# ---- pause_restart_gen_flat ----
Figure 1. Gate-type map (pause_restart_gen_flat).
(8 px per um)
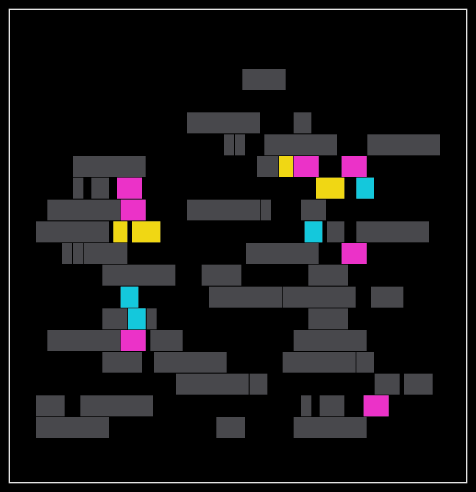

### src/rtl/pause_restart_gen_pkg.sv
// Shared constants and types for the pause/restart button front end.
package pause_restart_gen_pkg;

  localparam int DB_CYCLES_DEFAULT = 16;

  typedef enum logic [0:0] {
    PAUSE_BTN   = 1'b0,
    RESTART_BTN = 1'b1
  } btn_idx_e;

endpackage

### src/rtl/pause_restart_gen_if.sv
// Button inputs and sequence-FSM control outputs of the pause/restart generator.
interface pause_restart_gen_if;

  logic btn_pause;
  logic btn_restart;
  logic pause;
  logic restart;

  modport master (
    output btn_pause,
    output btn_restart,
    input  pause,
    input  restart
  );

  modport slave (
    input  btn_pause,
    input  btn_restart,
    output pause,
    output restart
  );

endinterface

### src/rtl/pause_restart_gen_btn_debounce.sv
// One push-button front end: two-flop synchronizer, counting debouncer and
// rising-edge detector producing a one-cycle press strobe.
module btn_debounce
  import pause_restart_gen_pkg::*;
#(
  parameter int DB_CYCLES = DB_CYCLES_DEFAULT
) (
  input  logic clk,
  input  logic rst,
  input  logic btn,
  output logic press
);

  localparam int CW = $clog2(DB_CYCLES + 1);
  localparam logic [CW-1:0] CNT_LAST = CW'(DB_CYCLES - 1);
  localparam logic [CW-1:0] CNT_ZERO = {CW{1'b0}};
  localparam logic [CW-1:0] CNT_ONE  = {{(CW-1){1'b0}}, 1'b1};

  logic          sync1_r;
  logic          sync2_r;
  logic          db_r;
  logic          db_d_r;
  logic [CW-1:0] cnt_r;
  logic          db_s;
  logic [CW-1:0] cnt_s;

  // Debounce next state: any agreement with db restarts the stability count
  always_comb begin
    db_s  = db_r;
    cnt_s = CNT_ZERO;
    if (sync2_r == db_r) begin
      cnt_s = CNT_ZERO;
    end else if (cnt_r == CNT_LAST) begin
      db_s  = sync2_r;
      cnt_s = CNT_ZERO;
    end else begin
      cnt_s = cnt_r + CNT_ONE;
    end
  end

  // Synchronizer, debounce and delayed-level registers
  always_ff @(posedge clk or negedge rst) begin
    if (!rst) begin
      sync1_r <= 1'b0;
      sync2_r <= 1'b0;
      db_r    <= 1'b0;
      db_d_r  <= 1'b0;
      cnt_r   <= CNT_ZERO;
    end else begin
      sync1_r <= btn;
      sync2_r <= sync1_r;
      db_r    <= db_s;
      db_d_r  <= db_r;
      cnt_r   <= cnt_s;
    end
  end

  // Both operands are flops, so the strobe is glitch-free for the output stage
  assign press = db_r & ~db_d_r;

endmodule

### src/rtl/pause_restart_gen.sv
// Pause level / restart pulse generator driven by two debounced push-buttons.
module pause_restart_gen
  import pause_restart_gen_pkg::*;
#(
  parameter int DB_CYCLES = DB_CYCLES_DEFAULT
) (
  input  logic                 clk,
  input  logic                 rst,
  pause_restart_gen_if.slave   bus
);

  logic [1:0] press_s;
  logic       pause_r;
  logic       restart_r;
  logic       pause_s;
  logic       restart_s;

  btn_debounce #(.DB_CYCLES(DB_CYCLES)) u_pause_db (
    .clk   (clk),
    .rst   (rst),
    .btn   (bus.btn_pause),
    .press (press_s[PAUSE_BTN])
  );

  btn_debounce #(.DB_CYCLES(DB_CYCLES)) u_restart_db (
    .clk   (clk),
    .rst   (rst),
    .btn   (bus.btn_restart),
    .press (press_s[RESTART_BTN])
  );

  // Output next state: restart wins over a simultaneous pause press
  always_comb begin
    pause_s   = pause_r;
    restart_s = 1'b0;
    if (press_s[RESTART_BTN]) begin
      restart_s = 1'b1;
      pause_s   = 1'b0;
    end else if (press_s[PAUSE_BTN]) begin
      pause_s   = ~pause_r;
    end else begin
      pause_s   = pause_r;
    end
  end

  // Output registers
  always_ff @(posedge clk or negedge rst) begin
    if (!rst) begin
      pause_r   <= 1'b0;
      restart_r <= 1'b0;
    end else begin
      pause_r   <= pause_s;
      restart_r <= restart_s;
    end
  end

  assign bus.pause   = pause_r;
  assign bus.restart = restart_r;

endmodule

### src/flat_wrapper.sv
// flat-port wrapper written by rule: the top's interface ports become plain ports
module pause_restart_gen_flat import pause_restart_gen_pkg::*;
#(
  parameter int DB_CYCLES = DB_CYCLES_DEFAULT
)
  (clk, rst, bus_btn_pause, bus_btn_restart, bus_pause, bus_restart);
  pause_restart_gen_if bus_i ();
  input  logic clk;
  input  logic rst;
  input wire logic [$bits(bus_i.btn_pause)-1:0] bus_btn_pause;
  input wire logic [$bits(bus_i.btn_restart)-1:0] bus_btn_restart;
  output wire logic [$bits(bus_i.pause)-1:0] bus_pause;
  output wire logic [$bits(bus_i.restart)-1:0] bus_restart;
  assign bus_i.btn_pause = bus_btn_pause;
  assign bus_i.btn_restart = bus_btn_restart;
  assign bus_pause = bus_i.pause;
  assign bus_restart = bus_i.restart;
  pause_restart_gen #(.DB_CYCLES(DB_CYCLES)) u_core (.clk(clk), .rst(rst), .bus(bus_i));
endmodule
### config.mk
export PLATFORM = sky130hd
export DESIGN_NAME = pause_restart_gen_flat
export DESIGN_NICKNAME = d
export VERILOG_FILES = /design/src/rtl/pause_restart_gen_pkg.sv /design/src/rtl/pause_restart_gen_if.sv /design/src/rtl/pause_restart_gen_btn_debounce.sv /design/src/rtl/pause_restart_gen.sv /design/src/flat_wrapper.sv
export SDC_FILE = /design/constraint.sdc
export NUM_CORES = 1
export LEC_CHECK = 0
export CAP_MARGIN = 10
export CORE_AREA = 3 3 54 56
export CTS_BUF_LIST = sky130_fd_sc_hd__clkbuf_8 sky130_fd_sc_hd__clkbuf_16
export DETAILED_ROUTE_END_ITERATION = 12
export DIE_AREA = 0 0 57 59
export GPL_TIMING_DRIVEN = 0
export PLACE_DENSITY = 0.42
export SYNTH_ARGS = -nofsm -noshare
export SYNTH_HDL_FRONTEND = slang
export SYNTH_SLANG_ARGS = --single-unit
export TNS_END_PERCENT = 50
### constraint.sdc
create_clock -name clk -period 1.3 [get_ports clk]
set_input_delay 0.26 -clock clk [delete_from_list [all_inputs] [get_ports clk]]
set_output_delay 0.26 -clock clk [all_outputs]
set_load 0.02 [all_outputs]
# ---- branch_resolve_queue ----
**src/rtl/branch_resolve_queue.sv**
```systemverilog
// branch_resolve_queue
// In-order queue of outstanding branches between fetch and the branch
// predictor. Fetch pushes {index, predicted direction}; when EX resolves the
// oldest branch the entry is popped and, one cycle later, the predictor write
// port is strobed with the actual outcome. Mispredictions are pulsed and
// counted. Protocol violations (overflow push, resolve while empty) latch a
// sticky error flag.
module branch_resolve_queue #(
  parameter int entry_num  = 256,
  parameter int addr_width = $clog2(entry_num),
  parameter int depth      = 4,
  parameter int cnt_width  = 32
) (
  input  logic                    cpu_clk,
  input  logic                    cpu_rst,
  input  logic                    fetch_br_valid,
  input  logic [addr_width-1:0]   fetch_br_idx,
  input  logic                    fetch_pred_taken,
  input  logic                    ex_br_valid,
  input  logic                    ex_br_taken,
  input  logic                    pipe_flush,
  output logic                    fetch_stall,
  output logic                    predictor_wen,
  output logic [addr_width-1:0]   predictor_waddr,
  output logic                    branch_taken_ex,
  output logic                    mispredict,
  output logic [$clog2(depth):0]  occupancy,
  output logic [cnt_width-1:0]    mispredict_cnt,
  output logic                    q_error
);

  localparam int ptr_w = $clog2(depth);
  localparam int occ_w = ptr_w + 1;
  localparam logic [occ_w-1:0] c_full = occ_w'(depth);

  // Entry storage: predictor index and predicted direction per slot.
  logic [addr_width-1:0] r_mem_idx  [depth];
  logic                  r_mem_pred [depth];

  logic [ptr_w-1:0] r_head;
  logic [ptr_w-1:0] r_tail;
  logic [occ_w-1:0] r_occ;

  logic                  r_wen;
  logic [addr_width-1:0] r_waddr;
  logic                  r_taken;
  logic                  r_mispredict;
  logic [cnt_width-1:0]  r_cnt;
  logic                  r_error;

  logic                  w_full;
  logic                  w_empty;
  logic                  w_pop;
  logic                  w_push;
  logic                  w_push_drop;
  logic                  w_pop_empty;
  logic [addr_width-1:0] w_head_idx;
  logic                  w_head_pred;
  logic                  w_miss;

  assign w_full      = (r_occ == c_full);
  assign w_empty     = (r_occ == '0);
  assign w_pop       = ex_br_valid && !w_empty;
  // A full queue still accepts a push when the head leaves in the same cycle.
  // A push that coincides with a flush is discarded silently.
  assign w_push      = fetch_br_valid && (!w_full || w_pop) && !pipe_flush;
  assign w_push_drop = fetch_br_valid && w_full && !w_pop && !pipe_flush;
  assign w_pop_empty = ex_br_valid && w_empty;
  assign w_head_idx  = r_mem_idx[r_head];
  assign w_head_pred = r_mem_pred[r_head];
  assign w_miss      = (w_head_pred != ex_br_taken);

  // Write the pushed branch into the tail slot.
  // NOTE: the entry array has no reset; validity is defined purely by the
  // head/tail/occupancy state, so stale contents are never observed. State is
  // updated with non-blocking assignments so every register samples pre-edge values.
  always_ff @(posedge cpu_clk) begin
    if (w_push) begin
      r_mem_idx[r_tail]  <= fetch_br_idx;
      r_mem_pred[r_tail] <= fetch_pred_taken;
    end
  end

  // Head/tail pointers and occupancy; flush empties the queue after any pop.
  always_ff @(posedge cpu_clk) begin
    if (cpu_rst) begin
      r_head <= '0;
      r_tail <= '0;
      r_occ  <= '0;
    end else if (pipe_flush) begin
      r_head <= '0;
      r_tail <= '0;
      r_occ  <= '0;
    end else begin
      if (w_pop)  r_head <= r_head + ptr_w'(1);
      if (w_push) r_tail <= r_tail + ptr_w'(1);
      case ({w_push, w_pop})
        2'b10:   r_occ <= r_occ + occ_w'(1);
        2'b01:   r_occ <= r_occ - occ_w'(1);
        default: r_occ <= r_occ;
      endcase
    end
  end

  // Registered predictor update and misprediction pulse, one cycle after a pop.
  always_ff @(posedge cpu_clk) begin
    if (cpu_rst) begin
      r_wen        <= 1'b0;
      r_waddr      <= '0;
      r_taken      <= 1'b0;
      r_mispredict <= 1'b0;
      r_cnt        <= '0;
    end else begin
      r_wen        <= w_pop;
      r_mispredict <= w_pop && w_miss;
      if (w_pop) begin
        r_waddr <= w_head_idx;
        r_taken <= ex_br_taken;
        if (w_miss && (r_cnt != '1)) r_cnt <= r_cnt + cnt_width'(1);
      end
    end
  end

  // Sticky protocol-error flag, cleared only by reset.
  always_ff @(posedge cpu_clk) begin
    if (cpu_rst) begin
      r_error <= 1'b0;
    end else if (w_push_drop || w_pop_empty) begin
      r_error <= 1'b1;
    end
  end

  assign fetch_stall     = w_full;
  assign predictor_wen   = r_wen;
  assign predictor_waddr = r_waddr;
  assign branch_taken_ex = r_taken;
  assign mispredict      = r_mispredict;
  assign occupancy       = r_occ;
  assign mispredict_cnt  = r_cnt;
  assign q_error         = r_error;

endmodule
```
**config.mk**
```make
export PLATFORM = sky130hd
export DESIGN_NAME = branch_resolve_queue
export DESIGN_NICKNAME = d
export VERILOG_FILES = /design/src/rtl/branch_resolve_queue.sv
export SDC_FILE = /design/constraint.sdc
export NUM_CORES = 1
export LEC_CHECK = 0
export CORE_MARGIN = 2
export CORE_UTILIZATION = 40
export CTS_BUF_LIST = sky130_fd_sc_hd__clkbuf_16
export CTS_CLUSTER_DIAMETER = 40
export CTS_CLUSTER_SIZE = 16
export DETAILED_ROUTE_END_ITERATION = 8
export PLACE_DENSITY = 0.62
export SYNTH_ARGS = -nofsm -noshare
export SYNTH_HDL_FRONTEND = slang
export SYNTH_SLANG_ARGS = --single-unit
```
**constraint.sdc**
```tcl
create_clock -name cpu_clk -period 2.5 [get_ports cpu_clk]
set_input_delay 0.5 -clock cpu_clk [delete_from_list [all_inputs] [get_ports cpu_clk]]
set_output_delay 0.5 -clock cpu_clk [all_outputs]
set_load 0.02 [all_outputs]
```

## Gallery

Close-up of the layout.
picture 1
Window x 14 to 44, y 26 to 56 um. Cells in grey, sequential cells in the stronger grey; small squares are vias.
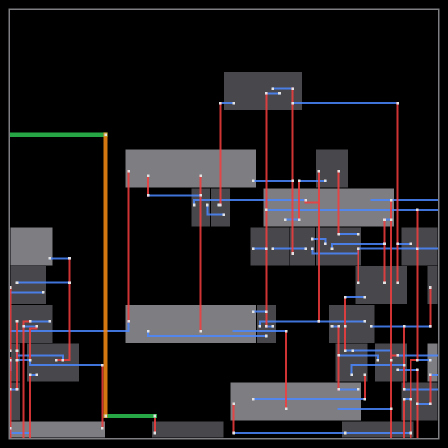
picture 2
Window x 35 to 65, y 56 to 86 um. Cells in grey, sequential cells in the stronger grey; small squares are vias.
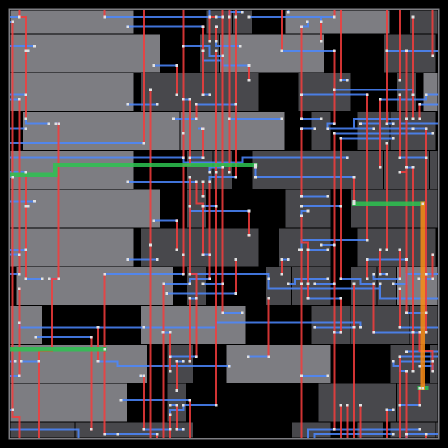
Picture 1 is pause_restart_gen_flat.
Picture 2 is branch_resolve_queue.

Figure 2. Met1 routing (pause_restart_gen_flat).
(6 px per um) Supply wires on this layer in grey.
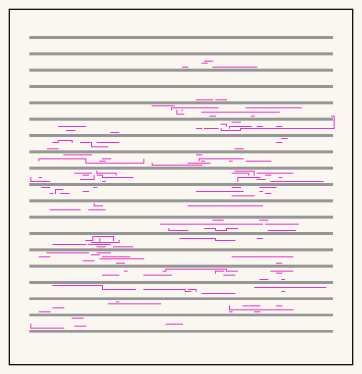
64 nets have wire on it. The longest straight run is 17.0 um.
global-route met1 utilization: 8.17%
total number of vias: 386
final wirelength: 1060 um

Notes on Figure 1 above:
XOR/XNOR gates: shown in magenta, cells 7, most used xor2_1. AND and OR gates: shown in cyan, cells 4. NAND gates: shown in yellow, cells 4.
most common cell after layout, fill and taps aside: dfrtp_1
fraction of standard cell area in multi-input logic: 26.8%
count of non-filler cells in the finished layout: 94

==> summary.txt, pause_restart_gen_flat <==
Flow results are below.

- The uppermost metal layer occupied by signal nets is met4, for reference.
- The worst min-delay path category is reg -> reg, for reference.
- The largest non-sequential cell family by area is simple AND/OR/NAND/NOR gates, for reference.
- In this design, the stage delay of the slowest critical-path cell is 0.38 ns.
- The critical path depth is 4, for reference.
- The number of hold violations in the final report is 0, for reference.
- The startpoint type of the worst setup path is a register, for reference.
- Per the finish-stage timing summary, setup violations number 0.
- The design draws 1190 uW.
- The simple-gate area share of the yosys netlist is 14.4%, for reference.
- The synthesis report gives the async set-or-reset register share as 100%.
- The post-CTS setup repair buffer count is 0, for reference.
- The flow ran to the end, and the final reports show no timing, DRC or antenna violations.
- The die footprint is 3360 um2, for reference.
- The overall fraction of global-route tracks in use is 7.92%, for reference.
- Looking at the reg2reg group, the worst path starts from u_core.u_pause_db.cnt_r[0].
- In the Yosys report, the sequential cells make up 67.6% of the chip area.
- Among all cell classes, the greatest summed area belongs to flip-flops and latches.
- The layout overhead on the synthesized area is 20.9%, for reference.
- The timing report gives the clock slew at the launch and capture registers of the worst setup and hold paths as 0.07 ns.
- Once placement completed, the tool counted placed cells totaling 89.
- The layout summary lists the proportion of cells stronger than drive strength 1 as 21.9%.
- After synthesis, the design contains 54 cells according to Yosys.
- The number of clock sinks came to 20.
- Tap insertion was completed with 30 tapcells.
Figure 3. Wiring by layer (branch_resolve_queue).
(4 px per um) Two of the layers only.
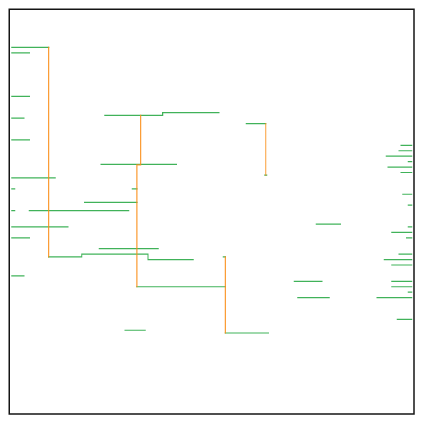
met4: shown in orange, wire length 128 um. met3: shown in green, wire length 332 um.
total number of vias: 2,695
routed wire length per instance: 14.6 um
GR Util All Layers: 16.3%
final wirelength: 7580 um

Figure 4. Gate-type map (branch_resolve_queue).
(4 px per um)
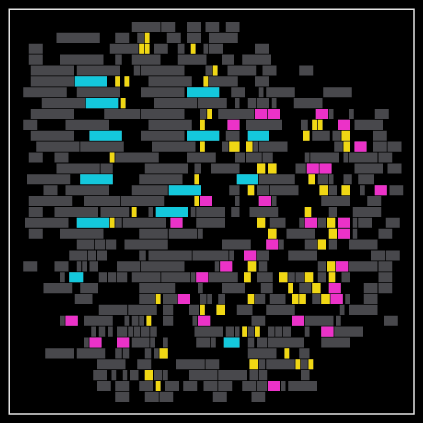
NAND gates: shown in yellow, cells 61, most used nand2_1. multiplexers: shown in cyan, cells 13, most used mux4_2. XOR/XNOR gates: shown in magenta, cells 30, most used xor2_1.
fraction of standard cell area in multi-input logic: 31.2%
count of non-filler cells in the finished layout: 521
most common cell after layout, fill and taps aside: clkdlybuf4s50_1

==> summary.txt, branch_resolve_queue <==
Flow results are below.

- The run finished with clean final reports.
- The instance count of the mapped netlist is 333, for reference.
- The largest single stage delay on the critical path is 0.47 ns.
- The complex-gate fraction of the synthesized area is 3.57%, for reference.
- The final instance area is 4860 um2, for reference.
- Buffers inserted during clock tree synthesis total 9.
- The launch point of the critical path was reported as pipe_flush.
- The category of the most critical setup path is in -> reg, for reference.
- For the worst min-delay path, the startpoint reported by OpenROAD is predictor_waddr[5].
- In the global route stage, met3 resource usage came out at 4.23%.
- The buffer count excluding the clock tree in the final layout is 75, for reference.
- Cells with a size suffix above 1 make up 12.2% of the layout.
- The number of violations reported at the end of detailed-routing iteration 0 is 108, for reference.
- The initial antenna violation count was 0.
- The logic area is 1520 um2, for reference.
- The capture point of the worst register-to-register path is recorded as occupancy[2].
- The final-layout worst hold slack is 0.453 ns, for reference.
- The port buffer count is 62, for reference.
- The endpoint class of the critical path is a register, for reference.
- The portion of synthesized area spent on multiplexers is 6.78%.
- The net total in the final layout is 427, for reference.
- The cell area after placement is 4560 um2, for reference.

# ---- multicycle_controller ----
Figure 5. Met1 routing (multicycle_controller).
(4 px per um) Supply wires on this layer in grey.
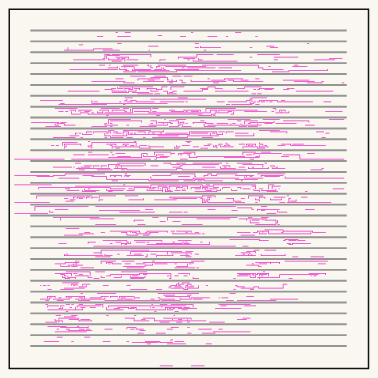

[src/rtl/multicycle_controller_pkg.sv]
// Shared definitions for the multi-cycle MIPS control path.
// Holds the controller state encoding, the opcode constants decoded from
// IR[31:26], and the ALUOp / ALUSrcB / PCSource encodings. The datapath
// muxes and ALU_Control import the same values so every block agrees.
package multicycle_controller_pkg;

  // Controller states, 4-bit encoding
  typedef enum logic [3:0] {
    S_IDLE      = 4'd0,
    S_FETCH     = 4'd1,
    S_DECODE    = 4'd2,
    S_MEM_ADDR  = 4'd3,
    S_MEM_READ  = 4'd4,
    S_MEM_WB    = 4'd5,
    S_MEM_WRITE = 4'd6,
    S_EXECUTE   = 4'd7,
    S_R_WB      = 4'd8,
    S_BRANCH    = 4'd9,
    S_JUMP      = 4'd10,
    S_ADDI_EX   = 4'd11,
    S_ADDI_WB   = 4'd12,
    S_TRAP      = 4'd13
  } state_t;

  // Instruction[31:26] opcodes
  localparam logic [5:0] OP_R    = 6'b000000;
  localparam logic [5:0] OP_LW   = 6'b100011;
  localparam logic [5:0] OP_SW   = 6'b101011;
  localparam logic [5:0] OP_BEQ  = 6'b000100;
  localparam logic [5:0] OP_J    = 6'b000010;
  localparam logic [5:0] OP_ADDI = 6'b001000;

  // ALUOp: how ALU_Control should interpret the operation
  localparam logic [1:0] ALUOP_ADD   = 2'b00;
  localparam logic [1:0] ALUOP_SUB   = 2'b01;
  localparam logic [1:0] ALUOP_FUNCT = 2'b10;

  // ALUSrcB: second ALU operand
  localparam logic [1:0] SRCB_B       = 2'b00;
  localparam logic [1:0] SRCB_FOUR    = 2'b01;
  localparam logic [1:0] SRCB_IMM     = 2'b10;
  localparam logic [1:0] SRCB_IMM_SH2 = 2'b11;

  // PCSource: next-PC mux
  localparam logic [1:0] PCSRC_ALU    = 2'b00;
  localparam logic [1:0] PCSRC_ALUOUT = 2'b01;
  localparam logic [1:0] PCSRC_JUMP   = 2'b10;

  // States that complete an instruction unconditionally (MEM_WRITE also
  // retires, but only once memory accepts the write).
  function automatic logic is_final_state(input state_t s);
    logic r;
    case (s)
      S_MEM_WB, S_R_WB, S_BRANCH, S_JUMP, S_ADDI_WB: r = 1'b1;
      default:                                        r = 1'b0;
    endcase
    return r;
  endfunction

endpackage

[src/rtl/multicycle_controller.sv]
// Moore control FSM for the multi-cycle MIPS datapath.
// Inputs : clk, rst (async, active-high), run, Opcode (IR[31:26]),
//          mem_ready (memory completes the current access this cycle).
// Outputs: datapath mux selects / write enables (PCWrite .. PCSource),
//          halted (illegal opcode trapped), busy (not IDLE/TRAP),
//          instr_count (retired instructions, wraps).
// Control outputs decode from the state register only, so an asserted rst
// clears them immediately. The one exception is FETCH, where IRWrite and
// PCWrite follow mem_ready so IR and PC load exactly on the completing cycle.
module multicycle_controller
  import multicycle_controller_pkg::*;
#(
  parameter int OP_WIDTH  = 6,
  parameter int CNT_WIDTH = 32
) (
  input  logic                 clk,
  input  logic                 rst,
  input  logic                 run,
  input  logic [OP_WIDTH-1:0]  Opcode,
  input  logic                 mem_ready,
  output logic                 PCWrite,
  output logic                 PCWriteCond,
  output logic                 IorD,
  output logic                 MemRead,
  output logic                 MemWrite,
  output logic                 IRWrite,
  output logic                 MemtoReg,
  output logic                 RegDst,
  output logic                 RegWrite,
  output logic                 ALUSrcA,
  output logic [1:0]           ALUSrcB,
  output logic [1:0]           ALUOp,
  output logic [1:0]           PCSource,
  output logic                 halted,
  output logic                 busy,
  output logic [CNT_WIDTH-1:0] instr_count
);

  state_t                 state_r;
  state_t                 next_state_s;
  logic                   retire_s;
  logic [CNT_WIDTH-1:0]   instr_count_r;

  // An instruction retires in its final state; a store waits for mem_ready
  assign retire_s = is_final_state(state_r) ||
                    ((state_r == S_MEM_WRITE) && mem_ready);

  // TRAP is absorbing, so halted is sticky until rst
  assign halted      = (state_r == S_TRAP);
  assign busy        = (state_r != S_IDLE) && (state_r != S_TRAP);
  assign instr_count = instr_count_r;

  // State register
  always_ff @(posedge clk or posedge rst) begin
    if (rst) begin
      state_r <= S_IDLE;
    end else begin
      state_r <= next_state_s;
    end
  end

  // Retired-instruction counter
  always_ff @(posedge clk or posedge rst) begin
    if (rst) begin
      instr_count_r <= {CNT_WIDTH{1'b0}};
    end else if (retire_s) begin
      instr_count_r <= instr_count_r + {{(CNT_WIDTH-1){1'b0}}, 1'b1};
    end else begin
      instr_count_r <= instr_count_r;
    end
  end

  // Next-state logic; run is only looked at in IDLE and on retire
  always_comb begin
    next_state_s = state_r;
    if (retire_s) begin
      next_state_s = run ? S_FETCH : S_IDLE;
    end else begin
      case (state_r)
        S_IDLE:      next_state_s = run ? S_FETCH : S_IDLE;
        S_FETCH:     next_state_s = mem_ready ? S_DECODE : S_FETCH;
        S_DECODE: begin
          case (Opcode)
            OP_LW, OP_SW: next_state_s = S_MEM_ADDR;
            OP_R:         next_state_s = S_EXECUTE;
            OP_BEQ:       next_state_s = S_BRANCH;
            OP_J:         next_state_s = S_JUMP;
            OP_ADDI:      next_state_s = S_ADDI_EX;
            default:      next_state_s = S_TRAP;
          endcase
        end
        // IR still holds the opcode, so it selects load vs store here
        S_MEM_ADDR:  next_state_s = (Opcode == OP_SW) ? S_MEM_WRITE : S_MEM_READ;
        S_MEM_READ:  next_state_s = mem_ready ? S_MEM_WB : S_MEM_READ;
        S_MEM_WRITE: next_state_s = S_MEM_WRITE;
        S_EXECUTE:   next_state_s = S_R_WB;
        S_ADDI_EX:   next_state_s = S_ADDI_WB;
        S_TRAP:      next_state_s = S_TRAP;
        default:     next_state_s = S_IDLE;
      endcase
    end
  end

  // Output decode; everything defaults low so IDLE and TRAP drive nothing
  always_comb begin
    PCWrite     = 1'b0;
    PCWriteCond = 1'b0;
    IorD        = 1'b0;
    MemRead     = 1'b0;
    MemWrite    = 1'b0;
    IRWrite     = 1'b0;
    MemtoReg    = 1'b0;
    RegDst      = 1'b0;
    RegWrite    = 1'b0;
    ALUSrcA     = 1'b0;
    ALUSrcB     = SRCB_B;
    ALUOp       = ALUOP_ADD;
    PCSource    = PCSRC_ALU;
    case (state_r)
      S_FETCH: begin
        MemRead = 1'b1;
        ALUSrcB = SRCB_FOUR;
        IRWrite = mem_ready;
        PCWrite = mem_ready;
      end
      S_DECODE:    ALUSrcB = SRCB_IMM_SH2;
      S_MEM_ADDR, S_ADDI_EX: begin
        ALUSrcA = 1'b1;
        ALUSrcB = SRCB_IMM;
      end
      S_MEM_READ: begin
        MemRead = 1'b1;
        IorD    = 1'b1;
      end
      S_MEM_WB: begin
        MemtoReg = 1'b1;
        RegWrite = 1'b1;
      end
      S_MEM_WRITE: begin
        MemWrite = 1'b1;
        IorD     = 1'b1;
      end
      S_EXECUTE: begin
        ALUSrcA = 1'b1;
        ALUOp   = ALUOP_FUNCT;
      end
      S_R_WB: begin
        RegDst   = 1'b1;
        RegWrite = 1'b1;
      end
      S_BRANCH: begin
        ALUSrcA     = 1'b1;
        ALUOp       = ALUOP_SUB;
        PCWriteCond = 1'b1;
        PCSource    = PCSRC_ALUOUT;
      end
      S_JUMP: begin
        PCWrite  = 1'b1;
        PCSource = PCSRC_JUMP;
      end
      S_ADDI_WB:   RegWrite = 1'b1;
      default: begin
        PCWrite = 1'b0;
      end
    endcase
  end

endmodule

[config.mk]
export PLATFORM = sky130hd
export DESIGN_NAME = multicycle_controller
export DESIGN_NICKNAME = d
export VERILOG_FILES = /design/src/rtl/multicycle_controller_pkg.sv /design/src/rtl/multicycle_controller.sv
export SDC_FILE = /design/constraint.sdc
export NUM_CORES = 1
export LEC_CHECK = 0
export ABC_AREA = 1
export CORE_MARGIN = 5
export CORE_UTILIZATION = 40
export DETAILED_ROUTE_END_ITERATION = 8
export HOLD_SLACK_MARGIN = 0.15
export PLACE_DENSITY = 0.65
export SYNTH_ARGS = -nofsm -noshare
export SYNTH_HDL_FRONTEND = slang
export SYNTH_SLANG_ARGS = --single-unit
[constraint.sdc]
create_clock -name clk -period 2.1 [get_ports clk]
set_clock_uncertainty 0.15 [all_clocks]
set_input_delay 0.63 -clock clk [delete_from_list [all_inputs] [get_ports clk]]
set_output_delay 0.63 -clock clk [all_outputs]
set_load 0.01 [all_outputs]
# ---- flags_unit ----
`src/rtl/flags_unit_pkg.sv`:
```
// Shared constants for the ALU flags consumer: widths, opcodes, rflags bit map,
// branch condition codes, FSM states and the trap-mask helper.
package flags_unit_pkg;

    localparam int DATA_WIDTH   = 16;
    localparam int OPCODE_WIDTH = 4;
    localparam int RFLAGS_WIDTH = 5;

    localparam logic [OPCODE_WIDTH-1:0] OP_ADD = 4'h0;
    localparam logic [OPCODE_WIDTH-1:0] OP_SUB = 4'h1;
    localparam logic [OPCODE_WIDTH-1:0] OP_MUL = 4'h2;
    localparam logic [OPCODE_WIDTH-1:0] OP_DIV = 4'h3;
    localparam logic [OPCODE_WIDTH-1:0] OP_AND = 4'h4;
    localparam logic [OPCODE_WIDTH-1:0] OP_OR  = 4'h5;
    localparam logic [OPCODE_WIDTH-1:0] OP_XOR = 4'h6;
    localparam logic [OPCODE_WIDTH-1:0] OP_CMP = 4'h7;
    localparam logic [OPCODE_WIDTH-1:0] OP_SHL = 4'h8;
    localparam logic [OPCODE_WIDTH-1:0] OP_SHR = 4'h9;
    localparam logic [OPCODE_WIDTH-1:0] OP_MOV = 4'hA;

    localparam int RF_DIV0 = 0;
    localparam int RF_LT   = 1;
    localparam int RF_EQ   = 2;
    localparam int RF_GT   = 3;
    localparam int RF_OV   = 4;

    localparam int TRAP_DIV0 = 0;
    localparam int TRAP_OV   = 1;

    typedef enum logic [2:0] {
        BR_ALWAYS = 3'd0,
        BR_EQ     = 3'd1,
        BR_NE     = 3'd2,
        BR_LT     = 3'd3,
        BR_GT     = 3'd4,
        BR_LE     = 3'd5,
        BR_GE     = 3'd6,
        BR_OV     = 3'd7
    } br_cond_e;

    typedef enum logic {
        ST_IDLE = 1'b0,
        ST_TRAP = 1'b1
    } state_e;

    // Error flags that are both raised by the ALU and enabled in the mask.
    function automatic logic [1:0] trap_causes(input logic [RFLAGS_WIDTH-1:0] flags,
                                               input logic [1:0]              en);
        logic [1:0] c;
        c[TRAP_DIV0] = flags[RF_DIV0] & en[TRAP_DIV0];
        c[TRAP_OV]   = flags[RF_OV]   & en[TRAP_OV];
        return c;
    endfunction

endpackage

```
`src/rtl/flags_cond_eval.sv`:
```
// Combinational branch-condition evaluator over an rflags snapshot.
// Zero latency; no flow control.
module flags_cond_eval
    import flags_unit_pkg::*;
(
    input  logic [RFLAGS_WIDTH-1:0] flags_i,
    input  logic [2:0]              cond_i,
    output logic                    taken_o
);

    logic lt;
    logic eq;
    logic gt;
    logic ov;

    assign lt = flags_i[RF_LT];
    assign eq = flags_i[RF_EQ];
    assign gt = flags_i[RF_GT];
    assign ov = flags_i[RF_OV];

    always_comb begin
        taken_o = 1'b0;
        case (br_cond_e'(cond_i))
            BR_ALWAYS: taken_o = 1'b1;
            BR_EQ:     taken_o = eq;
            BR_NE:     taken_o = ~eq;
            BR_LT:     taken_o = lt;
            BR_GT:     taken_o = gt;
            BR_LE:     taken_o = lt | eq;
            BR_GE:     taken_o = gt | eq;
            BR_OV:     taken_o = ov;
            default:   taken_o = 1'b0;
        endcase
    end

endmodule

```
`src/rtl/flags_unit.sv`:
```
// ALU result consumer: architectural rflags, branch resolve (1 cycle), writeback stage, trap FSM.
// Backpressure via in_ready (blocked in TRAP or by an undrained result); FLAGS_UNIT_FWD_EN forwards CMP flags to a same-cycle branch.
module flags_unit #(
    parameter int DATA_WIDTH   = flags_unit_pkg::DATA_WIDTH,
    parameter int OPCODE_WIDTH = flags_unit_pkg::OPCODE_WIDTH,
    parameter int RFLAGS_WIDTH = flags_unit_pkg::RFLAGS_WIDTH
) (
    input  logic                    clk,
    input  logic                    rst,
    input  logic                    in_valid,
    output logic                    in_ready,
    input  logic [OPCODE_WIDTH-1:0] in_opcode,
    input  logic [DATA_WIDTH-1:0]   in_data,
    input  logic [RFLAGS_WIDTH-1:0] in_rflags,
    output logic                    res_valid,
    input  logic                    res_ready,
    output logic [DATA_WIDTH-1:0]   res_data,
    input  logic                    br_req,
    input  logic [2:0]              br_cond,
    output logic                    br_valid,
    output logic                    br_taken,
    input  logic [1:0]              trap_en,
    output logic                    trap,
    output logic [1:0]              trap_cause,
    input  logic                    trap_ack,
    input  logic                    clr_sticky,
    output logic [RFLAGS_WIDTH-1:0] rflags
);

    import flags_unit_pkg::*;

    state_e                  state_q;
    logic                    trap_q;
    logic [1:0]              trap_cause_q;
    logic [RFLAGS_WIDTH-1:0] rflags_q;
    logic [RFLAGS_WIDTH-1:0] rflags_d;
    logic                    res_valid_q;
    logic                    res_valid_d;
    logic [DATA_WIDTH-1:0]   res_data_q;
    logic [DATA_WIDTH-1:0]   res_data_d;
    logic                    br_valid_q;
    logic                    br_taken_q;
    logic                    br_taken_d;

    logic                    accept;
    logic                    is_cmp;
    logic [1:0]              trap_mask;
    logic                    trap_hit;
    logic [RFLAGS_WIDTH-1:0] eval_flags;

    // Gated by rst so every output reads 0 while reset is held.
    assign in_ready  = ~rst & (state_q == ST_IDLE) & (~res_valid_q | res_ready);
    assign accept    = in_valid & in_ready;
    assign is_cmp    = (in_opcode == OP_CMP);
    assign trap_mask = trap_causes(in_rflags, trap_en);
    assign trap_hit  = accept & (|trap_mask);

    always_comb begin
        rflags_d = rflags_q;
        if (accept && is_cmp) begin
            rflags_d[RF_GT:RF_LT] = in_rflags[RF_GT:RF_LT];
        end
        // A same-cycle set beats clr_sticky, so an error is never silently dropped.
        rflags_d[RF_DIV0] = (rflags_q[RF_DIV0] & ~clr_sticky) | (accept & in_rflags[RF_DIV0]);
        rflags_d[RF_OV]   = (rflags_q[RF_OV]   & ~clr_sticky) | (accept & in_rflags[RF_OV]);
    end

    always_comb begin
        res_valid_d = res_valid_q;
        res_data_d  = res_data_q;
        if (accept && !is_cmp && !trap_hit) begin
            res_valid_d = 1'b1;
            res_data_d  = in_data;
        end else if (res_ready) begin
            res_valid_d = 1'b0;
        end
    end

`ifdef FLAGS_UNIT_FWD_EN
    always_comb begin
        eval_flags = rflags_q;
        if (accept && is_cmp) begin
            eval_flags[RF_GT:RF_LT] = in_rflags[RF_GT:RF_LT];
        end
    end
`else
    assign eval_flags = rflags_q;
`endif

    flags_cond_eval u_cond_eval (
        .flags_i (eval_flags),
        .cond_i  (br_cond),
        .taken_o (br_taken_d)
    );

    always_ff @(posedge clk or posedge rst) begin
        if (rst) begin
            state_q      <= ST_IDLE;
            trap_q       <= 1'b0;
            trap_cause_q <= 2'b00;
        end else begin
            case (state_q)
                ST_IDLE: begin
                    if (trap_hit) begin
                        state_q      <= ST_TRAP;
                        trap_q       <= 1'b1;
                        trap_cause_q <= trap_mask;
                    end
                end
                ST_TRAP: begin
                    if (trap_ack) begin
                        state_q      <= ST_IDLE;
                        trap_q       <= 1'b0;
                        trap_cause_q <= 2'b00;
                    end
                end
                default: begin
                    state_q      <= ST_IDLE;
                    trap_q       <= 1'b0;
                    trap_cause_q <= 2'b00;
                end
            endcase
        end
    end

    always_ff @(posedge clk or posedge rst) begin
        if (rst) begin
            rflags_q    <= '0;
            res_valid_q <= 1'b0;
            res_data_q  <= '0;
            br_valid_q  <= 1'b0;
            br_taken_q  <= 1'b0;
        end else begin
            rflags_q    <= rflags_d;
            res_valid_q <= res_valid_d;
            res_data_q  <= res_data_d;
            br_valid_q  <= br_req;
            br_taken_q  <= br_req & br_taken_d;
        end
    end

    assign res_valid  = res_valid_q;
    assign res_data   = res_data_q;
    assign br_valid   = br_valid_q;
    assign br_taken   = br_taken_q;
    assign trap       = trap_q;
    assign trap_cause = trap_cause_q;
    assign rflags     = rflags_q;

endmodule

```
`config.mk`:
```
export PLATFORM = sky130hd
export DESIGN_NAME = flags_unit
export DESIGN_NICKNAME = d
export VERILOG_FILES = /design/src/rtl/flags_unit_pkg.sv /design/src/rtl/flags_cond_eval.sv /design/src/rtl/flags_unit.sv
export SDC_FILE = /design/constraint.sdc
export NUM_CORES = 1
export LEC_CHECK = 0
export CELL_PAD_IN_SITES_DETAIL_PLACEMENT = 0
export CELL_PAD_IN_SITES_GLOBAL_PLACEMENT = 2
export CORE_ASPECT_RATIO = 0.6
export CORE_MARGIN = 3
export CORE_UTILIZATION = 20
export DETAILED_ROUTE_END_ITERATION = 8
export PLACE_DENSITY = 0.7
export SLEW_MARGIN = 20
export SYNTH_ARGS = -nofsm -noshare
export SYNTH_HDL_FRONTEND = slang
export SYNTH_SLANG_ARGS = --single-unit
```
`constraint.sdc`:
```
create_clock -name clk -period 1.7 [get_ports clk]
set_input_delay 0.51 -clock clk [delete_from_list [all_inputs] [get_ports clk]]
set_output_delay 0.51 -clock clk [all_outputs]
set_load 0.1 [all_outputs]
```
# ---- inst_loader ----
==> src/rtl/inst_loader_pkg.sv <==
// Shared types and constants for the instruction-memory program loader.
package inst_loader_pkg;

    typedef enum logic [2:0] {
        IDLE = 3'd0,
        LOAD = 3'd1,
        FILL = 3'd2,
        DONE = 3'd3,
        ERR  = 3'd4
    } ld_state_t;

    // Every bit of the halt encoding is one, whatever the word width.
    localparam logic HALT_BIT = 1'b1;

endpackage

==> src/rtl/inst_loader.sv <==
// Streams a machine-code image into instruction RAM from address 0, optionally
// pads the remainder with a halt word, and holds the core in reset until done.
module inst_loader
    import inst_loader_pkg::*;
#(
    parameter int              IW        = 10,
    parameter int              DW        = 9,
    parameter bit              FILL_EN   = 1'b1,
    parameter logic [DW-1:0]   FILL_WORD = {DW{HALT_BIT}}
) (
    input  logic            Clk,
    input  logic            Reset,
    input  logic            Start,
    input  logic            InValid,
    input  logic [DW-1:0]   InData,
    input  logic            InLast,
    output logic            InReady,
    output logic            WrEn,
    output logic [IW-1:0]   WrAddr,
    output logic [DW-1:0]   WrData,
    output logic            CpuHold,
    output logic            Done,
    output logic            Error,
    output logic [IW:0]     WordCount
);

    localparam logic [IW-1:0] PTR_MAX = {IW{1'b1}};
    localparam logic [IW-1:0] PTR_ONE = {{(IW-1){1'b0}}, 1'b1};
    localparam logic [IW:0]   CNT_ONE = {{IW{1'b0}}, 1'b1};

    ld_state_t       state_r;
    logic [IW-1:0]   ptr_r;
    logic            wr_en_r;
    logic [IW-1:0]   wr_addr_r;
    logic [DW-1:0]   wr_data_r;
    logic            cpu_hold_r;
    logic            done_r;
    logic            error_r;
    logic [IW:0]     word_count_r;
    logic            accept_s;

    // Ready depends on state alone so the upstream handshake has no comb loop.
    assign InReady  = (state_r == LOAD);
    assign accept_s = InValid & InReady;

    assign WrEn      = wr_en_r;
    assign WrAddr    = wr_addr_r;
    assign WrData    = wr_data_r;
    assign CpuHold   = cpu_hold_r;
    assign Done      = done_r;
    assign Error     = error_r;
    assign WordCount = word_count_r;

    // Loader FSM with pointer, word counter and registered write port.
    always_ff @(posedge Clk) begin
        if (Reset) begin
            state_r      <= IDLE;
            ptr_r        <= {IW{1'b0}};
            wr_en_r      <= 1'b0;
            wr_addr_r    <= {IW{1'b0}};
            wr_data_r    <= {DW{1'b0}};
            cpu_hold_r   <= 1'b1;
            done_r       <= 1'b0;
            error_r      <= 1'b0;
            word_count_r <= {(IW+1){1'b0}};
        end else begin
            case (state_r)
                IDLE, DONE, ERR: begin
                    wr_en_r <= 1'b0;
                    if (Start) begin
                        state_r      <= LOAD;
                        ptr_r        <= {IW{1'b0}};
                        word_count_r <= {(IW+1){1'b0}};
                        done_r       <= 1'b0;
                        error_r      <= 1'b0;
                        cpu_hold_r   <= 1'b1;
                    end else if (state_r == DONE) begin
                        done_r     <= 1'b1;
                        cpu_hold_r <= 1'b0;
                    end else if (state_r == ERR) begin
                        error_r    <= 1'b1;
                        cpu_hold_r <= 1'b1;
                    end else begin
                        state_r <= IDLE;
                    end
                end
                LOAD: begin
                    if (accept_s) begin
                        wr_en_r      <= 1'b1;
                        wr_addr_r    <= ptr_r;
                        wr_data_r    <= InData;
                        ptr_r        <= ptr_r + PTR_ONE;
                        word_count_r <= word_count_r + CNT_ONE;
                        // The word at the top address is still written on overflow.
                        if (InLast) begin
                            if ((ptr_r == PTR_MAX) || !FILL_EN) begin
                                state_r <= DONE;
                            end else begin
                                state_r <= FILL;
                            end
                        end else if (ptr_r == PTR_MAX) begin
                            state_r <= ERR;
                        end else begin
                            state_r <= LOAD;
                        end
                    end else begin
                        wr_en_r <= 1'b0;
                    end
                end
                FILL: begin
                    wr_en_r   <= 1'b1;
                    wr_addr_r <= ptr_r;
                    wr_data_r <= FILL_WORD;
                    ptr_r     <= ptr_r + PTR_ONE;
                    if (ptr_r == PTR_MAX) begin
                        state_r <= DONE;
                    end else begin
                        state_r <= FILL;
                    end
                end
                default: begin
                    state_r <= IDLE;
                    wr_en_r <= 1'b0;
                end
            endcase
        end
    end

endmodule

==> config.mk <==
export PLATFORM = sky130hd
export DESIGN_NAME = inst_loader
export DESIGN_NICKNAME = d
export VERILOG_FILES = /design/src/rtl/inst_loader_pkg.sv /design/src/rtl/inst_loader.sv
export SDC_FILE = /design/constraint.sdc
export NUM_CORES = 1
export LEC_CHECK = 0
export CORE_UTILIZATION = 40
export CTS_CLUSTER_DIAMETER = 50
export DETAILED_ROUTE_END_ITERATION = 10
export PLACE_DENSITY = 0.79
export RECOVER_POWER = 50
export SYNTH_ARGS = -nofsm -noshare
export SYNTH_HDL_FRONTEND = slang
export SYNTH_SLANG_ARGS = --single-unit
==> constraint.sdc <==
create_clock -name Clk -period 2 [get_ports Clk]
set_clock_uncertainty 0.1 [all_clocks]
set_input_delay 0.3 -clock Clk [delete_from_list [all_inputs] [get_ports Clk]]
set_output_delay 0.3 -clock Clk [all_outputs]
set_load 0.005 [all_outputs]
# ---- lsu_avalon_host_flat ----
**src/rtl/lsu_avalon_host_if.sv**
```systemverilog
// Avalon-MM read/write bus shared by the LSU host adapter and its agent.
// Handshake: the host holds read or write, with address, byteenable and
// host_to_agent stable, until a cycle with waitrequest=0 (the accept cycle).
// Read data is taken from agent_to_host in any cycle where readdatavalid=1.
// That cycle may be the accept cycle itself, or a later one.
interface AvalonMmRw;
  logic [31:0] address;
  logic [3:0]  byteenable;
  logic        read;
  logic        write;
  logic [31:0] host_to_agent;
  logic [31:0] agent_to_host;
  logic        waitrequest;
  logic        readdatavalid;

  modport Host (
    output address, byteenable, read, write, host_to_agent,
    input  agent_to_host, waitrequest, readdatavalid
  );

  modport Agent (
    input  address, byteenable, read, write, host_to_agent,
    output agent_to_host, waitrequest, readdatavalid
  );
endinterface

```
**src/rtl/lsu_avalon_host.sv**
```systemverilog
// Load/store host adapter: turns one CPU data request at a time into an
// Avalon-MM transaction. It handles lane steering, byte enables, sign
// extension, misalignment faults and the waitrequest/readdatavalid handshake.
// Optional feature: define LSU_HOST_TIMEOUT_EN to abort accesses that stay
// in CMD/RDWAIT for TIMEOUT_CYCLES cycles. The abort reports a fault.
// dbg_state_o exposes the FSM state (0 IDLE, 1 CMD, 2 RDWAIT, 3 RESP).
module lsu_avalon_host #(
  parameter int TIMEOUT_CYCLES = 256
) (
  input  logic        clk,
  input  logic        rst_n,
  input  logic        req_valid,
  output logic        req_ready,
  input  logic        req_write,
  input  logic [1:0]  req_size,
  input  logic        req_unsigned,
  input  logic [31:0] req_addr,
  input  logic [31:0] req_wdata,
  output logic        rsp_valid,
  output logic [31:0] rsp_rdata,
  output logic        rsp_fault,
  output logic [1:0]  dbg_state_o,
  AvalonMmRw.Host     bus
);

  typedef enum logic [1:0] {S_IDLE = 2'd0, S_CMD = 2'd1, S_RDWAIT = 2'd2, S_RESP = 2'd3} state_e;

  state_e      state_q, state_d;
  logic        is_write_q, unsigned_q;
  logic [1:0]  size_q, off_q;
  logic [31:0] addr_q, wdata_q;
  logic [3:0]  be_q;
  logic [31:0] rdata_q, rdata_d;
  logic        fault_q, fault_d;

  logic        handshake, misaligned, accept, capture, done, timeout_hit;
  logic [3:0]  be_new;
  logic [31:0] wdata_new, shifted, load_data;

  assign handshake = req_valid && req_ready;
  assign accept    = (state_q == S_CMD) && !bus.waitrequest;
  assign capture   = (accept && !is_write_q && bus.readdatavalid) ||
                     ((state_q == S_RDWAIT) && bus.readdatavalid);
  assign done      = (accept && is_write_q) || capture;

`ifdef LSU_HOST_TIMEOUT_EN
  localparam int CW = $clog2(TIMEOUT_CYCLES) + 1;
  localparam logic [CW-1:0] TMO_LAST = CW'(TIMEOUT_CYCLES - 1);
  logic [CW-1:0] tmo_q, tmo_d;

  // Abort fires only if the access has not completed in the same cycle.
  assign timeout_hit = ((state_q == S_CMD) || (state_q == S_RDWAIT)) &&
                       (tmo_q == TMO_LAST) && !done;

  // Counter restarts on entry to CMD and counts every CMD/RDWAIT cycle.
  always_comb begin
    tmo_d = tmo_q;
    if (handshake) tmo_d = '0;
    else if ((state_q == S_CMD) || (state_q == S_RDWAIT)) tmo_d = tmo_q + {{(CW-1){1'b0}}, 1'b1};
  end

  // Timeout counter register.
  always_ff @(posedge clk or negedge rst_n) begin
    if (!rst_n) tmo_q <= '0;
    else        tmo_q <= tmo_d;
  end
`else
  localparam int timeout_unused = TIMEOUT_CYCLES;
  assign timeout_hit = 1'b0;
`endif

  // Request decode: alignment check, lane enables and lane-steered store data.
  always_comb begin
    misaligned = (req_size == 2'd3) ||
                 ((req_size == 2'd1) && req_addr[0]) ||
                 ((req_size == 2'd2) && (req_addr[1:0] != 2'b00));
    case (req_size)
      2'd0:    be_new = 4'b0001 << req_addr[1:0];
      2'd1:    be_new = 4'b0011 << req_addr[1:0];
      default: be_new = 4'b1111;
    endcase
    wdata_new = (req_wdata << {req_addr[1:0], 3'b000}) &
                {{8{be_new[3]}}, {8{be_new[2]}}, {8{be_new[1]}}, {8{be_new[0]}}};
  end

  // Load extraction: shift the addressed lane down, then extend it.
  always_comb begin
    shifted = bus.agent_to_host >> {off_q, 3'b000};
    case (size_q)
      2'd0:    load_data = {{24{shifted[7] & ~unsigned_q}}, shifted[7:0]};
      2'd1:    load_data = {{16{shifted[15] & ~unsigned_q}}, shifted[15:0]};
      default: load_data = shifted;
    endcase
  end

  // FSM state register.
  always_ff @(posedge clk or negedge rst_n) begin
    if (!rst_n) state_q <= S_IDLE;
    else        state_q <= state_d;
  end

  // FSM next state.
  always_comb begin
    state_d = state_q;
    case (state_q)
      S_IDLE:   if (handshake) state_d = misaligned ? S_RESP : S_CMD;
      S_CMD: begin
        if (accept) state_d = (is_write_q || bus.readdatavalid) ? S_RESP : S_RDWAIT;
        else if (timeout_hit) state_d = S_RESP;
      end
      S_RDWAIT: if (bus.readdatavalid || timeout_hit) state_d = S_RESP;
      default:  state_d = S_IDLE;
    endcase
  end

  // FSM outputs: strobes decode straight from the state so reset drops them at once.
  always_comb begin
    req_ready      = (state_q == S_IDLE);
    rsp_valid      = (state_q == S_RESP);
    bus.read       = (state_q == S_CMD) && !is_write_q;
    bus.write      = (state_q == S_CMD) && is_write_q;
    bus.address    = addr_q;
    bus.byteenable = be_q;
    bus.host_to_agent = wdata_q;
    rsp_rdata      = rdata_q;
    rsp_fault      = fault_q;
    dbg_state_o    = state_q;
  end

  // Response next value: set on fault, capture or abort, cleared as RESP exits.
  always_comb begin
    rdata_d = rdata_q;
    fault_d = fault_q;
    if (state_q == S_RESP) begin
      rdata_d = '0;
      fault_d = 1'b0;
    end else if (handshake && misaligned) begin
      rdata_d = '0;
      fault_d = 1'b1;
    end else if (capture) begin
      rdata_d = load_data;
    end else if (timeout_hit) begin
      rdata_d = '0;
      fault_d = 1'b1;
    end
  end

  // Request latch and response registers.
  always_ff @(posedge clk or negedge rst_n) begin
    if (!rst_n) begin
      is_write_q <= 1'b0;
      unsigned_q <= 1'b0;
      size_q     <= 2'd0;
      off_q      <= 2'd0;
      addr_q     <= '0;
      be_q       <= '0;
      wdata_q    <= '0;
      rdata_q    <= '0;
      fault_q    <= 1'b0;
    end else begin
      rdata_q <= rdata_d;
      fault_q <= fault_d;
      if (handshake) begin
        is_write_q <= req_write;
        unsigned_q <= req_unsigned;
        size_q     <= req_size;
        off_q      <= req_addr[1:0];
        if (!misaligned) begin
          addr_q  <= {req_addr[31:2], 2'b00};
          be_q    <= be_new;
          wdata_q <= wdata_new;
        end
      end
    end
  end

endmodule

```
**src/flat_wrapper.sv**
```systemverilog
// flat-port wrapper written by rule: the top's interface ports become plain ports
module lsu_avalon_host_flat 
#(
  parameter int TIMEOUT_CYCLES = 256
)
  (clk, rst_n, req_valid, req_ready, req_write, req_size, req_unsigned, req_addr, req_wdata, rsp_valid, rsp_rdata, rsp_fault, dbg_state_o, bus_address, bus_byteenable, bus_read, bus_write, bus_host_to_agent, bus_agent_to_host, bus_waitrequest, bus_readdatavalid);
  AvalonMmRw bus_i ();
  input  logic clk;
  input  logic rst_n;
  input  logic req_valid;
  output logic req_ready;
  input  logic req_write;
  input  logic [1:0] req_size;
  input  logic req_unsigned;
  input  logic [31:0] req_addr;
  input  logic [31:0] req_wdata;
  output logic rsp_valid;
  output logic [31:0] rsp_rdata;
  output logic rsp_fault;
  output logic [1:0] dbg_state_o;
  output wire logic [$bits(bus_i.address)-1:0] bus_address;
  output wire logic [$bits(bus_i.byteenable)-1:0] bus_byteenable;
  output wire logic [$bits(bus_i.read)-1:0] bus_read;
  output wire logic [$bits(bus_i.write)-1:0] bus_write;
  output wire logic [$bits(bus_i.host_to_agent)-1:0] bus_host_to_agent;
  input wire logic [$bits(bus_i.agent_to_host)-1:0] bus_agent_to_host;
  input wire logic [$bits(bus_i.waitrequest)-1:0] bus_waitrequest;
  input wire logic [$bits(bus_i.readdatavalid)-1:0] bus_readdatavalid;
  assign bus_address = bus_i.address;
  assign bus_byteenable = bus_i.byteenable;
  assign bus_read = bus_i.read;
  assign bus_write = bus_i.write;
  assign bus_host_to_agent = bus_i.host_to_agent;
  assign bus_i.agent_to_host = bus_agent_to_host;
  assign bus_i.waitrequest = bus_waitrequest;
  assign bus_i.readdatavalid = bus_readdatavalid;
  lsu_avalon_host #(.TIMEOUT_CYCLES(TIMEOUT_CYCLES)) u_core (.clk(clk), .rst_n(rst_n), .req_valid(req_valid), .req_ready(req_ready), .req_write(req_write), .req_size(req_size), .req_unsigned(req_unsigned), .req_addr(req_addr), .req_wdata(req_wdata), .rsp_valid(rsp_valid), .rsp_rdata(rsp_rdata), .rsp_fault(rsp_fault), .dbg_state_o(dbg_state_o), .bus(bus_i));
endmodule
```
**config.mk**
```make
export PLATFORM = sky130hd
export DESIGN_NAME = lsu_avalon_host_flat
export DESIGN_NICKNAME = d
export VERILOG_FILES = /design/src/rtl/lsu_avalon_host_if.sv /design/src/rtl/lsu_avalon_host.sv /design/src/flat_wrapper.sv
export SDC_FILE = /design/constraint.sdc
export NUM_CORES = 1
export LEC_CHECK = 0
export CAP_MARGIN = 20
export CORE_ASPECT_RATIO = 0.6
export CORE_UTILIZATION = 40
export DETAILED_ROUTE_END_ITERATION = 8
export PLACE_DENSITY_LB_ADDON = 0.15
export SLEW_MARGIN = 20
export SYNTH_ARGS = -nofsm -noshare
export SYNTH_HDL_FRONTEND = slang
export SYNTH_SLANG_ARGS = --single-unit
```
**constraint.sdc**
```tcl
create_clock -name clk -period 2.9 [get_ports clk]
set_clock_uncertainty 0.1 [all_clocks]
set_input_delay 0.435 -clock clk [delete_from_list [all_inputs] [get_ports clk]]
set_output_delay 0.435 -clock clk [all_outputs]
set_load 0.01 [all_outputs]
```
Figure 6. Met1 routing (lsu_avalon_host_flat).
(3 px per um) Supply wires on this layer in grey.
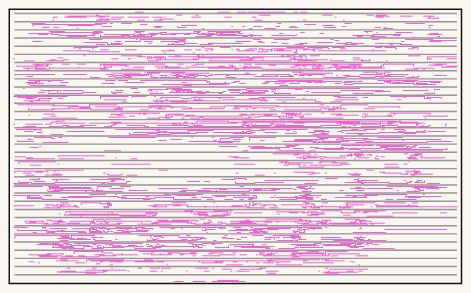
The wires run mostly horizontal. The layer carries 7,260 um of wire.
global-route met1 utilization: 34.6%
total number of vias: 4,477
final wirelength: 15,100 um

Figure 7. Close-up of the layout (lsu_avalon_host_flat).
Window x 60 to 90, y 49 to 79 um. Cells in grey, sequential cells in the stronger grey; small squares are vias.
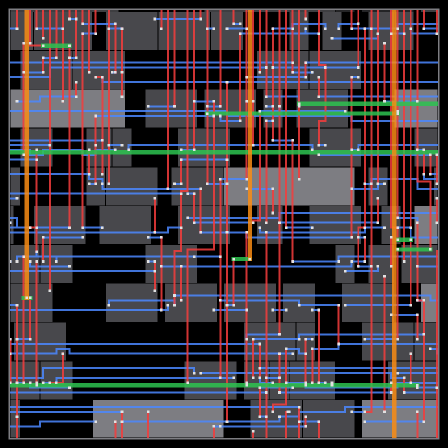
met1: shown in blue. met4: shown in orange. met2: shown in red. met3: shown in green.
Netlist names of flops here include u_core.bus.host_to_agent (3), u_core.bus.byteenable (1). Most frequent: clkdlybuf4s50_1 (19), nand2_1 (11), mux2i_1 (10). 60 logic cells have their middle in the window. Sequential cells in the window: 4.

==> summary.txt, lsu_avalon_host_flat <==
Flow results are below.

- The run finished with clean final reports.
- The clock network burns 17.4% of the power.
- The area of all sequential standard cells is 2680 um2, for reference.
- The final clock period utilization by the worst path is 81.1%, for reference.
- The power of the clock network is 1350 uW, for reference.
- The first global-routing pass estimated 24,200 um of wire.
- There are 107 flip-flops and latches.
- After Yosys synthesis, AND-OR and OR-AND compound gates account for 19.1% of the synthesized area.
- The setup TNS after final layout is 0 ns, for reference.
- Per the synth log, the flip-flop and latch total comes to 107.
- The amount of wire on met3 after detailed routing is 1060 um, for reference.
- The endpoint identified for the worst register-to-register timing path is u_core.rsp_rdata[12].
- The layout overhead on the synthesized area is 47.5%, for reference.
- The final core utilization is 60.5%, for reference.
- The dominant cell by count in the synthesized netlist is dfrtp_1, for reference.
- The max-slew violation total from the final report is 0, for reference.
- In the power breakdown, the internal column shows 5070 uW.
- The vertical die dimension reported for this design is 91.0 um.
- After clock tree synthesis, the clock-pin slew on the worst setup and hold paths is 0.07 ns.
- The via count of the first global-routing pass is 4,483, for reference.
- The synthesized design devotes to its leading area cell type 50.8% of total area.
- Nets still carrying antenna violations after routing amount to 0.
- Across all stage logs, warnings added up to 29.
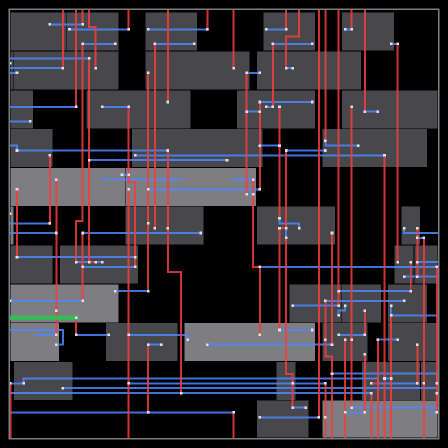
Figure 8: flags_unit, close-up of the layout.
Window x 37 to 67, y 30 to 60 um. Cells in grey, sequential cells in the stronger grey; small squares are vias.
met1: shown in blue. met3: shown in green. met2: shown in red.
Most frequent: buf_12 (7), clkdlybuf4s50_1 (6). 36 logic cells have their middle in the window. Netlist names of flops here include res_data (4), rflags (1). Sequential cells in the window: 5.

==> summary.txt, flags_unit <==
Flow results are below.

- In this run the number of H-tree levels came out at 1.
- The final worst-path setup slack is -0.174 ns, for reference.
- The area of all sequential standard cells is 704 um2, for reference.
- The timing report lists the critical path depth as 4 cells.
- The final reports fail on setup timing.
- The flow ran to the end, but the final reports show violations.
- The final max-slew violation count recorded for this run is 0.
- After floorplanning, the die was sized to cover 6750 um2.
- The total power per unit cell area is 1470 nW/um2, for reference.
- The worst-path maximum fanout is 2, for reference.
- The placed instances occupy a cell area of 2280 um2.
- The sink of the worst hold path is trap, for reference.
- Endpoints with negative setup slack in the final report add up to 17.
- For the pin with the worst max-slew slack, the measured transition is 0.238 ns.
- In this run the critical register-to-register path is captured at res_data[9].
- In the global route stage, met2 resource usage came out at 18.2%.
- The most critical setup path has its startpoint at res_valid.
- The reported sequential group power is 996 uW, for reference.
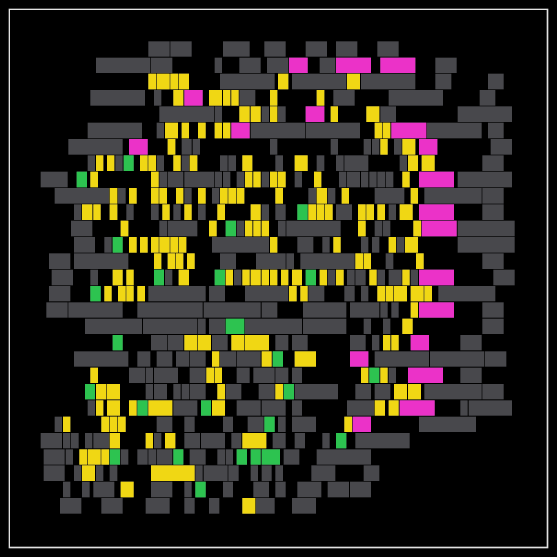
Figure 9: multicycle_controller, gate-type map.
(6 px per um)
NAND gates: shown in yellow, cells 166, most used nand2_1. XOR/XNOR gates: shown in magenta, cells 19, most used xnor2_2. inverting AOI/OAI gates: shown in green, cells 25, most used o21ai_1.
count of non-filler cells in the finished layout: 554
most common cell after layout, fill and taps aside: nand2_1
fraction of standard cell area in multi-input logic: 40.2%

## Picture notes: Figure 5
The layer holds 46% of the routed length. The longest straight run is 35.4 um. The wires run mostly horizontal. 442 nets have wire on it. The layer carries 3,150 um of wire.
final wirelength: 6790 um
global-route met1 utilization: 24.0%

==> summary.txt, multicycle_controller <==
Flow results are below.

- Combinational logic burns 54.8% of the power.
- The timing report gives the worst reg2reg path a setup slack of 0.28 ns.
- The synthesized netlist devotes 0.496% of its cell area to adder and majority cells.
- The category of the most critical setup path is reg -> out, for reference.
- The final tally of setup violations is 2, for reference.
- The number of placed instances, taps included, is 530.
- The amount of wire on met3 after detailed routing is 282 um, for reference.
- The final worst-path setup slack is -0.00937 ns, for reference.
- The transition time at the pin with the least slew margin is 0.292 ns, for reference.
- The synthesized netlist was found by Yosys to have 373 cells.
- Setup repair after global routing could not meet its margin everywhere.
- The leading power group is combinational cells, for reference.
- The post-synth register bit count is 36.
- The die is 89.5 um wide.
- The net switching power of the design is 1300 uW, for reference.
- The synthesized netlist handed to floorplanning was reported with a cell count of 373.
- In this run the critical register-to-register path is launched from instr_count[1].
- The weighted congestion reported at the end of routability-driven placement is 0.865, for reference.
- The power report lists the clock group at 614 uW.
- The synthesized netlist devotes 4.96% of its cell area to compound gates.
- The number of buffers inserted for hold repair after clock tree synthesis is 0, for reference.
- The die footprint is 8000 um2, for reference.
- The worst-case clock buffer depth is 2, for reference.
- The fraction of post-synthesis cell area in the top cell type by area is 35.7%, for reference.
- The run finished, with violations left.
- Sorting the synthesized cells by how often they occur yields 120 x nand2_1, 65 x nor2_1, 37 x inv_1.
- On the critical path the data arrives at 1.33 ns.
- The checks that failed: setup timing.
Figure 10. Met1 routing (inst_loader).
(4 px per um) Supply wires on this layer in grey.
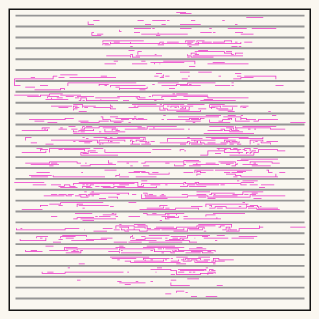
298 nets have wire on it. The layer holds 47% of the routed length. The layer carries 2,340 um of wire. The wires run mostly horizontal.
final wirelength: 4940 um
total number of vias: 1,993
global-route met1 utilization: 24.5%

Figure 11. Routing congestion (inst_loader).
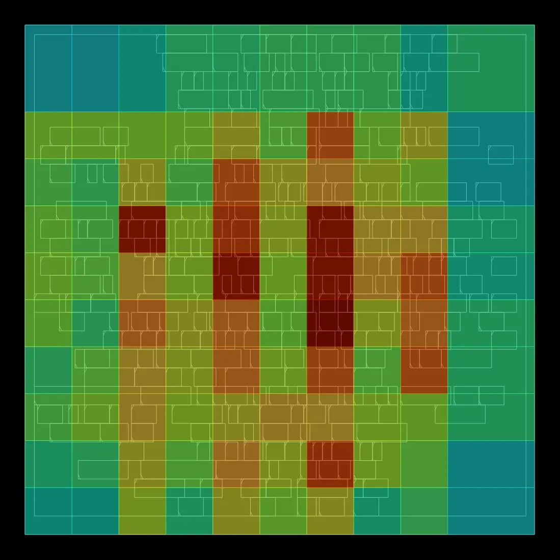
Most Crowded Layer GR: met2
met3 Usage GRT: 4.55%

==> summary.txt, inst_loader <==
Flow results are below.

- The flow ran to the end, and the final reports show no timing, DRC or antenna violations.
- The internal power of the cells totals 1600 uW.
- The reported sequential group power is 978 uW, for reference.
- The layout overhead on the synthesized area is 40.1%, for reference.
- The proportion of register bits with asynchronous set or reset after synthesis is 0%, for reference.
- Per the post-place timing report, worst setup slack is -0.244 ns.
- The later-pin clock latency in the skew report is 0.30 ns, for reference.
- The layout inverter count without the clock tree is 6, for reference.
- The routed wirelength on the met1 layer is recorded as 2340 um.
- The clock edge transition at the registers on the reported setup and hold paths is 0.09 ns, for reference.
- The number of synthesized flops with an enable pin is 0, for reference.
- Leaving out fill and tap cells, the most frequent cells in the layout are 45 x dfxtp_1, 40 x nor2_1, 29 x buf_4, 27 x dlygate4sd3_1, 21 x clkdlybuf4s50_1.
- The first global-routing pass estimated 8110 um of wire.
- The final tally of setup violations is 0, for reference.
- The final timing report lists a max-slew violation count of 0.
- The logic area is 1060 um2, for reference.
- The number of nets at floorplan is 259, for reference.
- The complex-gate fraction of the synthesized area is 14.4%, for reference.
- Power spread over the standard cell area amounts to 694 nW/um2.
- The final clock period utilization by the worst path is 95.8%, for reference.
- The initial antenna violation count is 0, for reference.
- The final non-filler cell total is 384, for reference.
- The instance count of the mapped netlist is 242, for reference.
- Multi-input gates account for 35.6% of the area.
- After layout the signal buffers, clock cells excluded, come to 24.3% of cell area.

# ---- riscv_mc_ctrl ----
Figure 12. Gate-type map (riscv_mc_ctrl).
(4 px per um)
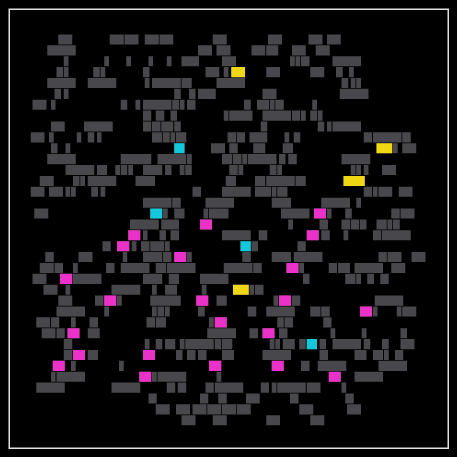

===== config.mk =====
export PLATFORM = sky130hd
export DESIGN_NAME = riscv_mc_ctrl
export DESIGN_NICKNAME = d
export VERILOG_FILES = /design/src/rtl/riscv_mc_ctrl.sv
export SDC_FILE = /design/constraint.sdc
export NUM_CORES = 1
export LEC_CHECK = 0
export CELL_PAD_IN_SITES_DETAIL_PLACEMENT = 0
export CELL_PAD_IN_SITES_GLOBAL_PLACEMENT = 2
export CORE_MARGIN = 5
export CORE_UTILIZATION = 26
export DETAILED_ROUTE_END_ITERATION = 8
export PLACE_DENSITY_LB_ADDON = 0.1
export SLEW_MARGIN = 20
export SYNTH_ARGS = -nofsm -noshare
export SYNTH_HDL_FRONTEND = slang
export SYNTH_SLANG_ARGS = --single-unit

===== constraint.sdc =====
create_clock -name clk -period 2.5 [get_ports clk]
set_input_delay 0.375 -clock clk [delete_from_list [all_inputs] [get_ports clk]]
set_output_delay 0.375 -clock clk [all_outputs]
set_load 0.01 [all_outputs]

===== src/rtl/riscv_mc_ctrl.sv =====
// riscv_mc_ctrl -- multi-cycle RV32 control unit.
//
// Sequences each instruction through FETCH -> DECODE -> EXEC -> [MEM] -> WB.
// FETCH and MEM wait on their memory handshakes; every other state lasts
// exactly one cycle. Outputs are decoded from the current state and the
// opcode captured at fetch time. While rst is high every output is forced
// to its idle value.
//
// Ports
//   clk       in   clock, rising edge
//   rst       in   synchronous active-high reset
//   imem_req  out  instruction fetch request (FETCH)
//   imem_ack  in   fetch data valid this cycle
//   instr     in   fetched instruction, captured on imem_req & imem_ack
//   br_taken  in   branch comparator result, latched in EXEC for branches
//   dmem_req  out  data request (MEM)
//   dmem_we   out  data write strobe (MEM, stores only)
//   dmem_ack  in   data access complete (only looked at in MEM)
//   ir_we     out  instruction register load (FETCH with ack)
//   op1_sel   out  operand-1 select: 0 = RS1, 1 = PC, 2 = zero-ext imm
//   rf_we     out  register file write (WB)
//   pc_we     out  PC update (WB)
//   pc_jump   out  PC source while pc_we: 1 = target, 0 = PC+4
//   illegal   out  one-cycle pulse in DECODE on an unsupported opcode
//   instret   out  retired-instruction counter, wraps
//   busy      out  low only in FETCH while waiting for imem_ack
module riscv_mc_ctrl #(
  parameter int unsigned WORD_LENGTH = 32
) (
  input  logic                   clk,
  input  logic                   rst,
  output logic                   imem_req,
  input  logic                   imem_ack,
  input  logic [31:0]            instr,
  input  logic                   br_taken,
  output logic                   dmem_req,
  output logic                   dmem_we,
  input  logic                   dmem_ack,
  output logic                   ir_we,
  output logic [1:0]             op1_sel,
  output logic                   rf_we,
  output logic                   pc_we,
  output logic                   pc_jump,
  output logic                   illegal,
  output logic [WORD_LENGTH-1:0] instret,
  output logic                   busy
);

  typedef enum logic [2:0] {
    S_FETCH,
    S_DECODE,
    S_EXEC,
    S_MEM,
    S_WB
  } state_t;

  typedef enum logic [1:0] {
    OP1_RS1 = 2'd0,
    OP1_PC  = 2'd1,
    OP1_IMZ = 2'd2
  } op1_sel_t;

  localparam logic [6:0] OPC_LOAD   = 7'b0000011;
  localparam logic [6:0] OPC_STORE  = 7'b0100011;
  localparam logic [6:0] OPC_OP     = 7'b0110011;
  localparam logic [6:0] OPC_OPIMM  = 7'b0010011;
  localparam logic [6:0] OPC_LUI    = 7'b0110111;
  localparam logic [6:0] OPC_AUIPC  = 7'b0010111;
  localparam logic [6:0] OPC_JAL    = 7'b1101111;
  localparam logic [6:0] OPC_JALR   = 7'b1100111;
  localparam logic [6:0] OPC_BRANCH = 7'b1100011;
  localparam logic [6:0] OPC_SYSTEM = 7'b1110011;

  state_t                 r_state;
  state_t                 w_next;
  op1_sel_t               r_op1_sel;
  logic [6:0]             r_opcode;
  logic [4:0]             r_rd;
  logic                   r_funct3_2;
  logic                   r_br_taken;
  logic [WORD_LENGTH-1:0] r_instret;

  // Only the fields the controller decodes are kept from the fetched word.
  logic                   w_unused_instr;
  assign w_unused_instr = ^{instr[31:15], instr[13:12]};

  logic     w_fetch_done;
  logic     w_legal;
  logic     w_is_mem;
  logic     w_is_store;
  logic     w_is_branch;
  logic     w_is_jump;
  logic     w_writes_rd;
  op1_sel_t w_op1_dec;

  assign w_fetch_done = (r_state == S_FETCH) && imem_ack;

  // Opcode classification of the captured instruction.
  always_comb begin
    w_legal     = 1'b1;
    w_is_mem    = 1'b0;
    w_is_store  = 1'b0;
    w_is_branch = 1'b0;
    w_is_jump   = 1'b0;
    w_writes_rd = 1'b0;
    w_op1_dec   = OP1_RS1;
    unique case (r_opcode)
      OPC_LOAD: begin
        w_is_mem    = 1'b1;
        w_writes_rd = 1'b1;
      end
      OPC_STORE: begin
        w_is_mem   = 1'b1;
        w_is_store = 1'b1;
      end
      OPC_OP, OPC_OPIMM, OPC_LUI: begin
        w_writes_rd = 1'b1;
      end
      OPC_AUIPC: begin
        w_writes_rd = 1'b1;
        w_op1_dec   = OP1_PC;
      end
      OPC_JAL: begin
        w_writes_rd = 1'b1;
        w_is_jump   = 1'b1;
        w_op1_dec   = OP1_PC;
      end
      OPC_JALR: begin
        w_writes_rd = 1'b1;
        w_is_jump   = 1'b1;
      end
      OPC_BRANCH: begin
        w_is_branch = 1'b1;
        w_op1_dec   = OP1_PC;
      end
      OPC_SYSTEM: begin
        w_writes_rd = 1'b1;
        // funct3[2] marks the CSR immediate forms (zimm in the rs1 field).
        if (r_funct3_2) begin
          w_op1_dec = OP1_IMZ;
        end
      end
      default: begin
        w_legal = 1'b0;
      end
    endcase
  end

  always_ff @(posedge clk) begin
    if (rst) begin
      r_state    <= S_FETCH;
      r_op1_sel  <= OP1_RS1;
      r_opcode   <= '0;
      r_rd       <= '0;
      r_funct3_2 <= 1'b0;
      r_br_taken <= 1'b0;
      r_instret  <= '0;
    end else begin
      r_state <= w_next;
      if (w_fetch_done) begin
        r_opcode   <= instr[6:0];
        r_rd       <= instr[11:7];
        r_funct3_2 <= instr[14];
      end
      if (r_state == S_DECODE) begin
        r_op1_sel <= w_op1_dec;
      end
      if ((r_state == S_EXEC) && w_is_branch) begin
        r_br_taken <= br_taken;
      end
      if (r_state == S_WB) begin
        r_instret <= r_instret + WORD_LENGTH'(1);
      end
    end
  end

  always_comb begin
    w_next   = r_state;
    imem_req = 1'b0;
    ir_we    = 1'b0;
    dmem_req = 1'b0;
    dmem_we  = 1'b0;
    rf_we    = 1'b0;
    pc_we    = 1'b0;
    pc_jump  = 1'b0;
    illegal  = 1'b0;
    busy     = 1'b1;
    unique case (r_state)
      S_FETCH: begin
        imem_req = 1'b1;
        busy     = imem_ack;
        if (imem_ack) begin
          ir_we  = 1'b1;
          w_next = S_DECODE;
        end
      end
      S_DECODE: begin
        if (w_legal) begin
          w_next = S_EXEC;
        end else begin
          illegal = 1'b1;
          w_next  = S_FETCH;
        end
      end
      S_EXEC: begin
        w_next = w_is_mem ? S_MEM : S_WB;
      end
      S_MEM: begin
        dmem_req = 1'b1;
        dmem_we  = w_is_store;
        if (dmem_ack) begin
          w_next = S_WB;
        end
      end
      S_WB: begin
        pc_we   = 1'b1;
        pc_jump = w_is_jump || (w_is_branch && r_br_taken);
        rf_we   = w_writes_rd && (r_rd != 5'd0);
        w_next  = S_FETCH;
      end
      default: begin
        w_next = S_FETCH;
      end
    endcase
    // Reset overrides everything so no handshake or write leaks through
    // in the cycle rst is raised.
    if (rst) begin
      w_next   = S_FETCH;
      imem_req = 1'b0;
      ir_we    = 1'b0;
      dmem_req = 1'b0;
      dmem_we  = 1'b0;
      rf_we    = 1'b0;
      pc_we    = 1'b0;
      pc_jump  = 1'b0;
      illegal  = 1'b0;
      busy     = 1'b0;
    end
  end

  assign op1_sel = rst ? OP1_RS1 : r_op1_sel;
  assign instret = rst ? '0 : r_instret;

endmodule


# ---- ring_alloc ----
<file path="config.mk">
export PLATFORM = sky130hd
export DESIGN_NAME = ring_alloc
export DESIGN_NICKNAME = d
export VERILOG_FILES = /design/src/rtl/ring_alloc.sv
export SDC_FILE = /design/constraint.sdc
export NUM_CORES = 1
export LEC_CHECK = 0
export CAP_MARGIN = 15
export CORE_MARGIN = 5
export CORE_UTILIZATION = 45
export DETAILED_ROUTE_END_ITERATION = 10
export GPL_ROUTABILITY_DRIVEN = 0
export HOLD_SLACK_MARGIN = 0.15
export PLACE_DENSITY = 0.84
export SYNTH_ARGS = -nofsm -noshare
export SYNTH_HDL_FRONTEND = slang
export SYNTH_SLANG_ARGS = --single-unit
</file>
<file path="constraint.sdc">
create_clock -name clk -period 7.7 [get_ports clk]
set_input_delay 1.54 -clock clk [delete_from_list [all_inputs] [get_ports clk]]
set_output_delay 1.54 -clock clk [all_outputs]
set_load 0.02 [all_outputs]
</file>
<file path="src/rtl/ring_alloc.sv">
// In-order slot allocator for a DEPTH-entry circular buffer: grants indices from
// a wrapping head pointer and reclaims them oldest-first through a wrapping tail.
module ring_alloc #(
   parameter int unsigned DEPTH     = 8,
   parameter int unsigned WIDTH     = (DEPTH == 1) ? 1 : $clog2(DEPTH),
   parameter int unsigned CNT_WIDTH = $clog2(DEPTH + 1)
) (
   input  logic                 clk,
   input  logic                 rst,
   input  logic                 alloc_valid,
   output logic                 alloc_ready,
   output logic [WIDTH-1:0]     alloc_idx,
   input  logic                 retire_valid,
   output logic                 retire_ready,
   output logic [WIDTH-1:0]     retire_idx,
   output logic [CNT_WIDTH-1:0] occupancy,
   output logic                 empty,
   output logic                 full,
   input  logic                 flush,
   output logic                 err
);

   localparam logic [CNT_WIDTH-1:0] FULL_CNT = CNT_WIDTH'(DEPTH);

   logic [CNT_WIDTH-1:0] r_cnt;
   logic                 r_err;
   logic                 w_empty;
   logic                 w_full;
   logic                 w_alloc_fire;
   logic                 w_retire_fire;

   // Readies look only at registered state and flush, so a retire never frees
   // a slot for an alloc in the same cycle.
   assign w_empty       = (r_cnt == '0);
   assign w_full        = (r_cnt == FULL_CNT);
   assign alloc_ready   = !w_full && !flush;
   assign retire_ready  = !w_empty && !flush;
   assign w_alloc_fire  = alloc_valid && alloc_ready;
   assign w_retire_fire = retire_valid && retire_ready;

   assign occupancy = r_cnt;
   assign empty     = w_empty;
   assign full      = w_full;
   assign err       = r_err;

   always_ff @(posedge clk or posedge rst) begin
      if (rst) begin
         r_cnt <= '0;
         r_err <= 1'b0;
      end else begin
         if (retire_valid && w_empty && !flush)
            r_err <= 1'b1;
         if (flush)
            r_cnt <= '0;
         else if (w_alloc_fire && !w_retire_fire)
            r_cnt <= r_cnt + CNT_WIDTH'(1);
         else if (!w_alloc_fire && w_retire_fire)
            r_cnt <= r_cnt - CNT_WIDTH'(1);
      end
   end

   generate
      if (DEPTH == 1) begin : g_single
         assign alloc_idx  = '0;
         assign retire_idx = '0;
      end else begin : g_ring
         localparam logic [WIDTH-1:0] LAST_IDX = WIDTH'(DEPTH - 1);

         logic [WIDTH-1:0] r_head;
         logic [WIDTH-1:0] r_tail;

         // Explicit wrap compare keeps non-power-of-two depths correct.
         always_ff @(posedge clk or posedge rst) begin
            if (rst) begin
               r_head <= '0;
               r_tail <= '0;
            end else if (flush) begin
               r_head <= '0;
               r_tail <= '0;
            end else begin
               if (w_alloc_fire)
                  r_head <= (r_head == LAST_IDX) ? '0 : r_head + WIDTH'(1);
               if (w_retire_fire)
                  r_tail <= (r_tail == LAST_IDX) ? '0 : r_tail + WIDTH'(1);
            end
         end

         assign alloc_idx  = r_head;
         assign retire_idx = r_tail;
      end
   endgenerate

endmodule

</file>
# ---- seg_scan_decoder ----
`src/rtl/seg_pkg.sv`:
```
// Shared 7-segment pattern table (active-high {A..G}) and decode result type.
// Used by both the cathode encoder and the scan read-back decoder.
package seg_pkg;

   localparam logic [6:0] SEG_PAT_0     = 7'b1111110;
   localparam logic [6:0] SEG_PAT_1     = 7'b0110000;
   localparam logic [6:0] SEG_PAT_2     = 7'b1101101;
   localparam logic [6:0] SEG_PAT_3     = 7'b1111001;
   localparam logic [6:0] SEG_PAT_4     = 7'b0110011;
   localparam logic [6:0] SEG_PAT_5     = 7'b1011011;
   localparam logic [6:0] SEG_PAT_6     = 7'b1011111;
   localparam logic [6:0] SEG_PAT_7     = 7'b1110000;
   localparam logic [6:0] SEG_PAT_8     = 7'b1111111;
   localparam logic [6:0] SEG_PAT_9     = 7'b1111011;
   localparam logic [6:0] SEG_PAT_BLANK = 7'b0000000;

   localparam logic [3:0] DIGIT_BLANK   = 4'hF;

   typedef struct packed {
      logic       legal;
      logic [3:0] value;
   } seg_dec_t;

endpackage

```
`src/rtl/seg_pattern_decode.sv`:
```
// Combinational 7-segment pattern to digit value; 0 cycles latency, no flow control.
// Unknown patterns return legal=0 with value DIGIT_BLANK.
module seg_pattern_decode
   import seg_pkg::*;
(
   input  logic [6:0] i_pattern,
   output seg_dec_t   o_dec
);

   always_comb begin
      o_dec = '{legal: 1'b1, value: 4'h0};
      case (i_pattern)
         SEG_PAT_0:     o_dec.value = 4'd0;
         SEG_PAT_1:     o_dec.value = 4'd1;
         SEG_PAT_2:     o_dec.value = 4'd2;
         SEG_PAT_3:     o_dec.value = 4'd3;
         SEG_PAT_4:     o_dec.value = 4'd4;
         SEG_PAT_5:     o_dec.value = 4'd5;
         SEG_PAT_6:     o_dec.value = 4'd6;
         SEG_PAT_7:     o_dec.value = 4'd7;
         SEG_PAT_8:     o_dec.value = 4'd8;
         SEG_PAT_9:     o_dec.value = 4'd9;
         SEG_PAT_BLANK: o_dec.value = DIGIT_BLANK;
         default:       o_dec = '{legal: 1'b0, value: DIGIT_BLANK};
      endcase
   end

endmodule

```
`src/rtl/seg_scan_decoder.sv`:
```
// Recovers per-position digits from a scanned active-low 7-seg bus (sync, debounce, decode).
// Latency 2 + STABLE_CYCLES + 1 clk from a held bus change; passive receiver, no backpressure.
module seg_scan_decoder
   import seg_pkg::*;
#(
   parameter int NUM_DIGITS    = 4,
   parameter int STABLE_CYCLES = 8,
   parameter int CNT_W         = 4
) (
   input  logic                    clk,
   input  logic                    rst_n,
   input  logic [NUM_DIGITS-1:0]   an_n,
   input  logic [6:0]              seg_n,
   output logic [4*NUM_DIGITS-1:0] digits_out,
   output logic [NUM_DIGITS-1:0]   digit_valid,
   output logic                    invalid_pulse,
   output logic                    frame_done
);

   localparam int SW = NUM_DIGITS + 7;

   logic [SW-1:0]           r_sync1;
   logic [SW-1:0]           r_samp;
   logic [SW-1:0]           r_prev;
   logic [CNT_W-1:0]        r_cnt;
   logic                    r_committed;
   logic [NUM_DIGITS-1:0]   r_mask;
   logic [4*NUM_DIGITS-1:0] r_digits;
   logic [NUM_DIGITS-1:0]   r_valid;
   logic                    r_invalid;
   logic                    r_frame;

   logic                    w_stable;
   logic                    w_capture;
   logic [NUM_DIGITS-1:0]   w_an_act;
   logic                    w_onehot;
   logic                    w_cap_hit;
   logic                    w_frame_full;
   logic [NUM_DIGITS-1:0]   w_mask_next;
   seg_dec_t                w_dec;

   seg_pattern_decode u_decode (
      .i_pattern (~r_samp[6:0]),
      .o_dec     (w_dec)
   );

   assign w_stable     = (r_samp == r_prev);
   assign w_capture    = w_stable && !r_committed && (r_cnt == CNT_W'(STABLE_CYCLES - 1));
   assign w_an_act     = ~r_samp[SW-1:7];
   assign w_onehot     = (w_an_act != '0) && ((w_an_act & (w_an_act - NUM_DIGITS'(1))) == '0);
   assign w_cap_hit    = w_capture && w_onehot;
   assign w_frame_full = &r_mask;
   // A capture landing in the frame_done cycle seeds the fresh mask instead of being dropped.
   assign w_mask_next  = (w_frame_full ? '0 : r_mask) | (w_cap_hit ? w_an_act : '0);

   always_ff @(posedge clk or negedge rst_n) begin
      if (!rst_n) begin
         r_sync1     <= '1;
         r_samp      <= '1;
         r_prev      <= '1;
         r_cnt       <= '0;
         r_committed <= 1'b0;
         r_mask      <= '0;
         r_digits    <= {NUM_DIGITS{DIGIT_BLANK}};
         r_valid     <= '0;
         r_invalid   <= 1'b0;
         r_frame     <= 1'b0;
      end else begin
         r_sync1 <= {an_n, seg_n};
         r_samp  <= r_sync1;
         r_prev  <= r_samp;

         if (!w_stable) begin
            r_cnt       <= '0;
            r_committed <= 1'b0;
         end else begin
            if (r_cnt != CNT_W'(STABLE_CYCLES - 1)) begin
               r_cnt <= r_cnt + CNT_W'(1);
            end
            if (w_capture) begin
               r_committed <= 1'b1;
            end
         end

         for (int i = 0; i < NUM_DIGITS; i++) begin
            if (w_cap_hit && w_an_act[i]) begin
               if (w_dec.legal) begin
                  r_digits[4*i +: 4] <= w_dec.value;
               end
               r_valid[i] <= w_dec.legal;
            end
         end

         r_invalid <= w_cap_hit && !w_dec.legal;
         r_frame   <= w_frame_full;
         r_mask    <= w_mask_next;
      end
   end

   assign digits_out    = r_digits;
   assign digit_valid   = r_valid;
   assign invalid_pulse = r_invalid;
   assign frame_done    = r_frame;

endmodule

```
`config.mk`:
```
export PLATFORM = sky130hd
export DESIGN_NAME = seg_scan_decoder
export DESIGN_NICKNAME = d
export VERILOG_FILES = /design/src/rtl/seg_pkg.sv /design/src/rtl/seg_pattern_decode.sv /design/src/rtl/seg_scan_decoder.sv
export SDC_FILE = /design/constraint.sdc
export NUM_CORES = 1
export LEC_CHECK = 0
export ABC_AREA = 1
export CORE_UTILIZATION = 45
export CTS_CLUSTER_SIZE = 8
export DETAILED_ROUTE_END_ITERATION = 7
export GPL_TIMING_DRIVEN = 0
export PLACE_DENSITY = 0.65
export SETUP_SLACK_MARGIN = 0.02
export SLEW_MARGIN = 20
export SYNTH_ARGS = -nofsm -noshare
export SYNTH_HDL_FRONTEND = slang
export SYNTH_SLANG_ARGS = --single-unit
```
`constraint.sdc`:
```
create_clock -name clk -period 4.27 [get_ports clk]
set_clock_uncertainty 0.05 [all_clocks]
set_input_delay 0.6405 -clock clk [delete_from_list [all_inputs] [get_ports clk]]
set_output_delay 0.6405 -clock clk [all_outputs]
set_load 0.005 [all_outputs]
```
# ---- fm_bram_0_reader_flat ----
**config.mk**
```make
export PLATFORM = sky130hd
export DESIGN_NAME = fm_bram_0_reader_flat
export DESIGN_NICKNAME = d
export VERILOG_FILES = /design/src/rtl/fm_bram_0_reader_pkg.sv /design/src/rtl/fm_bram_0_reader_if.sv /design/src/rtl/fm_bram_0_reader_serializer.sv /design/src/rtl/fm_bram_0_reader.sv /design/src/flat_wrapper.sv
export SDC_FILE = /design/constraint.sdc
export NUM_CORES = 2
export LEC_CHECK = 0
export ABC_CLOCK_PERIOD_IN_PS = 67400
export CORE_AREA = 5 5 507 509
export DETAILED_ROUTE_END_ITERATION = 7
export DIE_AREA = 0 0 512 514
export HOLD_SLACK_MARGIN = 0.15
export PLACE_DENSITY_LB_ADDON = 0.25
export SLEW_MARGIN = 20
export SYNTH_ARGS = -nofsm -noshare
export SYNTH_HDL_FRONTEND = slang
export SYNTH_SLANG_ARGS = --single-unit
```
**constraint.sdc**
```tcl
create_clock -name clk -period 67.4 [get_ports clk]
set_input_delay 16.85 -clock clk [delete_from_list [all_inputs] [get_ports clk]]
set_output_delay 16.85 -clock clk [all_outputs]
set_load 0.02 [all_outputs]
```
**src/rtl/fm_bram_0_reader_pkg.sv**
```systemverilog
// Shared definitions for the fm_bram_0 read-back path.
// Holds the reader FSM encoding and the fm_bram_0 layout constants that
// pool stage 2 (writer) and this reader must agree on.
package fm_bram_0_reader_pkg;

    // fm_bram_0 geometry shared with pool stage 2
    localparam int FM0_ADDR_W    = 6;
    localparam int FM0_DATA_W    = 1024;
    localparam int FM0_NUM_WORDS = 7;

    typedef enum logic [2:0] {
        ST_IDLE = 3'd0,
        ST_RD   = 3'd1,
        ST_WAIT = 3'd2,
        ST_SEND = 3'd3,
        ST_DONE = 3'd4
    } fm_rd_state_t;

    // Number of stream beats one BRAM word is split into
    function automatic int fm0_beats(input int data_w, input int out_w);
        return data_w / out_w;
    endfunction

endpackage

```
**src/rtl/fm_bram_0_reader_if.sv**
```systemverilog
// Bundle of the reader's control, fm_bram_0 port B and output stream signals.
// master = the reader, slave = whoever drives start/BRAM data/ready.
interface fm_bram_0_reader_if
    import fm_bram_0_reader_pkg::*;
#(
    parameter int ADDR_W = FM0_ADDR_W,
    parameter int DATA_W = FM0_DATA_W,
    parameter int OUT_W  = 256
);
    logic              fm_read_en;
    logic              fm_bram_0_enb;
    logic [ADDR_W-1:0] fm_bram_0_addrb;
    logic [DATA_W-1:0] fm_bram_0_doutb;
    logic              out_valid;
    logic              out_ready;
    logic [OUT_W-1:0]  out_data;
    logic              out_last;
    logic              busy;
    logic              fm_read_finish;

    modport master (
        input  fm_read_en, fm_bram_0_doutb, out_ready,
        output fm_bram_0_enb, fm_bram_0_addrb, out_valid, out_data,
               out_last, busy, fm_read_finish
    );

    modport slave (
        output fm_read_en, fm_bram_0_doutb, out_ready,
        input  fm_bram_0_enb, fm_bram_0_addrb, out_valid, out_data,
               out_last, busy, fm_read_finish
    );
endinterface

```
**src/rtl/fm_bram_0_reader_serializer.sv**
```systemverilog
// Purpose: holds one BRAM word and emits it as OUT_W beats, LSB slice first.
// Latency: first beat valid the cycle after i_load; one beat per accepted handshake.
// Backpressure: data/last held while o_valid & !i_ready; i_load may coincide with final handshake.
module fm_word_serializer
    import fm_bram_0_reader_pkg::*;
#(
    parameter int DATA_W = FM0_DATA_W,
    parameter int OUT_W  = 256
)(
    input  logic              clk,
    input  logic              rst,
    input  logic              i_load,
    input  logic [DATA_W-1:0] i_word,
    input  logic              i_last_word,
    input  logic              i_ready,
    output logic              o_valid,
    output logic [OUT_W-1:0]  o_data,
    output logic              o_last,
    output logic              o_final_hs
);
    localparam int BEATS = fm0_beats(DATA_W, OUT_W);
    localparam int B_W   = (BEATS > 1) ? $clog2(BEATS) : 1;
    localparam logic [B_W-1:0] B_LAST = B_W'(BEATS - 1);

    logic [DATA_W-1:0] r_word;
    logic [B_W-1:0]    r_b;
    logic              r_valid;
    logic [OUT_W-1:0]  r_data;
    logic              r_last;
    logic              r_last_word;

    logic              w_hs;
    logic [B_W-1:0]    w_b_inc;

    assign w_hs       = r_valid & i_ready;
    assign w_b_inc    = r_b + 1'b1;
    assign o_final_hs = w_hs & (r_b == B_LAST);
    assign o_valid    = r_valid;
    assign o_data     = r_data;
    assign o_last     = r_last;

    // Word capture, beat advance and registered slice/last generation
    always_ff @(posedge clk or posedge rst) begin
        if (rst) begin
            r_word      <= '0;
            r_b         <= '0;
            r_valid     <= 1'b0;
            r_data      <= '0;
            r_last      <= 1'b0;
            r_last_word <= 1'b0;
        end else if (i_load) begin
            r_word      <= i_word;
            r_b         <= '0;
            r_valid     <= 1'b1;
            r_data      <= i_word[OUT_W-1:0];
            r_last_word <= i_last_word;
            r_last      <= i_last_word && (BEATS == 1);
        end else if (w_hs) begin
            if (r_b == B_LAST) begin
                r_valid <= 1'b0;
                r_last  <= 1'b0;
                r_data  <= '0;
            end else begin
                r_b    <= w_b_inc;
                r_data <= r_word[int'(w_b_inc)*OUT_W +: OUT_W];
                r_last <= r_last_word && (w_b_inc == B_LAST);
            end
        end
    end

endmodule

```
**src/rtl/fm_bram_0_reader.sv**
```systemverilog
// Purpose: reads NUM_WORDS words from fm_bram_0 port B and streams them as OUT_W beats; FM_BRAM_0_READ_PREFETCH_EN overlaps the next read with SEND.
// Latency: 1+RD_LAT+BEATS cycles per word sequentially; gapless with prefetch when BEATS>RD_LAT.
// Backpressure: out_ready stalls the serializer; reads are never issued ahead of a free holding slot.
module fm_bram_0_reader
    import fm_bram_0_reader_pkg::*;
#(
    parameter int ADDR_W    = FM0_ADDR_W,
    parameter int DATA_W    = FM0_DATA_W,
    parameter int OUT_W     = 256,
    parameter int NUM_WORDS = FM0_NUM_WORDS,
    parameter int RD_LAT    = 1
)(
    input logic                clk,
    input logic                rst,
    fm_bram_0_reader_if.master bus
);
    localparam logic [ADDR_W-1:0] LAST_W   = ADDR_W'(NUM_WORDS - 1);
    localparam logic [1:0]        LAT_LAST = 2'(RD_LAT - 1);

    fm_rd_state_t      r_state, w_state_nxt;
    logic [ADDR_W-1:0] r_w, w_w_nxt;
    logic [1:0]        r_lat, w_lat_nxt;
    logic              r_enb;
    logic [ADDR_W-1:0] r_addrb;
    logic              r_busy;
    logic              r_fin;

    logic              w_load;
    logic [DATA_W-1:0] w_load_word;
    logic              w_load_last;
    logic              w_issue;
    logic              w_ser_valid;
    logic              w_ser_final;
    logic [OUT_W-1:0]  w_ser_data;
    logic              w_ser_last;

`ifdef FM_BRAM_0_READ_PREFETCH_EN
    localparam logic [1:0] LAT_PF = 2'(RD_LAT);

    logic [DATA_W-1:0] r_hold;
    logic              r_hold_vld;
    logic              r_pf_wait;
    logic [1:0]        r_pf_lat;
    logic              r_pend;
    logic              w_cap;
    logic              w_next_avail;
    logic              w_take;
    logic [DATA_W-1:0] w_next_word;

    // Prefetched data lands RD_LAT cycles after its enb cycle; a same-cycle
    // arrival is forwarded straight from doutb.
    assign w_cap        = r_pf_wait && (r_pf_lat == LAT_PF);
    assign w_next_avail = r_hold_vld || w_cap;
    assign w_next_word  = r_hold_vld ? r_hold : bus.fm_bram_0_doutb;
    assign w_take       = w_load && (r_state == ST_SEND);
    // Every non-final word entering SEND launches the read of its successor
    assign w_issue      = w_load && (w_w_nxt != LAST_W);
`else
    assign w_issue      = 1'b0;
`endif

    assign w_load_last = (w_w_nxt == LAST_W);

    // Next-state, word counter, wait counter and serializer load decisions
    always_comb begin
        w_state_nxt = r_state;
        w_w_nxt     = r_w;
        w_lat_nxt   = r_lat;
        w_load      = 1'b0;
        w_load_word = bus.fm_bram_0_doutb;
        case (r_state)
            ST_IDLE: begin
                w_w_nxt = '0;
                if (bus.fm_read_en) w_state_nxt = ST_RD;
            end
            ST_RD: begin
                w_lat_nxt   = '0;
                w_state_nxt = ST_WAIT;
            end
            ST_WAIT: begin
                if (r_lat == LAT_LAST) begin
                    w_load      = 1'b1;
                    w_state_nxt = ST_SEND;
                end else begin
                    w_lat_nxt = r_lat + 2'd1;
                end
            end
            ST_SEND: begin
`ifdef FM_BRAM_0_READ_PREFETCH_EN
                w_load_word = w_next_word;
                if (w_ser_final) begin
                    if (r_w == LAST_W) begin
                        w_state_nxt = ST_DONE;
                    end else begin
                        w_w_nxt = r_w + 1'b1;
                        w_load  = w_next_avail;
                    end
                end else if (r_pend && w_next_avail) begin
                    w_load = 1'b1;
                end
`else
                if (w_ser_final) begin
                    if (r_w == LAST_W) begin
                        w_state_nxt = ST_DONE;
                    end else begin
                        w_w_nxt     = r_w + 1'b1;
                        w_state_nxt = ST_RD;
                    end
                end
`endif
            end
            ST_DONE: w_state_nxt = ST_IDLE;
            default: w_state_nxt = ST_IDLE;
        endcase
    end

    // FSM state and counters
    always_ff @(posedge clk or posedge rst) begin
        if (rst) begin
            r_state <= ST_IDLE;
            r_w     <= '0;
            r_lat   <= '0;
        end else begin
            r_state <= w_state_nxt;
            r_w     <= w_w_nxt;
            r_lat   <= w_lat_nxt;
        end
    end

    // Registered BRAM port B controls and run status outputs
    always_ff @(posedge clk or posedge rst) begin
        if (rst) begin
            r_enb   <= 1'b0;
            r_addrb <= '0;
            r_busy  <= 1'b0;
            r_fin   <= 1'b0;
        end else begin
            r_enb  <= (w_state_nxt == ST_RD) || w_issue;
            r_busy <= (w_state_nxt != ST_IDLE);
            r_fin  <= (w_state_nxt == ST_DONE);
            if (w_state_nxt == ST_RD)
                r_addrb <= w_w_nxt;
            else if (w_issue)
                r_addrb <= w_w_nxt + 1'b1;
        end
    end

`ifdef FM_BRAM_0_READ_PREFETCH_EN
    // Single outstanding prefetch: latency tracking, holding register, deferred load
    always_ff @(posedge clk or posedge rst) begin
        if (rst) begin
            r_hold     <= '0;
            r_hold_vld <= 1'b0;
            r_pf_wait  <= 1'b0;
            r_pf_lat   <= '0;
            r_pend     <= 1'b0;
        end else begin
            if (w_issue) begin
                r_pf_wait <= 1'b1;
                r_pf_lat  <= '0;
            end else if (w_cap) begin
                r_pf_wait <= 1'b0;
            end else if (r_pf_wait) begin
                r_pf_lat <= r_pf_lat + 2'd1;
            end

            if (w_cap && !w_take) begin
                r_hold     <= bus.fm_bram_0_doutb;
                r_hold_vld <= 1'b1;
            end else if (w_take) begin
                r_hold_vld <= 1'b0;
            end

            if (w_take)
                r_pend <= 1'b0;
            else if ((r_state == ST_SEND) && w_ser_final && (r_w != LAST_W))
                r_pend <= 1'b1;
        end
    end
`endif

    fm_word_serializer #(
        .DATA_W (DATA_W),
        .OUT_W  (OUT_W)
    ) u_ser (
        .clk         (clk),
        .rst         (rst),
        .i_load      (w_load),
        .i_word      (w_load_word),
        .i_last_word (w_load_last),
        .i_ready     (bus.out_ready),
        .o_valid     (w_ser_valid),
        .o_data      (w_ser_data),
        .o_last      (w_ser_last),
        .o_final_hs  (w_ser_final)
    );

    assign bus.fm_bram_0_enb   = r_enb;
    assign bus.fm_bram_0_addrb = r_addrb;
    assign bus.busy            = r_busy;
    assign bus.fm_read_finish  = r_fin;
    assign bus.out_valid       = w_ser_valid;
    assign bus.out_data        = w_ser_data;
    assign bus.out_last        = w_ser_last;

endmodule

```
**src/flat_wrapper.sv**
```systemverilog
// flat-port wrapper written by rule: the top's interface ports become plain ports
module fm_bram_0_reader_flat import fm_bram_0_reader_pkg::*;
#(
    parameter int ADDR_W    = FM0_ADDR_W,
    parameter int DATA_W    = FM0_DATA_W,
    parameter int OUT_W     = 256,
    parameter int NUM_WORDS = FM0_NUM_WORDS,
    parameter int RD_LAT    = 1
)
  (clk, rst, bus_fm_read_en, bus_fm_bram_0_doutb, bus_out_ready, bus_fm_bram_0_enb, bus_fm_bram_0_addrb, bus_out_valid, bus_out_data, bus_out_last, bus_busy, bus_fm_read_finish);
  fm_bram_0_reader_if #(.ADDR_W(ADDR_W), .DATA_W(DATA_W), .OUT_W(OUT_W)) bus_i ();
  input logic clk;
  input logic rst;
  input wire logic [$bits(bus_i.fm_read_en)-1:0] bus_fm_read_en;
  input wire logic [$bits(bus_i.fm_bram_0_doutb)-1:0] bus_fm_bram_0_doutb;
  input wire logic [$bits(bus_i.out_ready)-1:0] bus_out_ready;
  output wire logic [$bits(bus_i.fm_bram_0_enb)-1:0] bus_fm_bram_0_enb;
  output wire logic [$bits(bus_i.fm_bram_0_addrb)-1:0] bus_fm_bram_0_addrb;
  output wire logic [$bits(bus_i.out_valid)-1:0] bus_out_valid;
  output wire logic [$bits(bus_i.out_data)-1:0] bus_out_data;
  output wire logic [$bits(bus_i.out_last)-1:0] bus_out_last;
  output wire logic [$bits(bus_i.busy)-1:0] bus_busy;
  output wire logic [$bits(bus_i.fm_read_finish)-1:0] bus_fm_read_finish;
  assign bus_i.fm_read_en = bus_fm_read_en;
  assign bus_i.fm_bram_0_doutb = bus_fm_bram_0_doutb;
  assign bus_i.out_ready = bus_out_ready;
  assign bus_fm_bram_0_enb = bus_i.fm_bram_0_enb;
  assign bus_fm_bram_0_addrb = bus_i.fm_bram_0_addrb;
  assign bus_out_valid = bus_i.out_valid;
  assign bus_out_data = bus_i.out_data;
  assign bus_out_last = bus_i.out_last;
  assign bus_busy = bus_i.busy;
  assign bus_fm_read_finish = bus_i.fm_read_finish;
  fm_bram_0_reader #(.ADDR_W(ADDR_W), .DATA_W(DATA_W), .OUT_W(OUT_W), .NUM_WORDS(NUM_WORDS), .RD_LAT(RD_LAT)) u_core (.clk(clk), .rst(rst), .bus(bus_i));
endmodule
```
Figure 13. Met1 routing (riscv_mc_ctrl).
(3 px per um) Supply wires on this layer in grey.
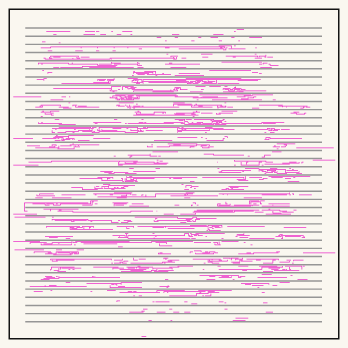
The layer holds 51% of the routed length. The wires run mostly horizontal. The longest straight run is 58.0 um.
total number of vias: 2,393
final wirelength: 7130 um
global-route met1 utilization: 17.9%

About Figure 12:
XOR/XNOR gates: shown in magenta, cells 22, most used xor2_1. AND-OR and OR-AND gates: shown in cyan, cells 4, most used a21o_1, where centre. multiplexers: shown in yellow, cells 4, most used mux2_2.
count of non-filler cells in the finished layout: 522
fraction of standard cell area in multi-input logic: 42.1%

==> summary.txt, riscv_mc_ctrl <==
Flow results are below.

- The first detailed-routing pass ran for 4 iterations.
- The layout has 7 inverters outside the clock class.
- The largest incremental delay on the critical path is 0.59 ns, for reference.
- VDD sags by at most 0.000217 V.
- The flip-flop count of the largest register after layout is 32, for reference.
- The worst path uses 95.5% of the clock period.
- The run finished with clean final reports.
- The weighted congestion reported at the end of routability-driven placement is 0.772, for reference.
- The first global-routing pass estimated 11,600 um of wire.
- The antenna diode instance count is 0, for reference.
- The setup TNS after final layout is 0 ns, for reference.
- The critical path required time is 2.12 ns, for reference.
- The highest layer touched by signal routing is met4.
- The combinational power is 129 uW, for reference.
- Looking at the gate-level netlist, the highest instance count belongs to dfxtp_1.
- The layout contains a multi-input combinational cell count of 249.
- Combinational cells account for 8.6% of the total power.
- The startpoint of the worst hold path is r_rd[3], for reference.
- The final tally of setup violations is 0, for reference.
- In this build the clock could be raised as far as 0.419 GHz.
- In the per-layer summary, the met1 wirelength comes to 3620 um.
- After technology mapping, the gate count stands at 322.
- The port buffer count is 60, for reference.
- During I/O placement, the number of pins put on the boundary was 80.
- Between clock sinks in the finished design, the worst skew comes to 0.00917 ns.
- The gate family responsible for the most delay along the worst path is buffers and inverters, for reference.
- The total of max-cap violations is 0, for reference.
- After Yosys synthesis, and, or, nand and nor cells account for 38.8% of the synthesized area.
- The clock edge transition at the registers on the reported setup and hold paths is 0.09 ns, for reference.
- The complex-gate fraction of the synthesized area is 7.75%, for reference.
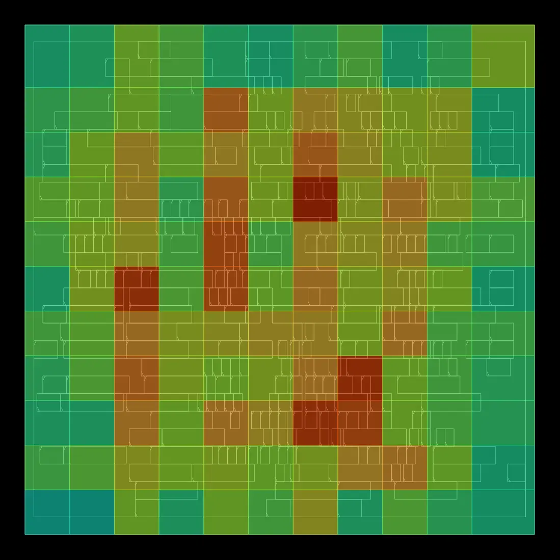
Figure 14: seg_scan_decoder, routing congestion.
global-route met1 utilization: 23.1%
met2 GRT Util: 22.8%
met3 Usage GRT: 3.49%
GR Util All Layers: 16.7%

==> summary.txt, seg_scan_decoder <==
Flow results are below.

- The post-synthesis share of cell area spent on xor and xnor gates is 1.32%, for reference.
- The number of detailed-routing iterations run before antenna repair is 4, for reference.
- The class occupying the most area after layout is reported as flip-flops and latches.
- For this block, wires on met1 add up to 2130 um.
- The remaining antenna violation count after routing is 0, for reference.
- The startpoint type of the worst setup path is a register, for reference.
- The clock passes through at most 2 buffers.
- Per report_power, the combinational group accounts for 4.6% of the total.
- Summing over every cut layer, the via total after detailed routing is 1,809.
- Measured on the final layout, buffering overhead outside the clock network stands at 11.0%.
- After synthesis, the chip area reported by Yosys is 2650 um2.
- The clock network area share is 6.75%, for reference.
- The combinational power is 58.7 uW, for reference.
- The min-delay analysis places its worst path in the category in -> async.
- For reference, compound AND-OR and OR-AND cells occupy 3.88% of the area reported after synthesis.
- Summed over all nets, wire length on met2 after detailed routing comes to 1890 um.
- According to the timing report, the data required time at the worst endpoint equals 3.58 ns.
- In the synthesized netlist, mux cells make up 0% of the area.
- The die covers 6190 um2.
- The number of nets in the synthesized netlist is 280.
- Per the detail_route log, met3 wirelength is 210 um.
- The run finished with clean final reports.
- The placed instances occupy a cell area of 3090 um2.
- Entering global routing, the biggest net connects 34 pins.
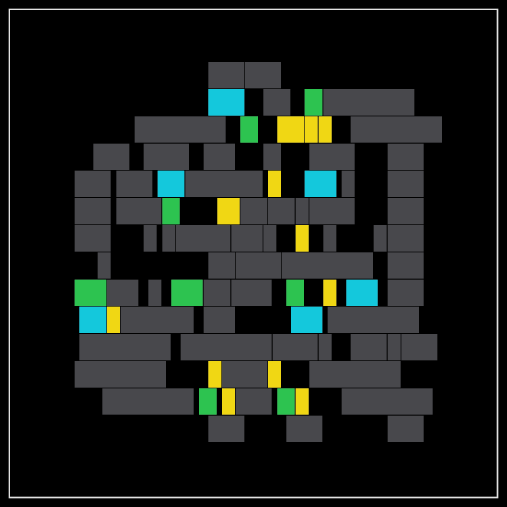
Figure 15: ring_alloc, gate-type map.
(10 px per um)
inverting AOI/OAI gates: shown in green, cells 8, most used o21ai_1. NAND gates: shown in yellow, cells 12, most used nand2_1. AND-OR and OR-AND gates: shown in cyan, cells 6, most used a22o_1.
count of non-filler cells in the finished layout: 104
most common cell after layout, fill and taps aside: clkdlybuf4s50_1

==> summary.txt, ring_alloc <==
Flow results are below.

- The run finished with clean final reports.
- Yosys reports that the leading cell type by area covers 40.9% of the netlist area.
- The combinational power is 169 uW, for reference.
- The plain and repair buffers instantiated in the layout total 20.
- By instance count after routing, the leading logic cell types are 19 x clkdlybuf4s50_1, 11 x dfrtp_1, 10 x nand2_1, 6 x nor2_1, 6 x ha_1.
- The clock edge transition at the registers on the reported setup and hold paths is 0.08 ns, for reference.
- The total number of yosys warnings is 0, for reference.
- The power share of the sequential group is 32.5%, for reference.
- The die footprint is 2370 um2, for reference.
- The area recorded from the Yosys report for this design is 673 um2.
- Per the synthesis report, the AND-OR/OR-AND share of the synthesized area is 14.7%.
- The commonest cells after synthesis are 11 x dfrtp_1, 10 x nand2_1, 6 x ha_1, 6 x nor2_1.
- The port buffer count is 19, for reference.
- Per the layout area report, the combinational fraction of cell area is 40.7%.
- The minimum period implied by the final worst setup slack is 4.41 ns, for reference.
- The largest non-sequential cell family by area is simple AND/OR/NAND/NOR gates, for reference.
- The max-slew violation total from the final report is 0, for reference.
- In the log, the iteration count for the first detailed-route pass is 4.
- The sink of the worst hold path is err, for reference.
- The die is 48.7 um tall.
Figure 16. Met1 routing (fm_bram_0_reader_flat).
(1 px per um) Supply wires on this layer in grey.
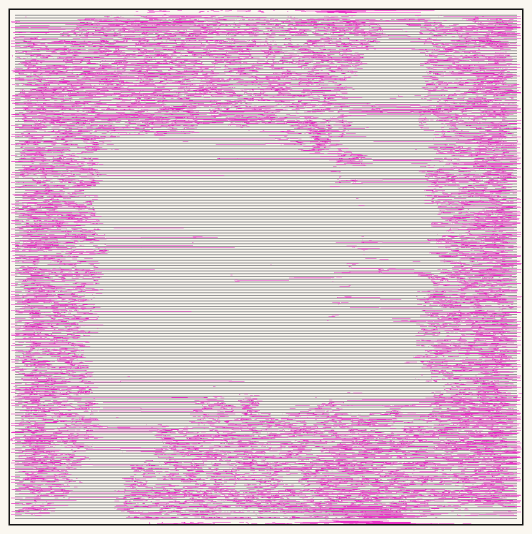
The layer carries 100 mm of wire. The wires run mostly horizontal. 7,186 nets have wire on it. The longest straight run is 269 um. The layer holds 42% of the routed length.
global-route met1 utilization: 22.7%
final wirelength: 241,000 um

Figure 17. Routing congestion (fm_bram_0_reader_flat).
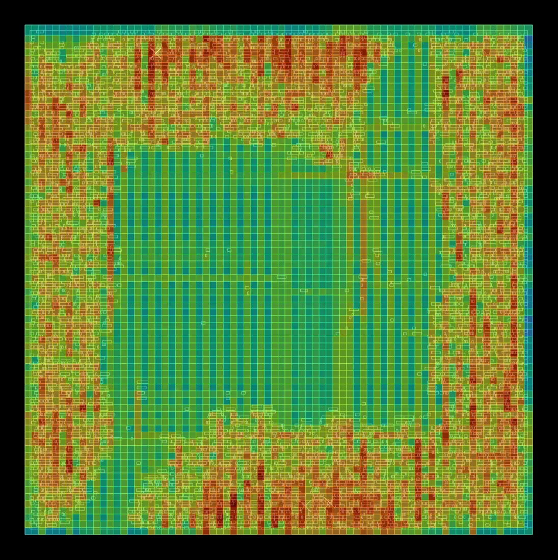
Most Crowded Layer GR: met2
met3 Usage GRT: 5.98%
routed wire length per instance: 23.4 um
met2 GRT Util: 28.1%

==> summary.txt, fm_bram_0_reader_flat <==
Flow results are below.

- The critical path capture point is u_core.u_ser.r_word[680], for reference.
- Per the detail_route report, DRC violations left total 6.
- The largest register by flop count is u_core.u_ser.r_word.
- The synthesis report lists the Yosys warning total as 0.
- The final reports fail on DRC.
- The timing report attributes the biggest portion of critical-path delay to buffers and inverters.
- The initial antenna violation count was 94.
- The leakage component of the power is 0.0372 uW, for reference.
- The final instance area is 77,400 um2, for reference.
- Per the post-run analysis, buffers plus inverters along the critical path come to 8.
- The final worst clock skew is 0.0654 ns, for reference.
- At floorplan, the net count of the design was reported as 6,649.
- The remaining max-slew budget at the tightest pin is 19.1%, for reference.
- For this design, the slowest cell found on the critical path is buf_4.
- The run finished, with violations left.
- The leading cell type in the layout, fill and taps excluded is nand2_1, for reference.
- The standard-cell row count is 185, for reference.
- The number of standard cells reported by yosys is 5,616, for reference.
- The number of warnings in the stage logs is 59, for reference.
- The most common logic cells in the final layout are 3,084 x nand2_1, 1,304 x dfrtp_1, 1,294 x clkdlybuf4s50_1, 262 x inv_1.
- Global routing finished with a remaining overflow of 0.
- STA classifies the critical path endpoint as an asynchronous set/reset pin.
- According to the dpl log, the detail-placed design has an HPWL of 173,000 um.
- In the per-layer summary, the met1 wirelength comes to 100,000 um.
- The sum of met2 wire segment lengths after detailed routing is 113,000 um, for reference.


==> screenshots <==
Routing congestion.
shot_01.png
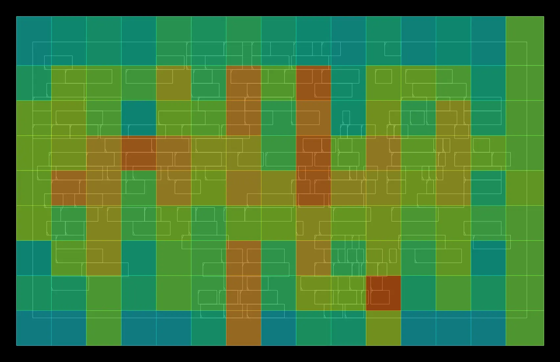
shot_02.png
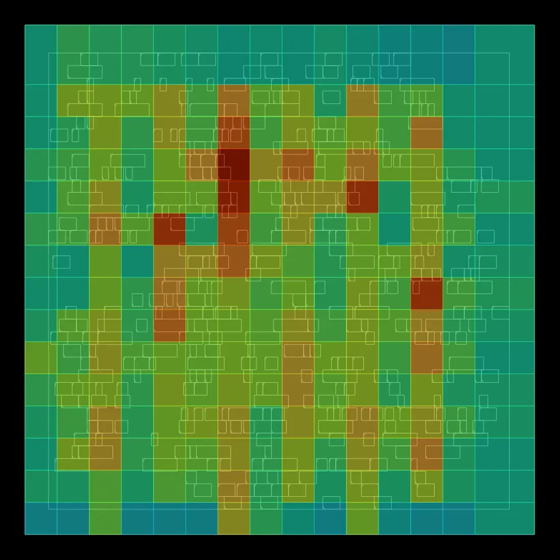
shot_03.png
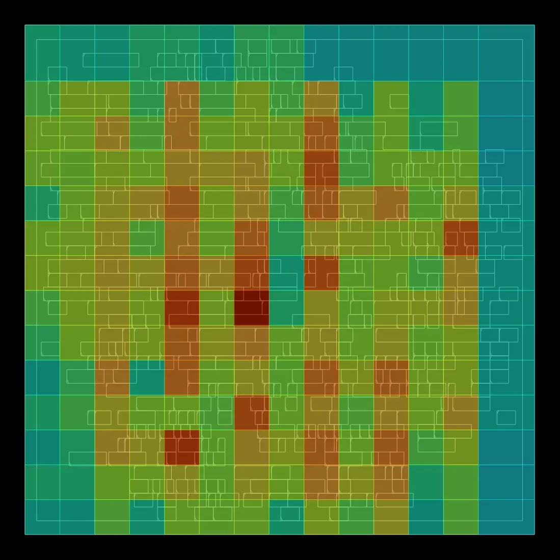
shot_04.png
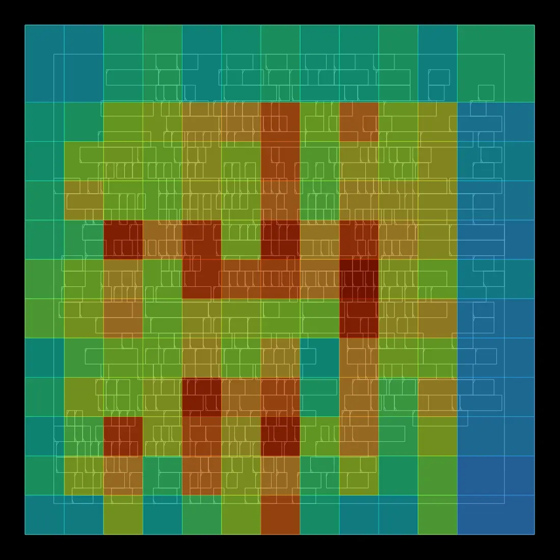
shot_05.png
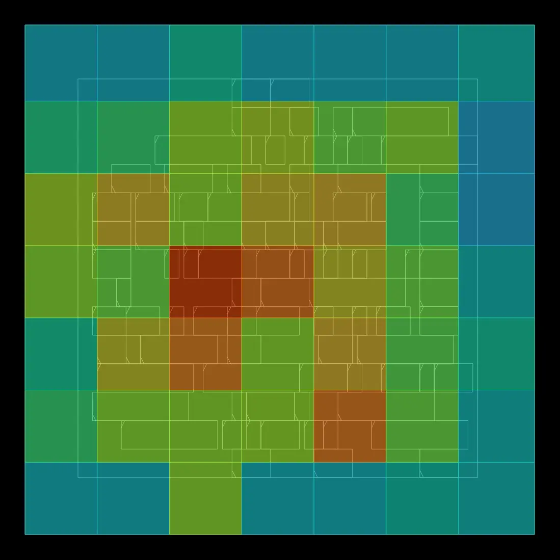
shot_06.png
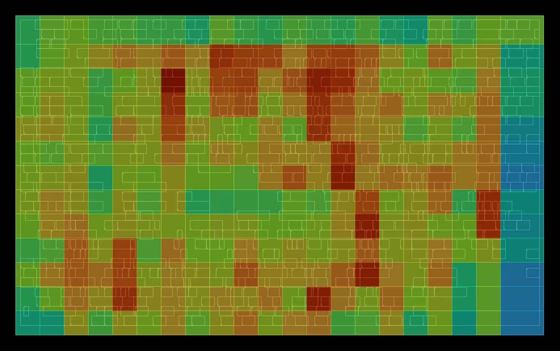
- shot_02.png = riscv_mc_ctrl
- shot_06.png = lsu_avalon_host_flat
- shot_05.png = ring_alloc
- shot_03.png = branch_resolve_queue
- shot_01.png = flags_unit
- shot_04.png = multicycle_controller
The one with the highest track usage is shot_06.png.


==> screenshots <==
Met1 routing.
Plate I
(4 px per um) Supply wires on this layer in grey.
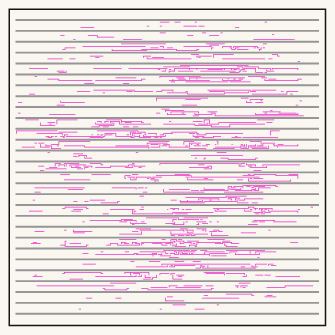
Plate II
(4 px per um) Supply wires on this layer in grey.
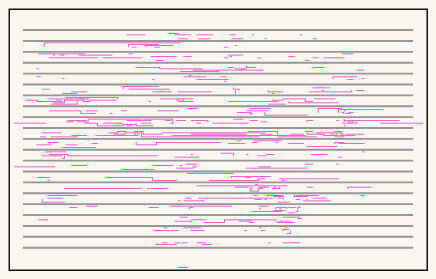
Plate III
(4 px per um) Supply wires on this layer in grey.
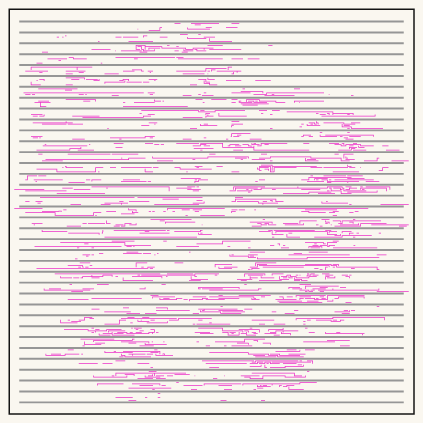
Plate IV
(8 px per um) Supply wires on this layer in grey.
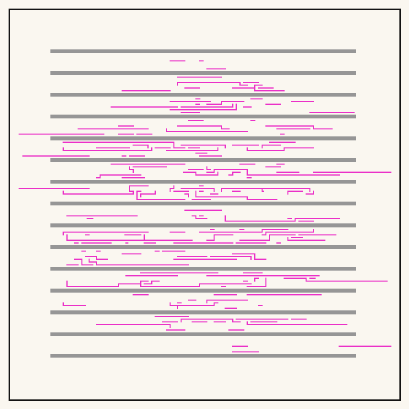
- smallest die: Plate IV
- largest die: Plate III
flags_unit is Plate II.
ring_alloc is Plate IV.
branch_resolve_queue is Plate III.
seg_scan_decoder is Plate I.

Key to Plate I:
The layer holds 49% of the routed length. The longest straight run is 22.1 um.

Power and IR drop assume default switching activity.
